==================== mem_scan_ctrl
==> mem_scan_ctrl/placement_by_type.png <==
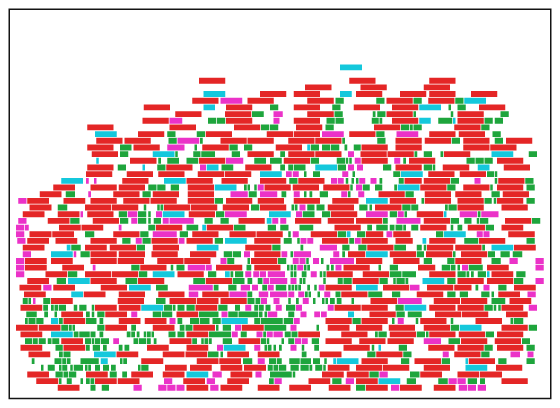

**config.mk**
```make
export PLATFORM = sky130hd
export DESIGN_NAME = mem_scan_ctrl
export DESIGN_NICKNAME = d
export VERILOG_FILES = /design/src/rtl/mem_scan_ctrl_pkg.sv /design/src/rtl/mem_scan_ram.sv /design/src/rtl/mem_scan_ctrl.sv
export SDC_FILE = /design/constraint.sdc
export NUM_CORES = 1
export LEC_CHECK = 0
export CAP_MARGIN = 20
export CORE_AREA = 2 2 218 156
export DETAILED_ROUTE_END_ITERATION = 16
export DIE_AREA = 0 0 220 158
export HOLD_SLACK_MARGIN = 0.12
export PLACE_DENSITY = 0.67
export RECOVER_POWER = 50
export SYNTH_ARGS = -nofsm -noshare
export SYNTH_HDL_FRONTEND = slang
export SYNTH_SLANG_ARGS = --single-unit
```
**constraint.sdc**
```tcl
create_clock -name CLOCK_50 -period 2.5 [get_ports CLOCK_50]
set_input_delay 0.5 -clock CLOCK_50 [delete_from_list [all_inputs] [get_ports CLOCK_50]]
set_output_delay 0.5 -clock CLOCK_50 [all_outputs]
set_load 0.03 [all_outputs]
```
**src/rtl/mem_scan_ctrl_pkg.sv**
```systemverilog
// Shared mode encodings and FSM state type for the RAM scan controller.
package mem_scan_ctrl_pkg;

    localparam logic [1:0] MODE_SCAN     = 2'b00;
    localparam logic [1:0] MODE_MANUAL   = 2'b01;
    localparam logic [1:0] MODE_FILL     = 2'b10;
    localparam logic [1:0] MODE_SCAN_ALT = 2'b11;

    typedef enum logic [1:0] {
        StIdle  = 2'b00,
        StWrite = 2'b01,
        StFill  = 2'b10
    } state_e;

endpackage

```
**src/rtl/mem_scan_ram.sv**
```systemverilog
// Inferred single-port synchronous RAM with registered read data (one-cycle latency).
module mem_scan_ram #(
    parameter int unsigned ADDR_W = 5,
    parameter int unsigned DATA_W = 8
) (
    input  logic              i_clk,
    input  logic              i_we,
    input  logic [ADDR_W-1:0] i_addr,
    input  logic [DATA_W-1:0] i_wdata,
    output logic [DATA_W-1:0] o_rdata
);

    logic [DATA_W-1:0] r_mem [0:(1<<ADDR_W)-1];
    logic [DATA_W-1:0] r_rdata;

    // No reset: contents must survive a controller reset.
    always_ff @(posedge i_clk) begin
        if (i_we) begin
            r_mem[i_addr] <= i_wdata;
        end
        r_rdata <= r_mem[i_addr];
    end

    assign o_rdata = r_rdata;

endmodule

```
**src/rtl/mem_scan_ctrl.sv**
```systemverilog
// RAM controller: switch write, bulk fill, auto-scan or manual read, last read latched for HEX.
module mem_scan_ctrl
    import mem_scan_ctrl_pkg::*;
#(
    parameter int unsigned ADDR_W   = 5,
    parameter int unsigned DATA_W   = 8,
    parameter int unsigned TICK_DIV = 50_000_000
) (
    input  logic              CLOCK_50,
    input  logic              rst_n,
    input  logic [1:0]        mode,
    input  logic [ADDR_W-1:0] addr_in,
    input  logic [DATA_W-1:0] data_in,
    input  logic              wr_req,
    output logic              busy,
    output logic              wr_led,
    output logic [ADDR_W-1:0] show_addr,
    output logic [DATA_W-1:0] show_data,
    output logic              show_valid
);

    localparam int unsigned TW = $clog2(TICK_DIV);

    logic [1:0]        r_mode_s1, r_mode_s2;
    logic [ADDR_W-1:0] r_addr_s1, r_addr_s2;
    logic [DATA_W-1:0] r_data_s1, r_data_s2;
    logic              r_wr_s1, r_wr_s2, r_wr_s3;
    logic [TW-1:0]     r_tick_cnt;
    state_e            r_state, w_state_nxt;
    logic [ADDR_W-1:0] r_fill_ptr, r_scan_ptr, r_op_addr, r_rd_addr, r_show_addr;
    logic [DATA_W-1:0] r_op_data, r_show_data;
    logic              r_fill_lock, r_rd_vld, r_show_valid;

    logic              w_tick, w_wr_rise, w_manual, w_auto, w_fill_last;
    logic              w_go_fill, w_go_write, w_rd_issue, w_we;
    logic [ADDR_W-1:0] w_ram_addr;
    logic [DATA_W-1:0] w_ram_q;

    assign w_tick      = (r_tick_cnt == TW'(TICK_DIV - 1));
    assign w_wr_rise   = r_wr_s2 & ~r_wr_s3;
    assign w_manual    = (r_mode_s2 == MODE_MANUAL);
    assign w_auto      = (r_mode_s2 == MODE_SCAN) || (r_mode_s2 == MODE_SCAN_ALT);
    assign w_fill_last = (r_state == StFill) && (r_fill_ptr == '1);

    always_ff @(posedge CLOCK_50 or negedge rst_n) begin
        if (!rst_n) begin
            r_state <= StIdle;
        end else begin
            r_state <= w_state_nxt;
        end
    end

    // Priority in idle: fill, then write, then read.
    always_comb begin
        w_state_nxt = r_state;
        w_go_fill   = 1'b0;
        w_go_write  = 1'b0;
        w_rd_issue  = 1'b0;
        w_we        = 1'b0;
        w_ram_addr  = w_manual ? r_addr_s2 : r_scan_ptr;
        unique case (r_state)
            StIdle: begin
                if ((r_mode_s2 == MODE_FILL) && !r_fill_lock) begin
                    w_go_fill   = 1'b1;
                    w_state_nxt = StFill;
                end else if (w_wr_rise) begin
                    w_go_write  = 1'b1;
                    w_state_nxt = StWrite;
                end else begin
                    w_rd_issue = w_manual || (w_auto && w_tick);
                end
            end
            StWrite: begin
                w_we        = 1'b1;
                w_ram_addr  = r_op_addr;
                w_state_nxt = StIdle;
            end
            StFill: begin
                w_we       = 1'b1;
                w_ram_addr = r_fill_ptr;
                if (w_fill_last) begin
                    w_state_nxt = StIdle;
                end
            end
            default: w_state_nxt = StIdle;
        endcase
    end

    always_ff @(posedge CLOCK_50 or negedge rst_n) begin
        if (!rst_n) begin
            r_mode_s1    <= '0;
            r_mode_s2    <= '0;
            r_addr_s1    <= '0;
            r_addr_s2    <= '0;
            r_data_s1    <= '0;
            r_data_s2    <= '0;
            r_wr_s1      <= 1'b0;
            r_wr_s2      <= 1'b0;
            r_wr_s3      <= 1'b0;
            r_tick_cnt   <= '0;
            r_fill_ptr   <= '0;
            r_scan_ptr   <= '0;
            r_op_addr    <= '0;
            r_op_data    <= '0;
            r_fill_lock  <= 1'b0;
            r_rd_vld     <= 1'b0;
            r_rd_addr    <= '0;
            r_show_addr  <= '0;
            r_show_data  <= '0;
            r_show_valid <= 1'b0;
        end else begin
            r_mode_s1  <= mode;
            r_mode_s2  <= r_mode_s1;
            r_addr_s1  <= addr_in;
            r_addr_s2  <= r_addr_s1;
            r_data_s1  <= data_in;
            r_data_s2  <= r_data_s1;
            r_wr_s1    <= wr_req;
            r_wr_s2    <= r_wr_s1;
            r_wr_s3    <= r_wr_s2;
            r_tick_cnt <= w_tick ? '0 : r_tick_cnt + 1'b1;

            if (w_go_fill) begin
                r_fill_ptr <= '0;
                r_op_data  <= r_data_s2;
            end else if (r_state == StFill) begin
                r_fill_ptr <= r_fill_ptr + 1'b1;
            end
            if (w_go_write) begin
                r_op_addr <= r_addr_s2;
                r_op_data <= r_data_s2;
            end

            // A held fill mode must leave 10 before another fill can start.
            if (w_fill_last) begin
                r_fill_lock <= 1'b1;
            end else if (r_mode_s2 != MODE_FILL) begin
                r_fill_lock <= 1'b0;
            end

            if (w_rd_issue && !w_manual) begin
                r_scan_ptr <= r_scan_ptr + 1'b1;
            end

            r_rd_vld  <= w_rd_issue;
            r_rd_addr <= w_ram_addr;
            if (r_rd_vld) begin
                r_show_addr  <= r_rd_addr;
                r_show_data  <= w_ram_q;
                r_show_valid <= 1'b1;
            end
        end
    end

    mem_scan_ram #(
        .ADDR_W (ADDR_W),
        .DATA_W (DATA_W)
    ) u_ram (
        .i_clk   (CLOCK_50),
        .i_we    (w_we),
        .i_addr  (w_ram_addr),
        .i_wdata (r_op_data),
        .o_rdata (w_ram_q)
    );

    assign busy       = (r_state == StFill);
    assign wr_led     = w_we;
    assign show_addr  = r_show_addr;
    assign show_data  = r_show_data;
    assign show_valid = r_show_valid;

endmodule

```
==================== cache_arbiter
<file path="config.mk">
export PLATFORM = sky130hd
export DESIGN_NAME = cache_arbiter
export DESIGN_NICKNAME = d
export VERILOG_FILES = /design/src/rtl/cache_arbiter.sv
export SDC_FILE = /design/constraint.sdc
export NUM_CORES = 1
export LEC_CHECK = 0
export CAP_MARGIN = 20
export CORE_AREA = 2 2 272 274
export CTS_BUF_LIST = sky130_fd_sc_hd__clkbuf_4
export DETAILED_ROUTE_END_ITERATION = 16
export DIE_AREA = 0 0 274 276
export GPL_ROUTABILITY_DRIVEN = 0
export HOLD_SLACK_MARGIN = 0.03
export SYNTH_ARGS = -nofsm -noshare
export SYNTH_HDL_FRONTEND = slang
export SYNTH_SLANG_ARGS = --single-unit
export TNS_END_PERCENT = 50
</file>
<file path="constraint.sdc">
create_clock -name clk -period 2.9 [get_ports clk]
set_input_delay 0.29 -clock clk [delete_from_list [all_inputs] [get_ports clk]]
set_output_delay 0.29 -clock clk [all_outputs]
set_load 0.1 [all_outputs]
</file>
<file path="src/rtl/cache_arbiter.sv">
// Round-robin arbiter serialising I-side fills and D-side fills/write-backs
// from the split L1 caches onto a single physical-memory line port.
module cache_arbiter #(
    parameter int ADDR_WIDTH = 16,
    parameter int LINE_WIDTH = 128
) (
    input  logic                  clk,
    input  logic                  rst_n,
    input  logic                  i_read,
    input  logic [ADDR_WIDTH-1:0] i_addr,
    output logic [LINE_WIDTH-1:0] i_rdata,
    output logic                  i_resp,
    input  logic                  d_read,
    input  logic                  d_write,
    input  logic [ADDR_WIDTH-1:0] d_addr,
    input  logic [LINE_WIDTH-1:0] d_wdata,
    output logic [LINE_WIDTH-1:0] d_rdata,
    output logic                  d_resp,
    output logic                  pmem_read,
    output logic                  pmem_write,
    output logic [ADDR_WIDTH-1:0] pmem_address,
    output logic [LINE_WIDTH-1:0] pmem_wdata,
    input  logic [LINE_WIDTH-1:0] pmem_rdata,
    input  logic                  pmem_resp
);

    typedef enum logic [1:0] {
        IDLE    = 2'd0,
        SERVE_I = 2'd1,
        SERVE_D = 2'd2,
        DONE    = 2'd3
    } state_t;

    state_t state_r;
    state_t state_next_s;
    logic   last_grant_r;   // 1'b0 = I side, 1'b1 = D side
    logic   i_req_s;
    logic   d_req_s;
    logic   start_s;
    logic   grant_d_s;

    assign i_req_s = i_read;
    assign d_req_s = d_read | d_write;

    // Next-state and grant decision; contention goes to the side not granted last.
    always_comb begin
        state_next_s = state_r;
        start_s      = 1'b0;
        grant_d_s    = 1'b0;
        case (state_r)
            IDLE: begin
                if (i_req_s && d_req_s) begin
                    start_s   = 1'b1;
                    grant_d_s = ~last_grant_r;
                end else if (d_req_s) begin
                    start_s   = 1'b1;
                    grant_d_s = 1'b1;
                end else if (i_req_s) begin
                    start_s   = 1'b1;
                    grant_d_s = 1'b0;
                end else begin
                    start_s   = 1'b0;
                    grant_d_s = 1'b0;
                end
                if (start_s) begin
                    state_next_s = grant_d_s ? SERVE_D : SERVE_I;
                end else begin
                    state_next_s = IDLE;
                end
            end
            SERVE_I, SERVE_D: begin
                if (pmem_resp) begin
                    state_next_s = DONE;
                end else begin
                    state_next_s = state_r;
                end
            end
            DONE:    state_next_s = IDLE;
            default: state_next_s = IDLE;
        endcase
    end

    // State register.
    always_ff @(posedge clk or negedge rst_n) begin
        if (!rst_n) begin
            state_r <= IDLE;
        end else begin
            state_r <= state_next_s;
        end
    end

    // Registered memory-side request, client responses and captured fill data.
    always_ff @(posedge clk or negedge rst_n) begin
        if (!rst_n) begin
            last_grant_r <= 1'b0;
            pmem_read    <= 1'b0;
            pmem_write   <= 1'b0;
            pmem_address <= {ADDR_WIDTH{1'b0}};
            pmem_wdata   <= {LINE_WIDTH{1'b0}};
            i_rdata      <= {LINE_WIDTH{1'b0}};
            d_rdata      <= {LINE_WIDTH{1'b0}};
            i_resp       <= 1'b0;
            d_resp       <= 1'b0;
        end else begin
            case (state_r)
                IDLE: begin
                    if (start_s) begin
                        last_grant_r <= grant_d_s;
                        if (grant_d_s) begin
                            // Simultaneous d_read/d_write is resolved as a write.
                            pmem_write   <= d_write;
                            pmem_read    <= ~d_write;
                            pmem_address <= d_addr;
                            if (d_write) begin
                                pmem_wdata <= d_wdata;
                            end
                        end else begin
                            pmem_write   <= 1'b0;
                            pmem_read    <= 1'b1;
                            pmem_address <= i_addr;
                        end
                    end
                end
                SERVE_I: begin
                    if (pmem_resp) begin
                        i_rdata   <= pmem_rdata;
                        pmem_read <= 1'b0;
                        i_resp    <= 1'b1;
                    end
                end
                SERVE_D: begin
                    if (pmem_resp) begin
                        if (pmem_read) begin
                            d_rdata <= pmem_rdata;
                        end
                        pmem_read  <= 1'b0;
                        pmem_write <= 1'b0;
                        d_resp     <= 1'b1;
                    end
                end
                DONE: begin
                    i_resp <= 1'b0;
                    d_resp <= 1'b0;
                end
                default: begin
                    pmem_read  <= 1'b0;
                    pmem_write <= 1'b0;
                    i_resp     <= 1'b0;
                    d_resp     <= 1'b0;
                end
            endcase
        end
    end

endmodule

</file>
==================== seq_gen_moore
[src/rtl/seq_gen_moore.sv]
// Programmable serial pattern generator: captures a pattern, a repeat count and a gap on start.
// It then shifts the pattern out MSB-first with a valid strobe and pulses done after the last bit.
module seq_gen_moore #(
    parameter int SEQ_W = 4,
    parameter int CNT_W = 4
) (
    input  logic             clk,
    input  logic             rst,
    input  logic             start,
    input  logic [SEQ_W-1:0] pattern,
    input  logic [CNT_W-1:0] repeats,
    input  logic [CNT_W-1:0] gap,
    output logic             out,
    output logic             valid,
    output logic             busy,
    output logic             done
);

    localparam int BIT_W = $clog2(SEQ_W);
    localparam logic [BIT_W-1:0] LAST_BIT = BIT_W'(SEQ_W - 1);

    typedef enum logic [1:0] {
        IDLE  = 2'd0,
        SHIFT = 2'd1,
        GAP   = 2'd2,
        DONE  = 2'd3
    } state_t;

    state_t             state_r;
    logic [SEQ_W-1:0]   shift_r;
    logic [SEQ_W-1:0]   pat_r;
    logic [BIT_W-1:0]   bit_cnt_r;
    logic [CNT_W-1:0]   rep_cnt_r;
    logic [CNT_W-1:0]   gap_len_r;
    logic [CNT_W-1:0]   gap_cnt_r;
    logic               out_r;
    logic               valid_r;
    logic               busy_r;
    logic               done_r;
    logic [CNT_W-1:0]   rep_init_s;

    // Repeat count of zero still sends the pattern once
    always_comb begin
        rep_init_s = (repeats == '0) ? CNT_W'(1) : repeats;
    end

    // FSM and datapath; outputs are registered alongside the state
    always_ff @(posedge clk) begin
        if (rst) begin
            state_r   <= IDLE;
            shift_r   <= '0;
            pat_r     <= '0;
            bit_cnt_r <= '0;
            rep_cnt_r <= '0;
            gap_len_r <= '0;
            gap_cnt_r <= '0;
            out_r     <= 1'b0;
            valid_r   <= 1'b0;
            busy_r    <= 1'b0;
            done_r    <= 1'b0;
        end else begin
            case (state_r)
                IDLE: begin
                    if (start) begin
                        shift_r   <= pattern;
                        pat_r     <= pattern;
                        rep_cnt_r <= rep_init_s;
                        gap_len_r <= gap;
                        bit_cnt_r <= '0;
                        out_r     <= pattern[SEQ_W-1];
                        valid_r   <= 1'b1;
                        busy_r    <= 1'b1;
                        done_r    <= 1'b0;
                        state_r   <= SHIFT;
                    end else begin
                        out_r   <= 1'b0;
                        valid_r <= 1'b0;
                        busy_r  <= 1'b0;
                        done_r  <= 1'b0;
                        state_r <= IDLE;
                    end
                end
                SHIFT: begin
                    if (bit_cnt_r != LAST_BIT) begin
                        // out_r mirrors the MSB, so the next bit is one below it
                        shift_r   <= {shift_r[SEQ_W-2:0], 1'b0};
                        out_r     <= shift_r[SEQ_W-2];
                        bit_cnt_r <= bit_cnt_r + BIT_W'(1);
                    end else if (rep_cnt_r == CNT_W'(1)) begin
                        rep_cnt_r <= '0;
                        shift_r   <= '0;
                        bit_cnt_r <= '0;
                        out_r     <= 1'b0;
                        valid_r   <= 1'b0;
                        busy_r    <= 1'b0;
                        done_r    <= 1'b1;
                        state_r   <= DONE;
                    end else if (gap_len_r == '0) begin
                        rep_cnt_r <= rep_cnt_r - CNT_W'(1);
                        shift_r   <= pat_r;
                        bit_cnt_r <= '0;
                        out_r     <= pat_r[SEQ_W-1];
                    end else begin
                        rep_cnt_r <= rep_cnt_r - CNT_W'(1);
                        gap_cnt_r <= gap_len_r;
                        bit_cnt_r <= '0;
                        out_r     <= 1'b0;
                        valid_r   <= 1'b0;
                        state_r   <= GAP;
                    end
                end
                GAP: begin
                    if (gap_cnt_r == CNT_W'(1)) begin
                        gap_cnt_r <= '0;
                        shift_r   <= pat_r;
                        out_r     <= pat_r[SEQ_W-1];
                        valid_r   <= 1'b1;
                        state_r   <= SHIFT;
                    end else begin
                        gap_cnt_r <= gap_cnt_r - CNT_W'(1);
                    end
                end
                DONE: begin
                    out_r   <= 1'b0;
                    valid_r <= 1'b0;
                    busy_r  <= 1'b0;
                    done_r  <= 1'b0;
                    state_r <= IDLE;
                end
                default: begin
                    out_r   <= 1'b0;
                    valid_r <= 1'b0;
                    busy_r  <= 1'b0;
                    done_r  <= 1'b0;
                    state_r <= IDLE;
                end
            endcase
        end
    end

    assign out   = out_r;
    assign valid = valid_r;
    assign busy  = busy_r;
    assign done  = done_r;

endmodule

[config.mk]
export PLATFORM = sky130hd
export DESIGN_NAME = seq_gen_moore
export DESIGN_NICKNAME = d
export VERILOG_FILES = /design/src/rtl/seq_gen_moore.sv
export SDC_FILE = /design/constraint.sdc
export NUM_CORES = 1
export LEC_CHECK = 0
export ABC_CLOCK_PERIOD_IN_PS = 4850
export CORE_UTILIZATION = 50
export DETAILED_ROUTE_END_ITERATION = 8
export DONT_BUFFER_PORTS = 1
export PLACE_DENSITY = 0.63
export SLEW_MARGIN = 25
export SYNTH_ARGS = -nofsm -noshare
export SYNTH_HDL_FRONTEND = slang
export SYNTH_SLANG_ARGS = --single-unit
[constraint.sdc]
create_clock -name clk -period 4.85 [get_ports clk]
set_input_delay 1.455 -clock clk [delete_from_list [all_inputs] [get_ports clk]]
set_output_delay 1.455 -clock clk [all_outputs]
set_load 0.01 [all_outputs]
==================== baccarat_datapath_flat
[src/rtl/baccarat_if.sv]
// Signal bundle between the baccarat state machine and the card/score datapath.
// The master drives load strobes and the external card; the slave returns cards and scores.
interface baccarat_if;
    logic       load_pcard1;
    logic       load_pcard2;
    logic       load_pcard3;
    logic       load_dcard1;
    logic       load_dcard2;
    logic       load_dcard3;
    logic       ext_card_en;
    logic [3:0] ext_card;
    logic [3:0] pcard1;
    logic [3:0] pcard2;
    logic [3:0] pcard3;
    logic [3:0] dcard1;
    logic [3:0] dcard2;
    logic [3:0] dcard3;
    logic [3:0] pscore;
    logic [3:0] dscore;
    logic [2:0] cards_dealt;

    modport master (
        output load_pcard1, load_pcard2, load_pcard3,
        output load_dcard1, load_dcard2, load_dcard3,
        output ext_card_en, ext_card,
        input  pcard1, pcard2, pcard3, dcard1, dcard2, dcard3,
        input  pscore, dscore, cards_dealt
    );

    modport slave (
        input  load_pcard1, load_pcard2, load_pcard3,
        input  load_dcard1, load_dcard2, load_dcard3,
        input  ext_card_en, ext_card,
        output pcard1, pcard2, pcard3, dcard1, dcard2, dcard3,
        output pscore, dscore, cards_dealt
    );
endinterface

[src/rtl/baccarat_datapath.sv]
// Baccarat card registers, free-running 1..13 dealer counter and mod-10 hand scoring.
module baccarat_datapath #(
    parameter logic [3:0] DEAL_SEED = 4'd1
) (
    input  logic       slow_clock,
    input  logic       resetb,
    baccarat_if.slave  bus
);

    logic [3:0] deal_cnt_r;
    logic [3:0] pcard1_r, pcard2_r, pcard3_r;
    logic [3:0] dcard1_r, dcard2_r, dcard3_r;
    logic [2:0] cards_dealt_r;
    logic [3:0] deal_card_s;
    logic [3:0] deal_cnt_nxt_s;
    logic       any_load_s;
    logic [4:0] psum_s, dsum_s;
    logic [3:0] pscore_s, dscore_s;

    function automatic logic [4:0] card_value(input logic [3:0] code);
        logic [4:0] v;
        case (code)
            4'd1, 4'd2, 4'd3, 4'd4, 4'd5,
            4'd6, 4'd7, 4'd8, 4'd9: v = {1'b0, code};
            default:                v = 5'd0;
        endcase
        return v;
    endfunction

    // Raw sum never exceeds 27, so one conditional subtract of 20 or 10 suffices.
    function automatic logic [3:0] mod10(input logic [4:0] sum);
        logic [4:0] r;
        if (sum >= 5'd20) begin
            r = sum - 5'd20;
        end else if (sum >= 5'd10) begin
            r = sum - 5'd10;
        end else begin
            r = sum;
        end
        return r[3:0];
    endfunction

    // Dealt card selection, counter successor and any-strobe detect.
    always_comb begin
        deal_card_s    = deal_cnt_r;
        deal_cnt_nxt_s = 4'd1;
        any_load_s     = 1'b0;
        if (bus.ext_card_en) begin
            deal_card_s = bus.ext_card;
        end else begin
            deal_card_s = deal_cnt_r;
        end
        // Out-of-range values also fall back to 1 so 0/14/15 can never persist.
        if ((deal_cnt_r >= 4'd13) || (deal_cnt_r == 4'd0)) begin
            deal_cnt_nxt_s = 4'd1;
        end else begin
            deal_cnt_nxt_s = deal_cnt_r + 4'd1;
        end
        any_load_s = bus.load_pcard1 | bus.load_pcard2 | bus.load_pcard3 |
                     bus.load_dcard1 | bus.load_dcard2 | bus.load_dcard3;
    end

    // Dealer counter, card registers and dealt-card counter.
    always_ff @(posedge slow_clock or negedge resetb) begin
        if (!resetb) begin
            deal_cnt_r    <= DEAL_SEED;
            pcard1_r      <= 4'd0;
            pcard2_r      <= 4'd0;
            pcard3_r      <= 4'd0;
            dcard1_r      <= 4'd0;
            dcard2_r      <= 4'd0;
            dcard3_r      <= 4'd0;
            cards_dealt_r <= 3'd0;
        end else begin
            deal_cnt_r <= deal_cnt_nxt_s;
            if (bus.load_pcard1) pcard1_r <= deal_card_s;
            if (bus.load_pcard2) pcard2_r <= deal_card_s;
            if (bus.load_pcard3) pcard3_r <= deal_card_s;
            if (bus.load_dcard1) dcard1_r <= deal_card_s;
            if (bus.load_dcard2) dcard2_r <= deal_card_s;
            if (bus.load_dcard3) dcard3_r <= deal_card_s;
            if (any_load_s && (cards_dealt_r != 3'd6)) begin
                cards_dealt_r <= cards_dealt_r + 3'd1;
            end
        end
    end

    // Hand scores follow the card registers combinationally.
    always_comb begin
        psum_s   = card_value(pcard1_r) + card_value(pcard2_r) + card_value(pcard3_r);
        dsum_s   = card_value(dcard1_r) + card_value(dcard2_r) + card_value(dcard3_r);
        pscore_s = mod10(psum_s);
        dscore_s = mod10(dsum_s);
    end

    assign bus.pcard1      = pcard1_r;
    assign bus.pcard2      = pcard2_r;
    assign bus.pcard3      = pcard3_r;
    assign bus.dcard1      = dcard1_r;
    assign bus.dcard2      = dcard2_r;
    assign bus.dcard3      = dcard3_r;
    assign bus.pscore      = pscore_s;
    assign bus.dscore      = dscore_s;
    assign bus.cards_dealt = cards_dealt_r;

endmodule

[src/flat_wrapper.sv]
// flat-port wrapper written by rule: the top's interface ports become plain ports
module baccarat_datapath_flat 
#(
    parameter logic [3:0] DEAL_SEED = 4'd1
)
  (slow_clock, resetb, bus_load_pcard1, bus_load_pcard2, bus_load_pcard3, bus_load_dcard1, bus_load_dcard2, bus_load_dcard3, bus_ext_card_en, bus_ext_card, bus_pcard1, bus_pcard2, bus_pcard3, bus_dcard1, bus_dcard2, bus_dcard3, bus_pscore, bus_dscore, bus_cards_dealt);
  baccarat_if bus_i ();
  input  logic slow_clock;
  input  logic resetb;
  input wire logic [$bits(bus_i.load_pcard1)-1:0] bus_load_pcard1;
  input wire logic [$bits(bus_i.load_pcard2)-1:0] bus_load_pcard2;
  input wire logic [$bits(bus_i.load_pcard3)-1:0] bus_load_pcard3;
  input wire logic [$bits(bus_i.load_dcard1)-1:0] bus_load_dcard1;
  input wire logic [$bits(bus_i.load_dcard2)-1:0] bus_load_dcard2;
  input wire logic [$bits(bus_i.load_dcard3)-1:0] bus_load_dcard3;
  input wire logic [$bits(bus_i.ext_card_en)-1:0] bus_ext_card_en;
  input wire logic [$bits(bus_i.ext_card)-1:0] bus_ext_card;
  output wire logic [$bits(bus_i.pcard1)-1:0] bus_pcard1;
  output wire logic [$bits(bus_i.pcard2)-1:0] bus_pcard2;
  output wire logic [$bits(bus_i.pcard3)-1:0] bus_pcard3;
  output wire logic [$bits(bus_i.dcard1)-1:0] bus_dcard1;
  output wire logic [$bits(bus_i.dcard2)-1:0] bus_dcard2;
  output wire logic [$bits(bus_i.dcard3)-1:0] bus_dcard3;
  output wire logic [$bits(bus_i.pscore)-1:0] bus_pscore;
  output wire logic [$bits(bus_i.dscore)-1:0] bus_dscore;
  output wire logic [$bits(bus_i.cards_dealt)-1:0] bus_cards_dealt;
  assign bus_i.load_pcard1 = bus_load_pcard1;
  assign bus_i.load_pcard2 = bus_load_pcard2;
  assign bus_i.load_pcard3 = bus_load_pcard3;
  assign bus_i.load_dcard1 = bus_load_dcard1;
  assign bus_i.load_dcard2 = bus_load_dcard2;
  assign bus_i.load_dcard3 = bus_load_dcard3;
  assign bus_i.ext_card_en = bus_ext_card_en;
  assign bus_i.ext_card = bus_ext_card;
  assign bus_pcard1 = bus_i.pcard1;
  assign bus_pcard2 = bus_i.pcard2;
  assign bus_pcard3 = bus_i.pcard3;
  assign bus_dcard1 = bus_i.dcard1;
  assign bus_dcard2 = bus_i.dcard2;
  assign bus_dcard3 = bus_i.dcard3;
  assign bus_pscore = bus_i.pscore;
  assign bus_dscore = bus_i.dscore;
  assign bus_cards_dealt = bus_i.cards_dealt;
  baccarat_datapath #(.DEAL_SEED(DEAL_SEED)) u_core (.slow_clock(slow_clock), .resetb(resetb), .bus(bus_i));
endmodule
[config.mk]
export PLATFORM = sky130hd
export DESIGN_NAME = baccarat_datapath_flat
export DESIGN_NICKNAME = d
export VERILOG_FILES = /design/src/rtl/baccarat_if.sv /design/src/rtl/baccarat_datapath.sv /design/src/flat_wrapper.sv
export SDC_FILE = /design/constraint.sdc
export NUM_CORES = 1
export LEC_CHECK = 0
export CAP_MARGIN = 25
export CORE_MARGIN = 8
export CORE_UTILIZATION = 35
export DETAILED_ROUTE_END_ITERATION = 8
export PLACE_DENSITY = 0.69
export SYNTH_ARGS = -nofsm -noshare
export SYNTH_HDL_FRONTEND = slang
export SYNTH_SLANG_ARGS = --single-unit
[constraint.sdc]
create_clock -name slow_clock -period 6.7 [get_ports slow_clock]
set_input_delay 1.005 -clock slow_clock [delete_from_list [all_inputs] [get_ports slow_clock]]
set_output_delay 1.005 -clock slow_clock [all_outputs]
set_load 0.005 [all_outputs]
==> baccarat_datapath_flat/congestion.png <==
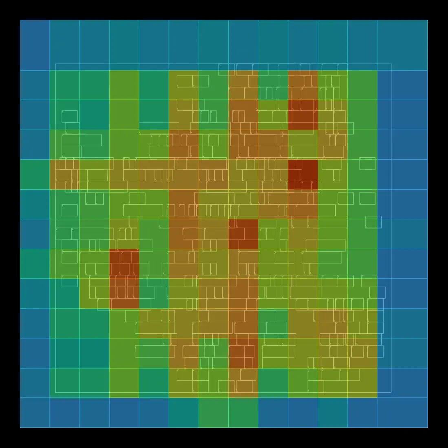
met2 GRT Util: 19.8%
fin util: 47.3%
GR peak layer: met2
wire length per cell: 13.5 um
met1 Use GR: 13.2%

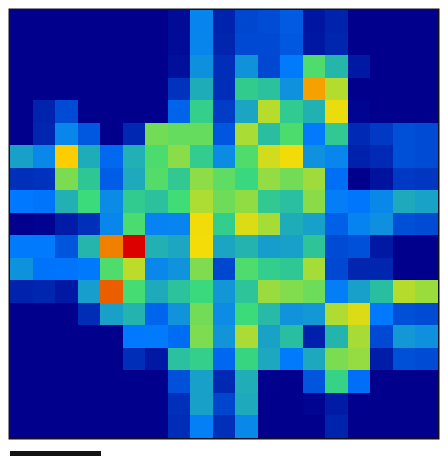
(baccarat_datapath_flat/metal_density.png)
Scale bar: 20 um. The die is cut into 19 by 19 equal tiles; dark blue is low, red is high, scaled to the fullest tile. Values are wire area over tile area, all layers added.
nearly empty tiles: 32%
tiles over half the peak: 15%
fullest tile: 0.37
densest ninth of the die: centre
mean over tiles: 0.085
Routed Wire Length: 4820 um
Via Count: 1,723

==> results_slide.txt, baccarat_datapath_flat <==
Flow Results at a Glance

Floorplan
  • Vert. Die Dim: 94.4 um
  • # Taps: 75
  • # IOs: 48
  • Die ar.: 8920 um^2

STA
  • Final Cycle Share: 71.1%
  • Worst setup margin: 1940 ps
  • Rel. slew slack: 50.7%
  • Min Tclk post-route: 4760 ps

Routing
  • # DRC: 0
  • Met1 wire length: 2130 um

Global route
  • Vias in the first global route: 1,735
  • Initial antenna violation count: 0
  • Total track usage: 11.5%
  • Routing usage on met3: 4.21%

Place
  • Port Buf Inserts: 47
  • Placement Cell Area: 2700 um^2

Clock network
  • Post-CTS setup buffer count: 0
  • CTS sink count: 31

Run
  • Max-cap viol count: 0
  • Tool warnings: 31

Setup path
  • RR Startpoint: u_core.deal_cnt_r[0]$_DFF_PN1_
  • Worst Setup SP: u_core.bus.dcard3[1]$_DFFE_PN0P_
  • Crit. End Element: output pin
  • R2R Setup Slk: 5300 ps

Synthesis
  • Leading area contributor after synthesis: dfrtp_1

Layout
  • Post-layout instance area: 2800 um^2
  • Combinational share of cell area: 45.7%
  • Share of layout cells above drive strength 1: 5.69%

Status
  • Status: finished clean
-- baccarat_datapath_flat: through the flow --
stage / utilization, % / hold WS (ps) / cells
floorplan: - / 453 / 232
global route: 47.3 / 511 / 356
global placement: 45.6 / 473 / 348
CTS: 47.3 / 490 / 356
finish: 47.3 / 485 / 356
detailed placement: 45.6 / 476 / 348
-- baccarat_datapath_flat: cell families after synthesis --
group | synth area share [%]
DFF | 36.1
and+or+nand+nor | 18.6
xor gates and xnor gates | 3.89
AOI/OAI and AO/OA | 14.2
buffers and inverters | 4.53
adders and majority gates | 19.2
muxes | 3.49
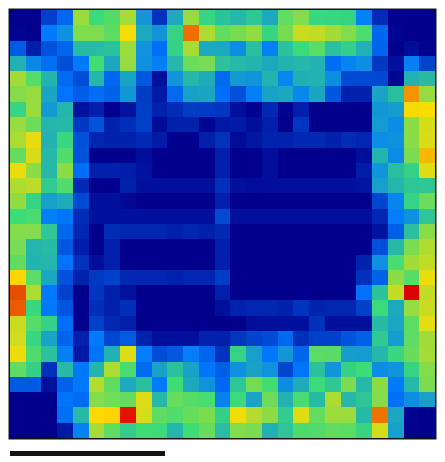
(cache_arbiter/metal_density.png)
Scale bar: 100 um. The die is cut into 27 by 28 equal tiles; dark blue is low, red is high, scaled to the fullest tile. Values are wire area over tile area, all layers added.
tiles over half the peak: 20%
nearly empty tiles: 21%
fullest tile: 0.44
mean over tiles: 0.11
densest ninth of the die: lower right
emptiest ninth of the die: centre

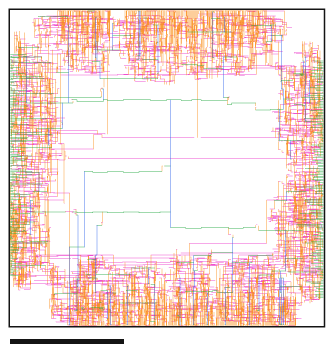
(cache_arbiter/wires.png)
Scale bar: 100 um.
| colour | layer | wire length |
|---|---|---|
| blue | metal 4 | 1,730 um |
| magenta | metal 1 | 19,800 um |
| green | metal 3 | 3,820 um |
| orange | metal 2 | 27.4 mm |

==> results_slide.txt, cache_arbiter <==
Flow Results at a Glance

Run
  • Max-cap viol count: 0

STA
  • Final hold vios: 0
  • Fmax: 0.418 GHz

Layout
  • Fin util: 37.7%
  • Share of layout cells above drive strength 1: 48.5%
  • Multi-In Gates: 486

Global route
  • Vias in the first global route: 13.9k

Worst hold path
  • Worst Hold Class: input port to flip-flop

Setup path
  • Slowest-stage cell, CP: dlygate4sd3_1
  • CP cell instances: inv_1 > ha_1 > buf_4 > o31ai_4 > buf_4 > o31ai_1 > dlygate4sd3_1
  • Crit. End Element: flip-flop

Clock network
  • CTS sink count: 407

Routing
  • # DRC: 0

Floorplan
  • # Taps: 959
  • Die ar.: 75,600 um^2

Synthesis
  • Mapped Nets: 1,249
  • Cells after synthesis: 950

Status
  • Status: finished clean
## cache_arbiter: stage by stage
step | instances | hold slack (ps) | area (um^2)
6_report | 3061 | 168 | 27400
5_1_grt | 3061 | 21.2 | 27400
4_1_cts | 3056 | 32.0 | 27400
3_5_place_dp | 2588 | 349 | 23200
3_3_place_gp | 2588 | 335 | 23200
2_1_floorplan | 950 | -5.59 | 16000
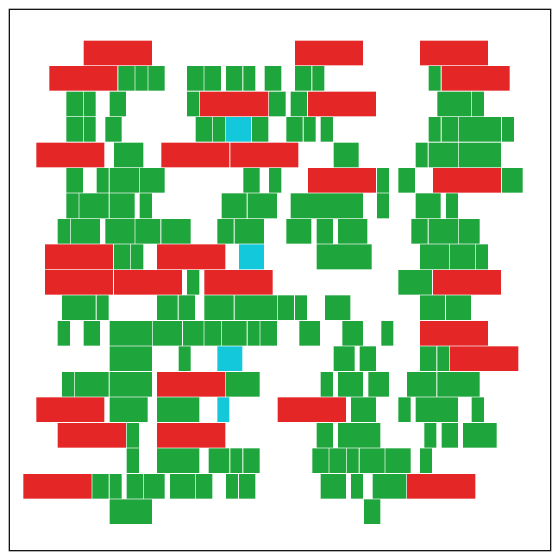
(seq_gen_moore/placement_by_type.png)
| colour | class | cells | share of their area |
|---|---|---|---|
| cyan | clock drivers and dummy loads | 4 | 1.7% |
| red | flops | 27 | 35% |
| green | combinational and other logic | 151 | 63% |

==> results_slide.txt, seq_gen_moore <==
Flow Results at a Glance

Global route
  • Total track usage: 22.2%
  • Met2 GRT Util: 36.0%

Worst hold path
  • Hold path start: pat_r[1]$_SDFFE_PP0P_
  • Hold endpoint: pat_r[1]$_SDFFE_PP0P_

Setup path
  • Worst Setup SP: state_r[1]$_SDFFE_PP0P_

Synthesis
  • Synth warnings: 0
  • Share of synthesized registers carrying an async set or reset: 0%

Clock network
  • Clk buf depth: 2
  • Cts hold-fix bufs: 0

Floorplan
  • Die ar.: 3320 um^2

Place
  • Gpl congestion: 0.784

Routing
  • Drt via density: 6.39

Status
  • Status: finished clean

Layout
  • Fin util: 55.3%
seq_gen_moore: registers in the layout, indices dropped and copies added (netlist names):
register   cells
done           1
busy           1
state_r        2
gap_len_r      4
shift_r        3
bit_cnt_r      2
valid          1
gap_cnt_r      4
rep_cnt_r      4
pat_r          4
out            1
seq_gen_moore: cell type report:
type	instances	area, um^2	area share [%]
clock buffers	4	26.3	1.67
inverters	12	45.0	2.85
multi-input cells	139	927	58.8
flip-flops and latches	27	541	34.3
well taps	31	38.8	2.46
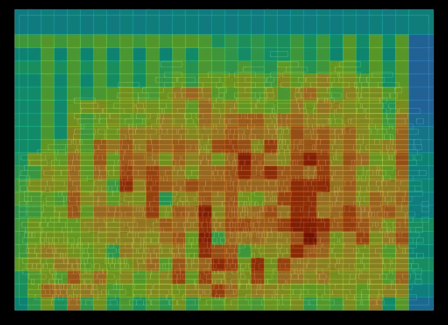
(mem_scan_ctrl/congestion.png)
routing usage on met3: 4.11%
total track usage: 19.2%
met2 GRT Util: 28.1%
wire length per cell: 21.6 um
GR peak layer: met1

Notes on mem_scan_ctrl/placement_by_type.png above:
| colour | class | cells | share of their area |
|---|---|---|---|
| red | flops | 369 | 60% |
| cyan | clock drivers and dummy loads | 63 | 6.6% |
| green | combinational and other logic | 513 | 23% |
| magenta | other buffers and delay cells | 169 | 10% |
row count: 56
fin util: 54.9%
post-layout instance area: 18,000 um^2

==> results_slide.txt, mem_scan_ctrl <==
Flow Results at a Glance

Synthesis
  • Top-area cell share: 53.1%
  • Adder Area Share: 0.777%
  • Mapped Nets: 946

STA
  • Final setup fails: 32
  • Worst setup margin: -123 ps
  • Setup TNS: -1430 ps
  • Fin. max-slew vios: 99

Run
  • Max-cap viol count: 4
  • Tool warnings: 32

Floorplan
  • # IOs: 34
  • Die ar.: 34,800 um^2
  • Vert. Die Dim: 158 um

Global route
  • Initial antenna violation count: 0
  • Vias in the first global route: 8,173

Layout
  • # clk buffers: 52
  • Storage element area: 10,500 um^2

Status
  • Failing checks: capacitance limit, slew limit, setup timing
  • Status: complete, but fails checks

Routing
  • Via Count: 8,385
  • Met3 wire length: 2950 um

Setup path
  • CP endpoint: u_ram.o_rdata[4]$_DFF_P_
-- mem_scan_ctrl: placed cells by master, fill, tap and decap left out, types with 7 or more instances in the layout --
master	instances
inv_2	7
dlygate4sd3_1	17
edfxtp_1	256
dfrtp_1	105
mux2i_2	19
nor2_2	15
nand3_1	15
a32oi_1	23
a32oi_2	9
buf_6	10
nand2_1	89
xor2_1	12
and3_1	7
clkdlybuf4s50_1	14
xnor2_1	15
clkbuf_1	16
dfxtp_1	8
nand4_1	17
mux2_2	22
mux2i_1	145
nor2_1	52
mux2_1	8
buf_4	89
buf_12	14
clkbuf_16	44

==================== mem_arbiter
==> mem_arbiter/flops_by_reg.png <==
Scale bar: 100 um.
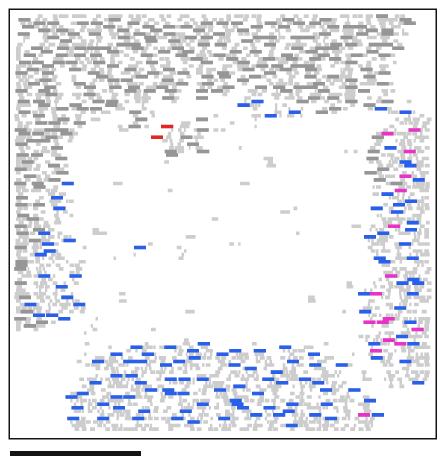

$ cat src/rtl/mem_arbiter.sv
// Two-requester (instruction/data) line-memory arbiter.
// Round-robin grant, IDLE/BUSY/DONE sequencing, fully registered outputs.
module mem_arbiter #(
   parameter int ADDR_W = 16,
   parameter int LINE_W = 128
) (
   input  logic              clk,
   input  logic              rst_n,
   input  logic              i_read,
   input  logic              i_write,
   input  logic [ADDR_W-1:0] i_address,
   input  logic [LINE_W-1:0] i_wdata,
   output logic              i_resp,
   output logic [LINE_W-1:0] i_rdata,
   input  logic              d_read,
   input  logic              d_write,
   input  logic [ADDR_W-1:0] d_address,
   input  logic [LINE_W-1:0] d_wdata,
   output logic              d_resp,
   output logic [LINE_W-1:0] d_rdata,
   output logic              mem_read,
   output logic              mem_write,
   output logic [ADDR_W-1:0] mem_address,
   output logic [LINE_W-1:0] mem_wdata,
   input  logic              mem_resp,
   input  logic [LINE_W-1:0] mem_rdata
);

   typedef enum logic [1:0] {
      IDLE,
      BUSY,
      DONE
   } state_t;

   state_t            state_q;
   logic              gnt_d_q;
   logic              last_d_q;
   logic              op_wr_q;
   logic              mem_read_q;
   logic              mem_write_q;
   logic [ADDR_W-1:0] mem_address_q;
   logic [LINE_W-1:0] mem_wdata_q;
   logic              i_resp_q;
   logic              d_resp_q;
   logic [LINE_W-1:0] i_rdata_q;
   logic [LINE_W-1:0] d_rdata_q;

   logic              i_req;
   logic              d_req;
   logic              gnt_d_d;
   logic              op_wr_d;
   logic [ADDR_W-1:0] addr_d;
   logic [LINE_W-1:0] wdata_d;

   // Pick the round-robin winner and mux its request fields
   always_comb begin
      i_req   = i_read | i_write;
      d_req   = d_read | d_write;
      gnt_d_d = d_req & (~i_req | ~last_d_q);
      op_wr_d = gnt_d_d ? d_write : i_write;
      addr_d  = gnt_d_d ? d_address : i_address;
      wdata_d = gnt_d_d ? d_wdata : i_wdata;
   end

   // Sequencer: latch on grant, wait for memory, pulse resp once
   always_ff @(posedge clk or negedge rst_n) begin
      if (!rst_n) begin
         state_q       <= IDLE;
         gnt_d_q       <= 1'b0;
         last_d_q      <= 1'b1;
         op_wr_q       <= 1'b0;
         mem_read_q    <= 1'b0;
         mem_write_q   <= 1'b0;
         mem_address_q <= '0;
         mem_wdata_q   <= '0;
         i_resp_q      <= 1'b0;
         d_resp_q      <= 1'b0;
         i_rdata_q     <= '0;
         d_rdata_q     <= '0;
      end else begin
         i_resp_q <= 1'b0;
         d_resp_q <= 1'b0;
         unique case (state_q)
            IDLE: begin
               if (i_req | d_req) begin
                  gnt_d_q       <= gnt_d_d;
                  last_d_q      <= gnt_d_d;
                  op_wr_q       <= op_wr_d;
                  mem_read_q    <= ~op_wr_d;
                  mem_write_q   <= op_wr_d;
                  mem_address_q <= addr_d;
                  mem_wdata_q   <= wdata_d;
                  state_q       <= BUSY;
               end
            end
            BUSY: begin
               if (mem_resp) begin
                  mem_read_q  <= 1'b0;
                  mem_write_q <= 1'b0;
                  if (!op_wr_q) begin
                     if (gnt_d_q) d_rdata_q <= mem_rdata;
                     else         i_rdata_q <= mem_rdata;
                  end
                  i_resp_q <= ~gnt_d_q;
                  d_resp_q <= gnt_d_q;
                  state_q  <= DONE;
               end
            end
            DONE: begin
               state_q <= IDLE;
            end
            default: begin
               state_q <= IDLE;
            end
         endcase
      end
   end

   assign mem_read    = mem_read_q;
   assign mem_write   = mem_write_q;
   assign mem_address = mem_address_q;
   assign mem_wdata   = mem_wdata_q;
   assign i_resp      = i_resp_q;
   assign d_resp      = d_resp_q;
   assign i_rdata     = i_rdata_q;
   assign d_rdata     = d_rdata_q;

endmodule

$ cat config.mk
export PLATFORM = sky130hd
export DESIGN_NAME = mem_arbiter
export DESIGN_NICKNAME = d
export VERILOG_FILES = /design/src/rtl/mem_arbiter.sv
export SDC_FILE = /design/constraint.sdc
export NUM_CORES = 1
export LEC_CHECK = 0
export CORE_AREA = 3 3 322 324
export CTS_BUF_LIST = sky130_fd_sc_hd__clkbuf_8
export DETAILED_ROUTE_END_ITERATION = 7
export DIE_AREA = 0 0 325 327
export PLACE_DENSITY = 0.52
export SYNTH_ARGS = -nofsm -noshare
export SYNTH_HDL_FRONTEND = slang
export SYNTH_SLANG_ARGS = --single-unit
$ cat constraint.sdc
create_clock -name clk -period 3.9 [get_ports clk]
set_clock_uncertainty 0.2 [all_clocks]
set_input_delay 0.78 -clock clk [delete_from_list [all_inputs] [get_ports clk]]
set_output_delay 0.78 -clock clk [all_outputs]
set_load 0.005 [all_outputs]
==================== change_dispenser_ctrl
**config.mk**
```make
export PLATFORM = sky130hd
export DESIGN_NAME = change_dispenser_ctrl
export DESIGN_NICKNAME = d
export VERILOG_FILES = /design/src/rtl/change_dispenser_ctrl.sv
export SDC_FILE = /design/constraint.sdc
export NUM_CORES = 1
export LEC_CHECK = 0
export ABC_AREA = 0
export CORE_ASPECT_RATIO = 1.25
export CORE_MARGIN = 10
export CORE_UTILIZATION = 57
export DETAILED_ROUTE_END_ITERATION = 7
export HOLD_SLACK_MARGIN = 0.08
export PLACE_DENSITY = 0.88
export REMOVE_ABC_BUFFERS = 1
export SYNTH_ARGS = -nofsm -noshare
export SYNTH_HDL_FRONTEND = slang
export SYNTH_SLANG_ARGS = --single-unit
```
**constraint.sdc**
```tcl
create_clock -name clk -period 3.1 [get_ports clk]
set_clock_uncertainty 0.1 [all_clocks]
set_input_delay 0.31 -clock clk [delete_from_list [all_inputs] [get_ports clk]]
set_output_delay 0.31 -clock clk [all_outputs]
set_load 0.01 [all_outputs]
```
**src/rtl/change_dispenser_ctrl.sv**
```systemverilog
// Change dispenser controller: pays a refund through a coin hopper using a
// greedy 50/10/5 sequence with a req/ack handshake, an ack timeout, an
// inter-coin gap and per-denomination stock counters.
// Optional: define CHANGE_AUDIT_EN to add a 16-bit running total of paid coins.
module change_dispenser_ctrl #(
  parameter int unsigned INIT_STOCK_50 = 4,
  parameter int unsigned INIT_STOCK_10 = 10,
  parameter int unsigned INIT_STOCK_5  = 10,
  parameter int unsigned ACK_TIMEOUT   = 200,
  parameter int unsigned GAP_CYCLES    = 25
) (
  input  logic       clk,
  input  logic       reset,
  input  logic       refund_req,
  input  logic [9:0] refund_amount,
  input  logic       coin_ack,
  input  logic       add_50,
  input  logic       add_10,
  input  logic       add_5,
  output logic       eject_req,
  output logic [1:0] eject_sel,
  output logic       busy,
  output logic       done,
  output logic       shortfall,
  output logic       fault,
  output logic [9:0] remaining,
  output logic [7:0] stock_50,
  output logic [7:0] stock_10,
  output logic [7:0] stock_5
`ifdef CHANGE_AUDIT_EN
  ,
  output logic [15:0] total_paid
`endif
);

  typedef enum logic [2:0] {IDLE, SELECT, EJECT, GAP, FINISH} state_t;

  localparam logic [1:0] SEL_NONE = 2'b00;
  localparam logic [1:0] SEL_5    = 2'b01;
  localparam logic [1:0] SEL_10   = 2'b10;
  localparam logic [1:0] SEL_50   = 2'b11;

  state_t      state;
  logic [31:0] cnt;
  logic        ack_hit;
  logic        dec_50, dec_10, dec_5;
  logic [9:0]  coin_value;

  // Saturating stock step; a simultaneous add and eject cancel out.
  function automatic logic [7:0] next_stock(input logic [7:0] s,
                                            input logic inc,
                                            input logic dec);
    logic [7:0] r;
    r = s;
    if (inc && !dec) begin
      if (s != 8'hFF) r = s + 8'd1;
    end else if (dec && !inc) begin
      r = s - 8'd1;
    end
    return r;
  endfunction

  // Decode an accepted coin acknowledgement and the value of that coin.
  always_comb begin
    ack_hit = (state == EJECT) && coin_ack;
    dec_50  = ack_hit && (eject_sel == SEL_50);
    dec_10  = ack_hit && (eject_sel == SEL_10);
    dec_5   = ack_hit && (eject_sel == SEL_5);
    case (eject_sel)
      SEL_50:  coin_value = 10'd50;
      SEL_10:  coin_value = 10'd10;
      SEL_5:   coin_value = 10'd5;
      default: coin_value = 10'd0;
    endcase
  end

  // Refund sequencer with registered handshake and status outputs.
  always_ff @(posedge clk or posedge reset) begin
    if (reset) begin
      state     <= IDLE;
      cnt       <= '0;
      eject_req <= 1'b0;
      eject_sel <= SEL_NONE;
      busy      <= 1'b0;
      done      <= 1'b0;
      shortfall <= 1'b0;
      fault     <= 1'b0;
      remaining <= '0;
    end else begin
      done      <= 1'b0;
      shortfall <= 1'b0;
      case (state)
        IDLE: begin
          if (refund_req) begin
            remaining <= refund_amount;
            fault     <= 1'b0;
            busy      <= 1'b1;
            state     <= SELECT;
          end
        end
        SELECT: begin
          cnt <= '0;
          if (remaining == 10'd0) begin
            done  <= 1'b1;
            state <= FINISH;
          end else if (remaining >= 10'd50 && stock_50 != 8'd0) begin
            eject_sel <= SEL_50;
            eject_req <= 1'b1;
            state     <= EJECT;
          end else if (remaining >= 10'd10 && stock_10 != 8'd0) begin
            eject_sel <= SEL_10;
            eject_req <= 1'b1;
            state     <= EJECT;
          end else if (remaining >= 10'd5 && stock_5 != 8'd0) begin
            eject_sel <= SEL_5;
            eject_req <= 1'b1;
            state     <= EJECT;
          end else begin
            done      <= 1'b1;
            shortfall <= 1'b1;
            state     <= FINISH;
          end
        end
        EJECT: begin
          if (coin_ack) begin
            remaining <= remaining - coin_value;
            eject_req <= 1'b0;
            eject_sel <= SEL_NONE;
            cnt       <= '0;
            state     <= GAP;
          end else if (cnt == ACK_TIMEOUT - 1) begin
            fault     <= 1'b1;
            eject_req <= 1'b0;
            eject_sel <= SEL_NONE;
            done      <= 1'b1;
            shortfall <= (remaining != 10'd0);
            state     <= FINISH;
          end else begin
            cnt <= cnt + 32'd1;
          end
        end
        GAP: begin
          if (cnt == GAP_CYCLES - 1) begin
            state <= SELECT;
          end else begin
            cnt <= cnt + 32'd1;
          end
        end
        FINISH: begin
          busy  <= 1'b0;
          state <= IDLE;
        end
        default: state <= IDLE;
      endcase
    end
  end

  // Coin stock counters: refilled by inserted coins, drained by acked ejects.
  always_ff @(posedge clk or posedge reset) begin
    if (reset) begin
      stock_50 <= 8'(INIT_STOCK_50);
      stock_10 <= 8'(INIT_STOCK_10);
      stock_5  <= 8'(INIT_STOCK_5);
    end else begin
      stock_50 <= next_stock(stock_50, add_50, dec_50);
      stock_10 <= next_stock(stock_10, add_10, dec_10);
      stock_5  <= next_stock(stock_5,  add_5,  dec_5);
    end
  end

`ifdef CHANGE_AUDIT_EN
  // Running total of coin value paid out, wrapping at 16 bits.
  always_ff @(posedge clk or posedge reset) begin
    if (reset) begin
      total_paid <= '0;
    end else if (ack_hit) begin
      total_paid <= total_paid + {6'd0, coin_value};
    end
  end
`endif

endmodule

```
==================== interconnect_bank_arbiter
`src/rtl/interconnect_bank_arbiter.sv`:
```
// Per-bank request arbiter: picks at most one load or store requester per
// global-memory bank per cycle, round-robin within each request type.
// Stores win by default; a per-bank streak counter forces a load grant once
// STARVE_LIMIT consecutive stores have been granted while a load was waiting.
//
// Request/grant handshake: a PE raises ld_req/st_req with its target bank and
// holds it (request and bank id stable) until it sees the matching gnt in the
// same cycle. A grant is a single-cycle completion. Ungranted requests are not
// latched here. Grants are combinational from requests and the current state.
module interconnect_bank_arbiter #(
  parameter int N_PE               = 4,
  parameter int N_GLOBAL_MEM_BANKS = 4,
  parameter int STARVE_LIMIT       = 4,
  localparam int PW  = $clog2(N_PE),
  localparam int BW  = $clog2(N_GLOBAL_MEM_BANKS),
  localparam int IDW = PW + 1,
  localparam int SW  = $clog2(STARVE_LIMIT + 1)
) (
  input  logic                                    clk,
  input  logic                                    rst,
  input  logic [N_PE-1:0]                         ld_req,
  input  logic [N_PE-1:0][BW-1:0]                 ld_mem_bank_id,
  input  logic [N_PE-1:0]                         st_req,
  input  logic [N_PE-1:0][BW-1:0]                 st_mem_bank_id,
  input  logic                                    init_mem_vld,
  output logic [N_PE-1:0]                         ld_gnt,
  output logic [N_PE-1:0]                         st_gnt,
  output logic [N_GLOBAL_MEM_BANKS-1:0][IDW-1:0]  granted_requester_id,
  output logic [N_GLOBAL_MEM_BANKS-1:0]           grant_out_port_wise
);

  localparam int NB = N_GLOBAL_MEM_BANKS;

  logic [NB-1:0][PW-1:0] ld_ptr, ld_ptr_nxt;
  logic [NB-1:0][PW-1:0] st_ptr, st_ptr_nxt;
  logic [NB-1:0][SW-1:0] streak, streak_nxt;

  logic [NB-1:0]         ld_hit, st_hit;
  logic [NB-1:0][PW-1:0] ld_sel, st_sel;

  // Round-robin search per bank: first requester at or above the pointer, wrapping.
  always_comb begin
    logic [PW-1:0] idx;
    ld_hit = '0;
    st_hit = '0;
    ld_sel = '0;
    st_sel = '0;
    idx    = '0;
    for (int b = 0; b < NB; b++) begin
      for (int i = 0; i < N_PE; i++) begin
        idx = ld_ptr[b] + PW'(i);
        if (!ld_hit[b] && ld_req[idx] && (ld_mem_bank_id[idx] == BW'(b))) begin
          ld_hit[b] = 1'b1;
          ld_sel[b] = idx;
        end
        idx = st_ptr[b] + PW'(i);
        if (!st_hit[b] && st_req[idx] && (st_mem_bank_id[idx] == BW'(b))) begin
          st_hit[b] = 1'b1;
          st_sel[b] = idx;
        end
      end
    end
  end

  // Type select per bank, grant outputs and next-state; idle while in reset or init.
  always_comb begin
    ld_gnt              = '0;
    st_gnt              = '0;
    grant_out_port_wise = '0;
    ld_ptr_nxt          = ld_ptr;
    st_ptr_nxt          = st_ptr;
    streak_nxt          = streak;
    for (int b = 0; b < NB; b++) begin
      granted_requester_id[b] = {1'b1, {PW{1'b0}}};
    end
    if (rst && !init_mem_vld) begin
      for (int b = 0; b < NB; b++) begin
        if (st_hit[b] && !(ld_hit[b] && (streak[b] == SW'(STARVE_LIMIT)))) begin
          st_gnt[st_sel[b]]       = 1'b1;
          granted_requester_id[b] = {1'b0, st_sel[b]};
          grant_out_port_wise[b]  = 1'b1;
          st_ptr_nxt[b]           = st_sel[b] + PW'(1);
          if (!ld_hit[b]) begin
            streak_nxt[b] = '0;
          end else if (streak[b] != SW'(STARVE_LIMIT)) begin
            streak_nxt[b] = streak[b] + SW'(1);
          end
        end else if (ld_hit[b]) begin
          ld_gnt[ld_sel[b]]       = 1'b1;
          granted_requester_id[b] = {1'b1, ld_sel[b]};
          grant_out_port_wise[b]  = 1'b1;
          ld_ptr_nxt[b]           = ld_sel[b] + PW'(1);
          streak_nxt[b]           = '0;
        end else begin
          streak_nxt[b] = '0;
        end
      end
    end
  end

  // Per-bank pointer and streak registers.
  always_ff @(posedge clk or negedge rst) begin
    if (!rst) begin
      ld_ptr <= '0;
      st_ptr <= '0;
      streak <= '0;
    end else begin
      ld_ptr <= ld_ptr_nxt;
      st_ptr <= st_ptr_nxt;
      streak <= streak_nxt;
    end
  end

endmodule

```
`config.mk`:
```
export PLATFORM = sky130hd
export DESIGN_NAME = interconnect_bank_arbiter
export DESIGN_NICKNAME = d
export VERILOG_FILES = /design/src/rtl/interconnect_bank_arbiter.sv
export SDC_FILE = /design/constraint.sdc
export NUM_CORES = 1
export LEC_CHECK = 0
export CAP_MARGIN = 0
export CORE_MARGIN = 8
export CORE_UTILIZATION = 55
export DETAILED_ROUTE_END_ITERATION = 7
export PLACE_DENSITY = 0.82
export SLEW_MARGIN = 20
export SYNTH_ARGS = -nofsm -noshare
export SYNTH_HDL_FRONTEND = slang
export SYNTH_SLANG_ARGS = --single-unit
```
`constraint.sdc`:
```
create_clock -name clk -period 2.6 [get_ports clk]
set_input_delay 0.39 -clock clk [delete_from_list [all_inputs] [get_ports clk]]
set_output_delay 0.39 -clock clk [all_outputs]
set_load 0.01 [all_outputs]
```
==================== ras_ctrl_flat
### src/rtl/ras_pkg.sv
// Shared decode constants, FSM state type and JAL/JALR classification helpers
// for the return-address-stack controller.
package ras_pkg;

  localparam logic [6:0] OPC_JAL  = 7'b1101111;
  localparam logic [6:0] OPC_JALR = 7'b1100111;

  localparam logic [4:0] LNK_X1 = 5'd1;
  localparam logic [4:0] LNK_X5 = 5'd5;

  typedef enum logic {
    RUN,
    FLUSH
  } ras_state_e;

  function automatic logic is_link(input logic [4:0] rd);
    return (rd == LNK_X1) || (rd == LNK_X5);
  endfunction

  function automatic logic is_call(input logic [31:0] instr);
    logic [6:0] opc;
    opc = instr[6:0];
    return ((opc == OPC_JAL) || (opc == OPC_JALR)) && is_link(instr[11:7]);
  endfunction

  // JALR x1,x1 is a plain call; JALR x1,x5 (or x5,x1) is a coroutine swap.
  function automatic logic is_ret(input logic [31:0] instr);
    logic [4:0] rd;
    logic [4:0] rs1;
    rd  = instr[11:7];
    rs1 = instr[19:15];
    return (instr[6:0] == OPC_JALR) && is_link(rs1) &&
           ((rd == 5'd0) || (is_link(rd) && (rd != rs1)));
  endfunction

endpackage

### src/rtl/ras_ctrl_if.sv
// Push/pop connection between the RAS controller (master) and the call stack
// (slave). Signal names follow the controller's point of view.
interface ras_ctrl_if #(
  parameter int DW = 32
);
  logic          o_push_en;
  logic [DW-1:0] o_push_data;
  logic          o_pop_en;
  logic [DW-1:0] i_pop_data;
  logic          i_empty;
  logic          i_full;

  modport master (
    output o_push_en, o_push_data, o_pop_en,
    input  i_pop_data, i_empty, i_full
  );

  modport slave (
    input  o_push_en, o_push_data, o_pop_en,
    output i_pop_data, i_empty, i_full
  );
endinterface

### src/rtl/ras_pred_fifo.sv
// In-order queue of outstanding return predictions awaiting resolution.
// Read and write are both honoured in one cycle, including when full.
module ras_pred_fifo #(
  parameter int DW    = 32,
  parameter int DEPTH = 4
) (
  input  logic          clk,
  input  logic          aresetn,
  input  logic          wr_i,
  input  logic [DW-1:0] wr_data_i,
  input  logic          rd_i,
  input  logic          clr_i,
  output logic          full_o,
  output logic          empty_o,
  output logic [DW-1:0] head_o
);

  localparam int AW = $clog2(DEPTH);

  logic [DW-1:0] mem_q [DEPTH];
  logic [AW:0]   wptr_q;
  logic [AW:0]   rptr_q;
  logic          wr_ok;
  logic          rd_ok;

  // Extra pointer MSB distinguishes full from empty when the indices match.
  assign empty_o = (wptr_q == rptr_q);
  assign full_o  = (wptr_q[AW] != rptr_q[AW]) && (wptr_q[AW-1:0] == rptr_q[AW-1:0]);
  assign rd_ok   = rd_i & ~empty_o;
  assign wr_ok   = wr_i & (~full_o | rd_ok);
  assign head_o  = mem_q[rptr_q[AW-1:0]];

  // NOTE: sequential state uses non-blocking assignments so every flop samples
  // pre-edge values regardless of block evaluation order.
  always_ff @(posedge clk or negedge aresetn) begin
    if (!aresetn) begin
      wptr_q <= '0;
      rptr_q <= '0;
    end else if (clr_i) begin
      wptr_q <= '0;
      rptr_q <= '0;
    end else begin
      if (wr_ok) wptr_q <= wptr_q + (AW+1)'(1);
      if (rd_ok) rptr_q <= rptr_q + (AW+1)'(1);
    end
  end

  // NOTE: storage is deliberately not reset; the pointers alone define which
  // entries are valid, and an unreset array maps onto plain RAM/flops.
  always_ff @(posedge clk) begin
    if (wr_ok && !clr_i) mem_q[wptr_q[AW-1:0]] <= wr_data_i;
  end

endmodule

### src/rtl/ras_ctrl.sv
// Return-address-stack controller: classifies JAL/JALR, drives the call stack,
// issues return predictions and scores them against resolved targets.
module ras_ctrl
  import ras_pkg::*;
#(
  parameter int DW     = 32,
  parameter int PQ_DPT = 4,
  parameter int CW     = 16
) (
  input  logic          clk,
  input  logic          aresetn,
  input  logic          i_vld,
  output logic          o_rdy,
  input  logic [31:0]   i_instr,
  input  logic [DW-1:0] i_pc,
  input  logic          i_flush,
  ras_ctrl_if.master    stk,
  output logic          o_pred_vld,
  output logic [DW-1:0] o_pred_target,
  input  logic          i_res_vld,
  input  logic [DW-1:0] i_res_target,
  output logic          o_mispred,
  output logic [DW-1:0] o_mispred_target,
  output logic [CW-1:0] o_hit_cnt,
  output logic [CW-1:0] o_miss_cnt
);

  ras_state_e    state_q;
  logic          pred_vld_q;
  logic [DW-1:0] pred_target_q;
  logic          mispred_q;
  logic [DW-1:0] mispred_target_q;
  logic [CW-1:0] hit_cnt_q;
  logic [CW-1:0] miss_cnt_q;

  logic          q_full;
  logic          q_empty;
  logic [DW-1:0] q_head;
  logic          acc;
  logic          push_en;
  logic          pop_en;
  logic          res_take;
  logic          res_hit;

  // Gating with aresetn drops the stack drive immediately when reset asserts.
  assign o_rdy    = aresetn & (state_q == RUN) & ~q_full;
  assign acc      = i_vld & o_rdy & ~i_flush;
  assign push_en  = acc & is_call(i_instr);
  assign pop_en   = acc & is_ret(i_instr) & ~stk.i_empty;
  assign res_take = (state_q == RUN) & i_res_vld & ~q_empty;
  assign res_hit  = (q_head == i_res_target);

  assign stk.o_push_en   = push_en;
  assign stk.o_push_data = aresetn ? (i_pc + DW'(4)) : '0;
  assign stk.o_pop_en    = pop_en;

  // The prediction enters the queue on the same edge that registers it, so
  // o_rdy sampled at accept time has already reserved the slot.
  ras_pred_fifo #(
    .DW    (DW),
    .DEPTH (PQ_DPT)
  ) u_pred_fifo (
    .clk       (clk),
    .aresetn   (aresetn),
    .wr_i      (pop_en),
    .wr_data_i (stk.i_pop_data),
    .rd_i      (res_take),
    .clr_i     (state_q == FLUSH),
    .full_o    (q_full),
    .empty_o   (q_empty),
    .head_o    (q_head)
  );

  always_ff @(posedge clk or negedge aresetn) begin
    if (!aresetn) begin
      state_q          <= RUN;
      pred_vld_q       <= 1'b0;
      pred_target_q    <= '0;
      mispred_q        <= 1'b0;
      mispred_target_q <= '0;
      hit_cnt_q        <= '0;
      miss_cnt_q       <= '0;
    end else begin
      pred_vld_q <= pop_en;
      if (pop_en) pred_target_q <= stk.i_pop_data;

      mispred_q <= res_take & ~res_hit;
      if (res_take && !res_hit) mispred_target_q <= i_res_target;

      // Counters stick at all-ones rather than wrapping.
      if (res_take && res_hit && !(&hit_cnt_q))   hit_cnt_q  <= hit_cnt_q + CW'(1);
      if (res_take && !res_hit && !(&miss_cnt_q)) miss_cnt_q <= miss_cnt_q + CW'(1);

      unique case (state_q)
        RUN:     if (i_flush) state_q <= FLUSH;
        FLUSH:   state_q <= RUN;
        default: state_q <= RUN;
      endcase
    end
  end

  assign o_pred_vld       = pred_vld_q;
  assign o_pred_target    = pred_target_q;
  assign o_mispred        = mispred_q;
  assign o_mispred_target = mispred_target_q;
  assign o_hit_cnt        = hit_cnt_q;
  assign o_miss_cnt       = miss_cnt_q;

endmodule
### src/flat_wrapper.sv
// flat-port wrapper written by rule: the top's interface ports become plain ports
module ras_ctrl_flat import ras_pkg::*;
#(
  parameter int DW     = 32,
  parameter int PQ_DPT = 4,
  parameter int CW     = 16
)
  (clk, aresetn, i_vld, o_rdy, i_instr, i_pc, i_flush, o_pred_vld, o_pred_target, i_res_vld, i_res_target, o_mispred, o_mispred_target, o_hit_cnt, o_miss_cnt, stk_o_push_en, stk_o_push_data, stk_o_pop_en, stk_i_pop_data, stk_i_empty, stk_i_full);
  ras_ctrl_if #(.DW(DW)) stk_i ();
  input  logic clk;
  input  logic aresetn;
  input  logic i_vld;
  output logic o_rdy;
  input  logic [31:0] i_instr;
  input  logic [DW-1:0] i_pc;
  input  logic i_flush;
  output logic o_pred_vld;
  output logic [DW-1:0] o_pred_target;
  input  logic i_res_vld;
  input  logic [DW-1:0] i_res_target;
  output logic o_mispred;
  output logic [DW-1:0] o_mispred_target;
  output logic [CW-1:0] o_hit_cnt;
  output logic [CW-1:0] o_miss_cnt;
  output wire logic [$bits(stk_i.o_push_en)-1:0] stk_o_push_en;
  output wire logic [$bits(stk_i.o_push_data)-1:0] stk_o_push_data;
  output wire logic [$bits(stk_i.o_pop_en)-1:0] stk_o_pop_en;
  input wire logic [$bits(stk_i.i_pop_data)-1:0] stk_i_pop_data;
  input wire logic [$bits(stk_i.i_empty)-1:0] stk_i_empty;
  input wire logic [$bits(stk_i.i_full)-1:0] stk_i_full;
  assign stk_o_push_en = stk_i.o_push_en;
  assign stk_o_push_data = stk_i.o_push_data;
  assign stk_o_pop_en = stk_i.o_pop_en;
  assign stk_i.i_pop_data = stk_i_pop_data;
  assign stk_i.i_empty = stk_i_empty;
  assign stk_i.i_full = stk_i_full;
  ras_ctrl #(.DW(DW), .PQ_DPT(PQ_DPT), .CW(CW)) u_core (.clk(clk), .aresetn(aresetn), .i_vld(i_vld), .o_rdy(o_rdy), .i_instr(i_instr), .i_pc(i_pc), .i_flush(i_flush), .stk(stk_i), .o_pred_vld(o_pred_vld), .o_pred_target(o_pred_target), .i_res_vld(i_res_vld), .i_res_target(i_res_target), .o_mispred(o_mispred), .o_mispred_target(o_mispred_target), .o_hit_cnt(o_hit_cnt), .o_miss_cnt(o_miss_cnt));
endmodule
### config.mk
export PLATFORM = sky130hd
export DESIGN_NAME = ras_ctrl_flat
export DESIGN_NICKNAME = d
export VERILOG_FILES = /design/src/rtl/ras_pkg.sv /design/src/rtl/ras_ctrl_if.sv /design/src/rtl/ras_pred_fifo.sv /design/src/rtl/ras_ctrl.sv /design/src/flat_wrapper.sv
export SDC_FILE = /design/constraint.sdc
export NUM_CORES = 1
export LEC_CHECK = 0
export CORE_MARGIN = 4
export CORE_UTILIZATION = 30
export DETAILED_ROUTE_END_ITERATION = 10
export MAX_ROUTING_LAYER = met4
export SETUP_SLACK_MARGIN = 0.05
export SKIP_LAST_GASP = 1
export SLEW_MARGIN = 10
export SYNTH_ARGS = -nofsm -noshare
export SYNTH_HDL_FRONTEND = slang
export SYNTH_HIERARCHICAL = 1
export SYNTH_SLANG_ARGS = --single-unit
### constraint.sdc
create_clock -name clk -period 7.1 [get_ports clk]
set_input_delay 0.71 -clock clk [delete_from_list [all_inputs] [get_ports clk]]
set_output_delay 0.71 -clock clk [all_outputs]
set_load 0.005 [all_outputs]
==> change_dispenser_ctrl/flops_by_reg.png <==
Scale bar: 20 um.
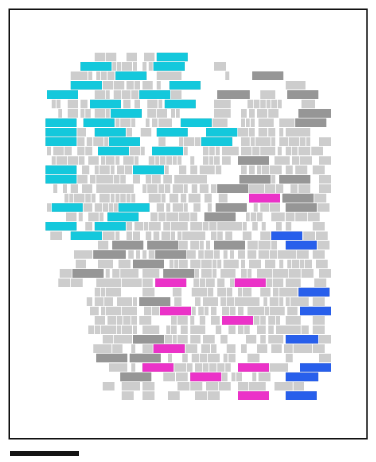
| colour | name in the netlist | placed flops |
|---|---|---|
| magenta | `remaining` | 10 |
| cyan | `cnt` | 32 |
| blue | `stock_10` | 8 |
not coloured: 26
Seq area share: 32.8%
fin util: 69.8%
storage element area: 1910 um^2

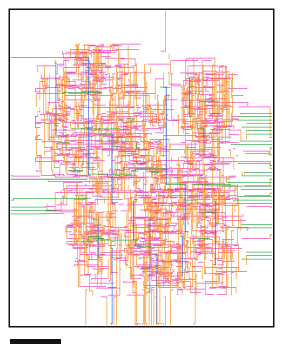
(change_dispenser_ctrl/wires.png)
Scale bar: 20 um.
| colour | layer | wire length |
|---|---|---|
| green | metal 3 | 754 um |
| orange | metal 2 | 5,860 um |
| magenta | metal 1 | 4,920 um |
| blue | metal 4 | 337 um |
total track usage: 19.4%
wire length per cell: 17.3 um

==> results_slide.txt, change_dispenser_ctrl <==
Flow Results at a Glance

Setup path
  • CP Launch Type: flip-flop
  • Worst path buffer plus inverter count: 0
  • Crit. End Element: flip-flop

Synthesis
  • Netlist Area Pre-Place: 4910 um^2
  • XOR Share, Synth: 8.21%
  • Cells after synthesis: 527
  • Top-area cell share: 36.2%
  • Basic Gates by Area: 22.5%

Status
  • Status: finished clean

Routing
  • Top Layer Used: met4

Global route
  • First-pass GRT wire length: 20,000 um
  • GR peak layer: met2

Power
  • Net switching power: 2470 uW

Clock network
  • Clk buf depth: 2
  • Clk pin slew, worst setup/hold paths: 80 ps
  • H-Tree Depth: 3
  • TritonCTS clock tree: built

STA
  • Worst setup margin: 206 ps
  • Fmax: 0.346 GHz
## change_dispenser_ctrl: repair_timing
item                       in CTS  in global routing
gates resized                   0                  3
setup endpoints to repair       0                  2
setup buffers                   0                  0
## change_dispenser_ctrl: area by class of cell
| type | instances | area, um^2 | share of cell area [%] |
|---|---|---|---|
| Clock buffer | 10 | 138 | 2.37 |
| Clock inverter | 6 | 71.3 | 1.23 |
| Inverter | 19 | 71.3 | 1.23 |
| Multi-Input combinational cell | 413 | 2860 | 49.1 |
| Sequential cell | 76 | 1910 | 32.8 |
| Tap cell | 97 | 121 | 2.09 |
| Timing Repair Buffer | 66 | 651 | 11.2 |
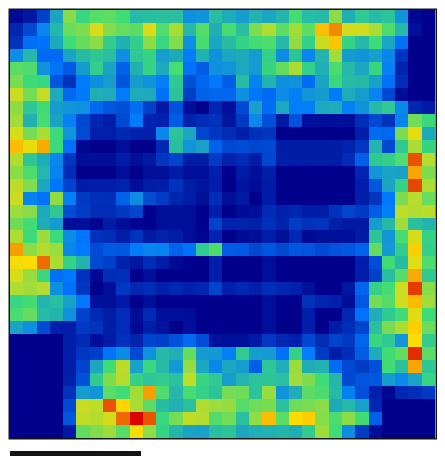
(mem_arbiter/metal_density.png)
Scale bar: 100 um. The die is cut into 32 by 33 equal tiles; dark blue is low, red is high, scaled to the fullest tile. Values are wire area over tile area, all layers added.
emptiest ninth of the die: centre
mean over tiles: 0.13
fullest tile: 0.47
nearly empty tiles: 15%
densest ninth of the die: upper left

About mem_arbiter/flops_by_reg.png:
| colour | name in the netlist | placed flops |
|---|---|---|
| red | `state_q` | 2 |
| blue | `mem_wdata` | 128 |
| magenta | `mem_address` | 16 |
not coloured: 263
fin util: 29.6%
Seq area share: 34.1%
sequential logic power: 7630 uW
storage element area: 10,200 um^2

==> results_slide.txt, mem_arbiter <==
Flow Results at a Glance

Clock network
  • TritonCTS Buffers: 81

Global route
  • Met1 Use GR: 18.3%

Routing
  • Drt first pass iters: 5
  • Top Layer Used: met5
  • Met1 wire length: 33,900 um

Power
  • Net switching power: 7480 uW

Status
  • Status: finished clean

Setup path
  • Largest delay share family, worst path: buffers and inverters

Worst hold path
  • Worst hold stages: 1

Synthesis
  • Number of library cell types mapped by synthesis: 25
  • Yosys Instances: 1,584
  • MUX area fraction: 15.8%
  • Synth logic family: AND-OR/OR-AND gates

STA
  • Min Tclk post-route: 2790 ps

Place
  • Worst slack, placed: 710 ps

Floorplan
  • Die ar.: 106,000 um^2

Layout
  • Nonclk inv count: 2
  • Post-Layout Cell Count: 3,816
==> mem_arbiter: synth_stat cells (2+ instances only) <==
cell / count / area share (%)
buf_6: 8 / 0.49
inv_1: 2 / 0.041
clkbuf_1: 114 / 2.3
dfrtp_1: 408 / 56
o21ai_0: 296 / 8.1
and2_1: 2 / 0.068
mux2_2: 257 / 16
a21oi_1: 288 / 7.8
nor2_1: 2 / 0.041
nand3b_1: 2 / 0.082
or2_2: 2 / 0.068
buf_2: 47 / 1.3
o211a_1: 144 / 7.8
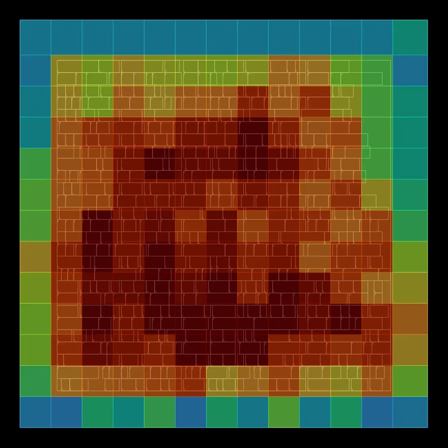
(interconnect_bank_arbiter/congestion.png)
total track usage: 30.6%
met2 GRT Util: 53.0%
routing usage on met3: 5.74%
met1 Use GR: 33.5%
wire length per cell: 27.2 um

==> results_slide.txt, interconnect_bank_arbiter <==
Flow Results at a Glance

Status
  • Failing checks: setup timing
  • Status: complete, but fails checks

Place
  • Worst slack, placed: -692 ps

Setup path
  • RR Startpoint: streak[7]$_DFFE_PN0P_
  • CP max FO: 5
  • Worst path buffer plus inverter count: 3
  • Reg-to-Reg End: ld_ptr[4]$_DFFE_PN0P_
  • R2R Setup Slk: 470 ps
  • CP Launch Type: flip-flop

Worst hold path
  • Worst Hold Class: input port to asynchronous set/reset pin

STA
  • Final setup fails: 13
  • Fin. max-slew vios: 0
  • Worst setup margin: -200 ps

Power
  • Clock Power Share: 15.6%
  • Net switching power: 861 uW
  • Sw Ratio: 43.0%
  • Power Dens Cells: 407 nW/um^2
  • Power, Total: 2000 uW

Synthesis
  • Top cells by count, synth: ha_1, inv_1, nand2_1
  • Top cells, area: dfrtp_1, ha_1, a22oi_1

Layout
  • Max reg flops: 12
  • # diodes: 0
  • Comb. cell area: 2600 um^2
-- interconnect_bank_arbiter: per-layer routing --
| layer | part of all wire, % | GRT usage, % |
|---|---|---|
| met1 | 33 | 33.5 |
| met2 | 46 | 53.0 |
| met3 | 11 | 5.74 |
| met4 | 9.7 | 19.3 |
| met5 | 0 | 0 |
-- interconnect_bank_arbiter: repair_timing --
item                       in CTS  in global routing
pin swaps                      28                 47
setup endpoints to repair      24                 17
cloned                          0                  0
hold buffers                    0                  0
buffers inserted               14                 15
gates resized                 140                104
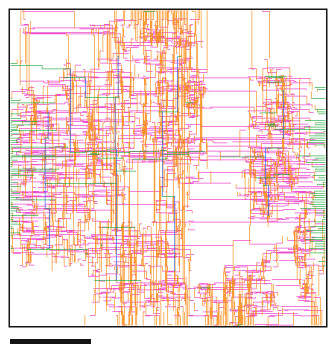
(ras_ctrl_flat/wires.png)
Scale bar: 50 um.
| colour | layer | wire length |
|---|---|---|
| orange | metal 2 | 13,100 um |
| magenta | metal 1 | 11,800 um |
| green | metal 3 | 1,440 um |
| blue | metal 4 | 488 um |

==> results_slide.txt, ras_ctrl_flat <==
Flow Results at a Glance

Worst hold path
  • Worst hold stages: 2

STA
  • Slew @ Worst Pin: 1210 ps
  • Setup TNS: 0 ps

Power
  • Pint: 2920 uW
  • Power Dens Cells: 277 nW/um^2

Layout
  • Nonclk inv count: 11
  • Seq cells: 233
  • # clk buffers: 33

Place
  • Port Buf Inserts: 251
  • Worst slack, placed: 2350 ps

Synthesis
  • Top cells, area: edfxtp_1, dfrtp_1, mux4_2
  • Share of synthesized registers carrying an async set or reset: 45.1%
  • Seq share, synth: 61.6%

Setup path
  • Worst EP required: 6390 ps

Clock network
  • Clk pin slew, worst setup/hold paths: 60 ps

Status
  • Status: finished clean
-- ras_ctrl_flat: metal layers --
metal,up-vias,global-route usage [%],routed length [um]
met2,207,23.1,13100
met1,3401,18.2,11800
met3,35,2.64,1440
li1,3243,-,-
met4,0,2.74,488
met5,-,-,0
-- ras_ctrl_flat: critical path, cell delays in order (launching register included) --
cell and delay (ps):
dfrtp_2 1020, xnor2_4 210, nand2_1 130, nor2_1 40, nor3b_1 370, nand2_1 100, nor3_1 280, and3_2 840
clkdlybuf4s50_1 650

==================== multicycle_ctrl
**config.mk**
```make
export PLATFORM = sky130hd
export DESIGN_NAME = multicycle_ctrl
export DESIGN_NICKNAME = d
export VERILOG_FILES = /design/src/rtl/multicycle_ctrl.sv
export SDC_FILE = /design/constraint.sdc
export NUM_CORES = 1
export LEC_CHECK = 0
export CAP_MARGIN = 15
export CELL_PAD_IN_SITES_DETAIL_PLACEMENT = 0
export CELL_PAD_IN_SITES_GLOBAL_PLACEMENT = 1
export CORE_ASPECT_RATIO = 1.5
export CORE_MARGIN = 4
export CORE_UTILIZATION = 32
export CTS_BUF_LIST = sky130_fd_sc_hd__clkbuf_8
export CTS_CLUSTER_DIAMETER = 30
export CTS_CLUSTER_SIZE = 14
export DETAILED_ROUTE_END_ITERATION = 6
export PLACE_DENSITY = 0.81
export SLEW_MARGIN = 10
export SYNTH_ARGS = -nofsm -noshare
export SYNTH_HDL_FRONTEND = slang
export SYNTH_SLANG_ARGS = --single-unit
```
**constraint.sdc**
```tcl
create_clock -name clk_i -period 2.2 [get_ports clk_i]
set_input_delay 0.22 -clock clk_i [delete_from_list [all_inputs] [get_ports clk_i]]
set_output_delay 0.22 -clock clk_i [all_outputs]
set_load 0.01 [all_outputs]
```
**src/rtl/multicycle_ctrl.sv**
```systemverilog
// Main control FSM for the multi-cycle MIPS-subset datapath: sequences each
// instruction through fetch/decode/execute states and drives datapath controls.
module multicycle_ctrl #(
  parameter int MUL_CYCLES = 4
) (
  input  logic       clk_i,
  input  logic       rst_i,
  input  logic [5:0] opcode_i,
  input  logic [5:0] funct_i,
  input  logic       zero_i,
  input  logic       mem_ready_i,
  output logic       pc_write_o,
  output logic       ir_write_o,
  output logic       mem_read_o,
  output logic       mem_write_o,
  output logic       reg_write_o,
  output logic       iord_o,
  output logic       mem_to_reg_o,
  output logic       reg_dst_o,
  output logic       alu_src_a_o,
  output logic [1:0] alu_src_b_o,
  output logic [2:0] ALUOp_o,
  output logic [1:0] pc_source_o,
  output logic       illegal_o,
  output logic [3:0] state_o
);

  typedef enum logic [3:0] {
    S_IDLE     = 4'd0,
    S_FETCH    = 4'd1,
    S_DECODE   = 4'd2,
    S_EXEC_R   = 4'd3,
    S_MUL_WAIT = 4'd4,
    S_R_WB     = 4'd5,
    S_EXEC_I   = 4'd6,
    S_I_WB     = 4'd7,
    S_ADDR     = 4'd8,
    S_MEM_RD   = 4'd9,
    S_MEM_WB   = 4'd10,
    S_MEM_WR   = 4'd11,
    S_BRANCH   = 4'd12,
    S_JUMP     = 4'd13,
    S_JR       = 4'd14
  } state_t;

  // EXEC_R accounts for one mul cycle and the zero-count cycle for another.
  localparam logic [3:0] MUL_LOAD = (MUL_CYCLES > 1) ? 4'(MUL_CYCLES - 2) : 4'd0;

  state_t     r_state;
  state_t     w_next;
  logic [3:0] r_cnt;
  logic [3:0] w_cntNext;

  always_ff @(posedge clk_i or negedge rst_i) begin
    if (!rst_i) begin
      r_state <= S_IDLE;
      r_cnt   <= 4'd0;
    end else begin
      r_state <= w_next;
      r_cnt   <= w_cntNext;
    end
  end

  always_comb begin
    w_next       = r_state;
    w_cntNext    = r_cnt;
    pc_write_o   = 1'b0;
    ir_write_o   = 1'b0;
    mem_read_o   = 1'b0;
    mem_write_o  = 1'b0;
    reg_write_o  = 1'b0;
    iord_o       = 1'b0;
    mem_to_reg_o = 1'b0;
    reg_dst_o    = 1'b0;
    alu_src_a_o  = 1'b0;
    alu_src_b_o  = 2'd0;
    ALUOp_o      = 3'd0;
    pc_source_o  = 2'd0;
    illegal_o    = 1'b0;
    case (r_state)
      S_IDLE: w_next = S_FETCH;
      S_FETCH: begin
        mem_read_o  = 1'b1;
        alu_src_b_o = 2'd1;
        ALUOp_o     = 3'd3;
        if (mem_ready_i) begin
          ir_write_o = 1'b1;
          pc_write_o = 1'b1;
          w_next     = S_DECODE;
        end
      end
      S_DECODE: begin
        alu_src_b_o = 2'd3;
        ALUOp_o     = 3'd3;
        case (opcode_i)
          6'd0:                       w_next = (funct_i == 6'd8) ? S_JR : S_EXEC_R;
          6'd2:                       w_next = S_JUMP;
          6'd4, 6'd5:                 w_next = S_BRANCH;
          6'd8, 6'd11, 6'd13, 6'd15:  w_next = S_EXEC_I;
          6'd35, 6'd43:               w_next = S_ADDR;
          default: begin
            illegal_o = 1'b1;
            w_next    = S_FETCH;
          end
        endcase
      end
      S_EXEC_R: begin
        alu_src_a_o = 1'b1;
        if ((funct_i == 6'd24) && (MUL_CYCLES > 1)) begin
          w_next    = S_MUL_WAIT;
          w_cntNext = MUL_LOAD;
        end else begin
          w_next = S_R_WB;
        end
      end
      S_MUL_WAIT: begin
        alu_src_a_o = 1'b1;
        if (r_cnt == 4'd0) w_next = S_R_WB;
        else               w_cntNext = r_cnt - 4'd1;
      end
      S_R_WB: begin
        reg_dst_o   = 1'b1;
        reg_write_o = 1'b1;
        w_next      = S_FETCH;
      end
      S_EXEC_I: begin
        alu_src_a_o = 1'b1;
        alu_src_b_o = 2'd2;
        case (opcode_i)
          6'd11:   ALUOp_o = 3'd4;
          6'd13:   ALUOp_o = 3'd5;
          6'd15:   ALUOp_o = 3'd6;
          default: ALUOp_o = 3'd3;
        endcase
        w_next = S_I_WB;
      end
      S_I_WB: begin
        reg_write_o = 1'b1;
        w_next      = S_FETCH;
      end
      S_ADDR: begin
        alu_src_a_o = 1'b1;
        alu_src_b_o = 2'd2;
        ALUOp_o     = 3'd3;
        case (opcode_i)
          6'd35:   w_next = S_MEM_RD;
          6'd43:   w_next = S_MEM_WR;
          default: w_next = S_FETCH;
        endcase
      end
      S_MEM_RD: begin
        iord_o     = 1'b1;
        mem_read_o = 1'b1;
        if (mem_ready_i) w_next = S_MEM_WB;
      end
      S_MEM_WB: begin
        mem_to_reg_o = 1'b1;
        reg_write_o  = 1'b1;
        w_next       = S_FETCH;
      end
      S_MEM_WR: begin
        iord_o      = 1'b1;
        mem_write_o = 1'b1;
        if (mem_ready_i) w_next = S_FETCH;
      end
      // The ALU's bne op raises zero on inequality, so pc_write follows zero either way.
      S_BRANCH: begin
        alu_src_a_o = 1'b1;
        pc_source_o = 2'd1;
        pc_write_o  = zero_i;
        ALUOp_o     = (opcode_i == 6'd5) ? 3'd2 : 3'd1;
        w_next      = S_FETCH;
      end
      S_JUMP: begin
        pc_source_o = 2'd2;
        pc_write_o  = 1'b1;
        w_next      = S_FETCH;
      end
      S_JR: begin
        pc_source_o = 2'd3;
        pc_write_o  = 1'b1;
        w_next      = S_FETCH;
      end
      default: w_next = S_IDLE;
    endcase
  end

  assign state_o = r_state;

endmodule

```
==================== mul_seq_flat
### config.mk
export PLATFORM = sky130hd
export DESIGN_NAME = mul_seq_flat
export DESIGN_NICKNAME = d
export VERILOG_FILES = /design/src/rtl/mul_seq_if.sv /design/src/rtl/mul_seq.sv /design/src/flat_wrapper.sv
export SDC_FILE = /design/constraint.sdc
export NUM_CORES = 1
export LEC_CHECK = 0
export ABC_CLOCK_PERIOD_IN_PS = 4200
export CORE_MARGIN = 8
export CORE_UTILIZATION = 55
export CTS_BUF_LIST = sky130_fd_sc_hd__clkbuf_8 sky130_fd_sc_hd__clkbuf_16
export DETAILED_ROUTE_END_ITERATION = 10
export DONT_BUFFER_PORTS = 1
export GPL_ROUTABILITY_DRIVEN = 0
export PLACE_DENSITY = 0.68
export SETUP_SLACK_MARGIN = 0.1
export SLEW_MARGIN = 5
export SYNTH_ARGS = -nofsm -noshare
export SYNTH_HDL_FRONTEND = slang
export SYNTH_SLANG_ARGS = --single-unit
### constraint.sdc
create_clock -name clk -period 4.2 [get_ports clk]
set_input_delay 0.42 -clock clk [delete_from_list [all_inputs] [get_ports clk]]
set_output_delay 0.42 -clock clk [all_outputs]
set_load 0.02 [all_outputs]
### src/rtl/mul_seq_if.sv
// Operand/result bundle for mul_seq; the sgn field exists only when MUL_SIGNED_EN is defined.
interface mul_seq_if #(
  parameter int W = 8
);
  logic           start;
  logic [W-1:0]   a;
  logic [W-1:0]   b;
`ifdef MUL_SIGNED_EN
  logic           sgn;
`endif
  logic           busy;
  logic           done;
  logic [2*W-1:0] z;

`ifdef MUL_SIGNED_EN
  modport master (output start, a, b, sgn, input busy, done, z);
  modport slave  (input start, a, b, sgn, output busy, done, z);
`else
  modport master (output start, a, b, input busy, done, z);
  modport slave  (input start, a, b, output busy, done, z);
`endif
endinterface

### src/rtl/mul_seq.sv
// Radix-2 shift-add multiplier, W cycles from start sample to done, next issue accepted in the done cycle.
// Signed operands are supported when MUL_SIGNED_EN is defined (sign-magnitude around an unsigned core).
module mul_seq #(
  parameter int W = 8
) (
  input  logic    clk,
  input  logic    rst,
  mul_seq_if.slave bus
);
  localparam int CW = (W > 1) ? $clog2(W) : 1;

  typedef enum logic [1:0] {IDLE, RUN, DONE} state_t;

  state_t         state_q, state_d;
  logic [W-1:0]   mcand_q, mcand_d;
  logic [W-1:0]   hi_q, hi_d;
  logic [W-1:0]   lo_q, lo_d;
  logic [CW-1:0]  cnt_q, cnt_d;
  logic [2*W-1:0] z_q, z_d;
  logic           sign_q, sign_d;

  logic [W-1:0]   a_mag, b_mag;
  logic           sign_in;
  logic [W:0]     sum;
  logic [2*W-1:0] prod_next;

`ifdef MUL_SIGNED_EN
  // Magnitudes stay W-bit unsigned so -2^(W-1) converts without overflow.
  always_comb begin
    a_mag   = (bus.sgn && bus.a[W-1]) ? -bus.a : bus.a;
    b_mag   = (bus.sgn && bus.b[W-1]) ? -bus.b : bus.b;
    sign_in = bus.sgn & (bus.a[W-1] ^ bus.b[W-1]);
  end
`else
  always_comb begin
    a_mag   = bus.a;
    b_mag   = bus.b;
    sign_in = 1'b0;
  end
`endif

  // lo holds the unconsumed multiplier bits; product bits shift in from the top.
  assign sum       = {1'b0, hi_q} + (lo_q[0] ? {1'b0, mcand_q} : {(W+1){1'b0}});
  assign prod_next = {sum, lo_q[W-1:1]};

  always_comb begin
    state_d = state_q;
    mcand_d = mcand_q;
    hi_d    = hi_q;
    lo_d    = lo_q;
    cnt_d   = cnt_q;
    z_d     = z_q;
    sign_d  = sign_q;
    case (state_q)
      IDLE, DONE: begin
        if (bus.start) begin
          mcand_d = a_mag;
          lo_d    = b_mag;
          hi_d    = '0;
          cnt_d   = '0;
          sign_d  = sign_in;
          state_d = RUN;
        end else begin
          state_d = IDLE;
        end
      end
      RUN: begin
        {hi_d, lo_d} = prod_next;
        cnt_d        = cnt_q + 1'b1;
        if (cnt_q == CW'(W - 1)) begin
          z_d     = sign_q ? -prod_next : prod_next;
          state_d = DONE;
        end
      end
      default: state_d = IDLE;
    endcase
  end

  always_ff @(posedge clk or posedge rst) begin
    if (rst) begin
      state_q <= IDLE;
      mcand_q <= '0;
      hi_q    <= '0;
      lo_q    <= '0;
      cnt_q   <= '0;
      z_q     <= '0;
      sign_q  <= 1'b0;
    end else begin
      state_q <= state_d;
      mcand_q <= mcand_d;
      hi_q    <= hi_d;
      lo_q    <= lo_d;
      cnt_q   <= cnt_d;
      z_q     <= z_d;
      sign_q  <= sign_d;
    end
  end

  assign bus.busy = (state_q == RUN);
  assign bus.done = (state_q == DONE);
  assign bus.z    = z_q;
endmodule

### src/flat_wrapper.sv
// flat-port wrapper written by rule: the top's interface ports become plain ports
module mul_seq_flat 
#(
  parameter int W = 8
)
  (clk, rst, bus_start, bus_a, bus_b, bus_busy, bus_done, bus_z);
  mul_seq_if #(.W(W)) bus_i ();
  input  logic clk;
  input  logic rst;
  input wire logic [$bits(bus_i.start)-1:0] bus_start;
  input wire logic [$bits(bus_i.a)-1:0] bus_a;
  input wire logic [$bits(bus_i.b)-1:0] bus_b;
  output wire logic [$bits(bus_i.busy)-1:0] bus_busy;
  output wire logic [$bits(bus_i.done)-1:0] bus_done;
  output wire logic [$bits(bus_i.z)-1:0] bus_z;
  assign bus_i.start = bus_start;
  assign bus_i.a = bus_a;
  assign bus_i.b = bus_b;
  assign bus_busy = bus_i.busy;
  assign bus_done = bus_i.done;
  assign bus_z = bus_i.z;
  mul_seq #(.W(W)) u_core (.clk(clk), .rst(rst), .bus(bus_i));
endmodule
==> mul_seq_flat/wires.png <==
Scale bar: 20 um.
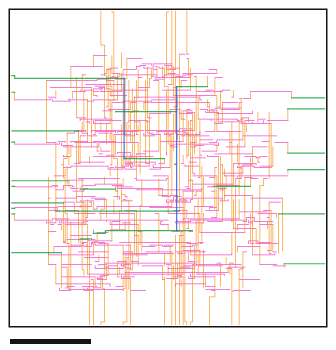
| colour | layer | wire length |
|---|---|---|
| magenta | metal 1 | 1,800 um |
| orange | metal 2 | 2,070 um |
| blue | metal 4 | 55.1 um |
| green | metal 3 | 252 um |

==> results_slide.txt, mul_seq_flat <==
Flow Results at a Glance

Synthesis
  • XOR Share, Synth: 2.51%
  • Number of library cell types mapped by synthesis: 33
  • Mapped Nets: 225
  • Cells after synthesis: 195
  • Synth warnings: 0

Layout
  • Layout Nets: 226
  • Max reg flops: 16

Floorplan
  • Die Wd: 77.7 um
  • Vert. Die Dim: 77.7 um

Status
  • Status: finished clean

Routing
  • Drt initial violations: 49

Clock network
  • TritonCTS Buffers: 5
  • CTS sink count: 45

Power
  • Pint: 1180 uW
  • Pleak: 0.00107 uW

Setup path
  • Slowest-stage cell, CP: dfrtp_1
  • Worst path buffer plus inverter count: 0
[mul_seq_flat: worst paths after layout]
path	end	slack (ps)	cells after the start
worst max-delay path	u_core.bus.z[15]$_DFFE_PP0P_	1990	8
worst min-delay path	u_core.cnt_q[0]$_DFFE_PP0P_	130	2
worst max register to register	u_core.bus.z[15]$_DFFE_PP0P_	1990	8
worst min register to register	u_core.mcand_q[7]$_DFFE_PP0P_	480	2
max in group asynchronous	u_core.bus.z[11]$_DFFE_PP0P_	3690	2
min in group clk	u_core.mcand_q[6]$_DFFE_PP0P_	230	2
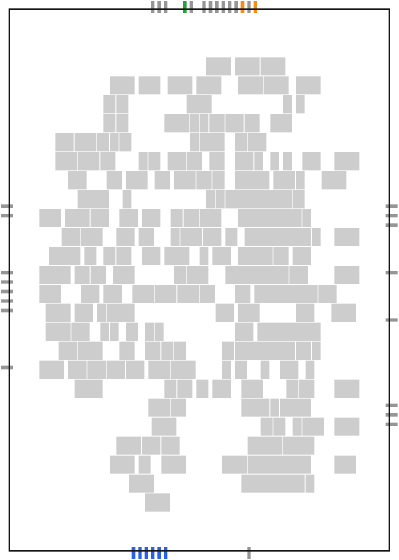
(multicycle_ctrl/io_placement.png)
Pins as bars across the die edge, other pins in grey.
| colour | port | pins | direction | edge |
|---|---|---|---|---|
| blue | `funct_i` | 6 | input | bottom |
| orange | `pc_source_o` | 2 | output | top |
| green | `ir_write_o` | 1 | output | top |
Vert. Die Dim: 77.4 um
Die Wd: 54.3 um

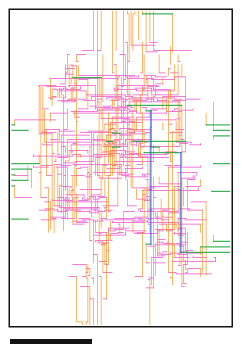
(multicycle_ctrl/wires.png)
Scale bar: 20 um.
| colour | layer | wire length |
|---|---|---|
| blue | metal 4 | 57.1 um |
| green | metal 3 | 129 um |
| orange | metal 2 | 1,700 um |
| magenta | metal 1 | 1,270 um |

==> results_slide.txt, multicycle_ctrl <==
Flow Results at a Glance

STA
  • Final setup fails: 0
  • RSZ-0062 raised after global routing: no
  • Final hold vios: 0
  • Worst setup margin: 80.2 ps
  • Fmax: 0.472 GHz

Global route
  • First-pass GRT wire length: 5270 um

Clock network
  • TritonCTS Buffers: 3
  • Clk buf depth: 2
  • CTS sink count: 8
  • Root Buffer: clkbuf_8

Layout
  • Post-layout instance area: 1590 um^2
  • Post-Layout Cell Count: 228
  • Top cell excl fill/tap: clkdlybuf4s50_1
  • Share of layout cells above drive strength 1: 18.5%
  • Fin util: 52.9%

Floorplan
  • Die ar.: 4200 um^2
  • Core ar.: 3000 um^2
  • Fp util: 34.2%

Place
  • Gpl congestion: 0.853
  • Dpl cells: 225
  • Worst slack, placed: -127 ps

Power
  • Sequential logic power: 272 uW
  • Power Dens Cells: 883 nW/um^2
  • Clock group: 175 uW

Setup path
  • CP endpoint: ALUOp_o[0]
  • Worst path buffer plus inverter count: 2
  • CP Launch Type: input port

Routing
  • Drt initial violations: 23

Status
  • Status: finished clean

Synthesis
  • Netlist Area Pre-Place: 1030 um^2
multicycle_ctrl: metal layers:
metal	track usage (%)	vias to the layer above	wire length, um
met3	2.11	5	129
li1	-	618	-
met1	19.3	562	1270
met4	7.23	0	57
met5	0	-	0
met2	27.6	34	1700
multicycle_ctrl: final cells by class:
cell class / count / area [um^2]
repair buffers: 55 / 505
multi-input cells: 115 / 761
inverters: 8 / 30.0
flip-flops and latches: 8 / 203
clock buffers: 3 / 41.3
well taps: 39 / 48.8
fillers: 300 / 1410

## Gallery

Wire density map.
shot_01.png
Scale bar: 20 um. The die is cut into 11 by 15 equal tiles; dark blue is low, red is high, scaled to the fullest tile. Values are wire area over tile area, all layers added.
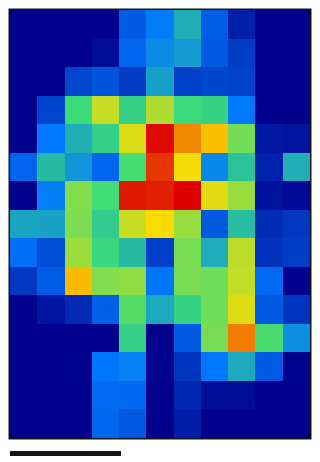
shot_02.png
Scale bar: 20 um. The die is cut into 16 by 16 equal tiles; dark blue is low, red is high, scaled to the fullest tile. Values are wire area over tile area, all layers added.
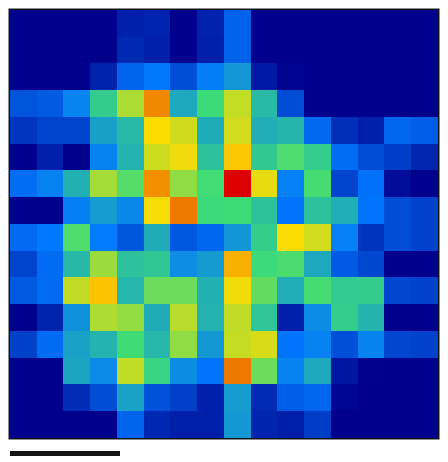
Of these, largest die: shot_02.png
shot_01.png is multicycle_ctrl.
shot_02.png is mul_seq_flat.



==> screenshots <==
Wiring by layer.
Plate I
Scale bar: 50 um.
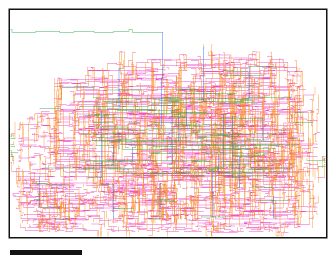
Plate II
Scale bar: 20 um.
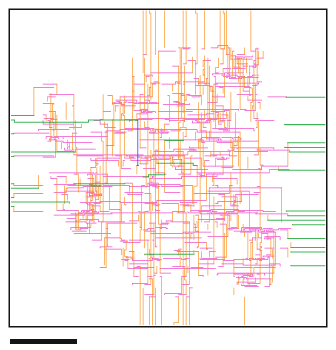
Plate III
Scale bar: 20 um.
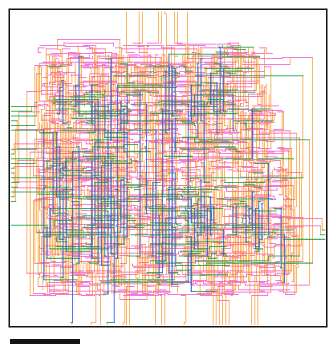
Plate IV
Scale bar: 20 um.
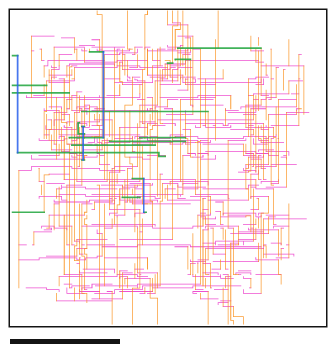
Plate V
Scale bar: 100 um.
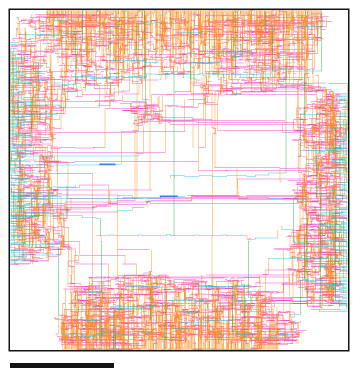
Plate IV -> seq_gen_moore
Plate III -> interconnect_bank_arbiter
Plate V -> mem_arbiter
Plate II -> baccarat_datapath_flat
Plate I -> mem_scan_ctrl
- most wire: Plate V
- largest die: Plate V


==> notes/layouts.md <==
Pictures saved along the way, in no particular order.

Routing congestion map.
image #1
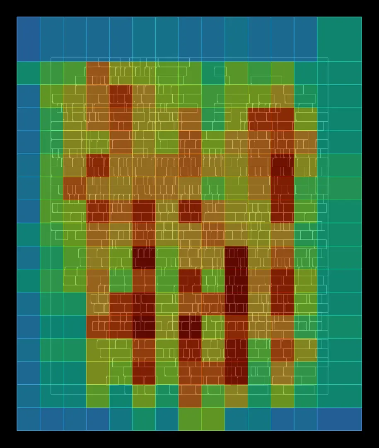
image #2
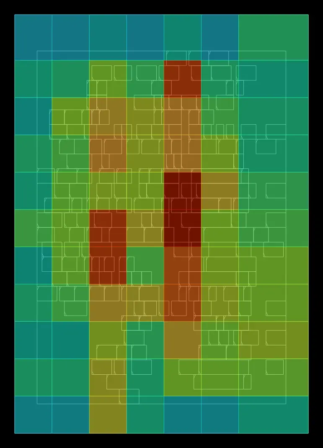
image #3
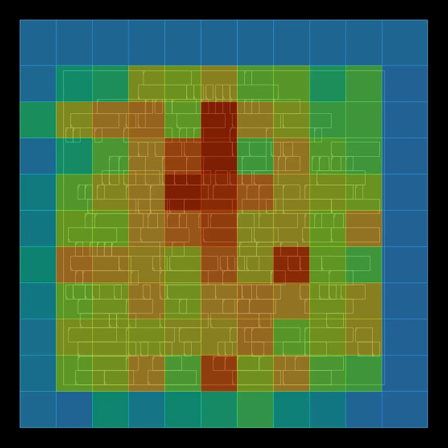
image #4
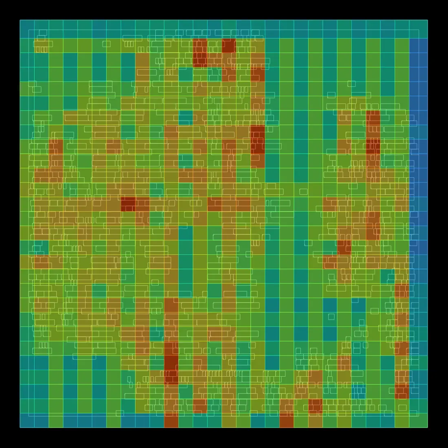
image #5
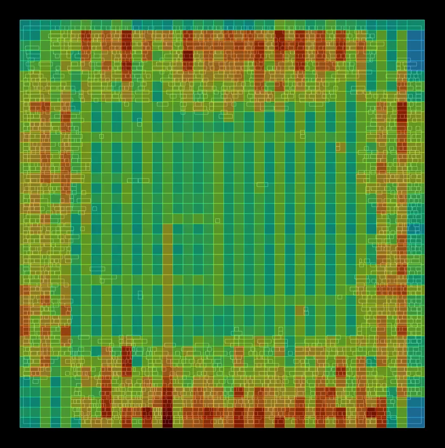
image #6
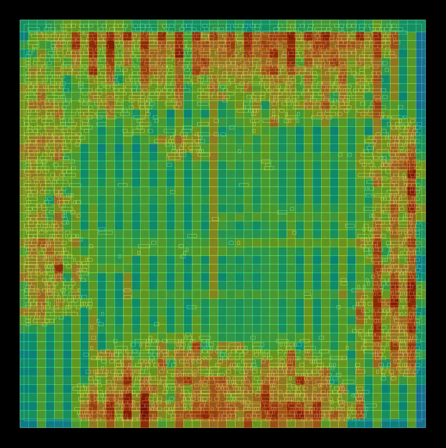
Image #4 comes from ras_ctrl_flat.
Image #5 comes from cache_arbiter.
Image #3 comes from mul_seq_flat.
Image #2 comes from multicycle_ctrl.
Image #1 comes from change_dispenser_ctrl.
Image #6 comes from mem_arbiter.
Of these, highest track usage: image #1

Power is estimated from default activity; no workload was simulated.
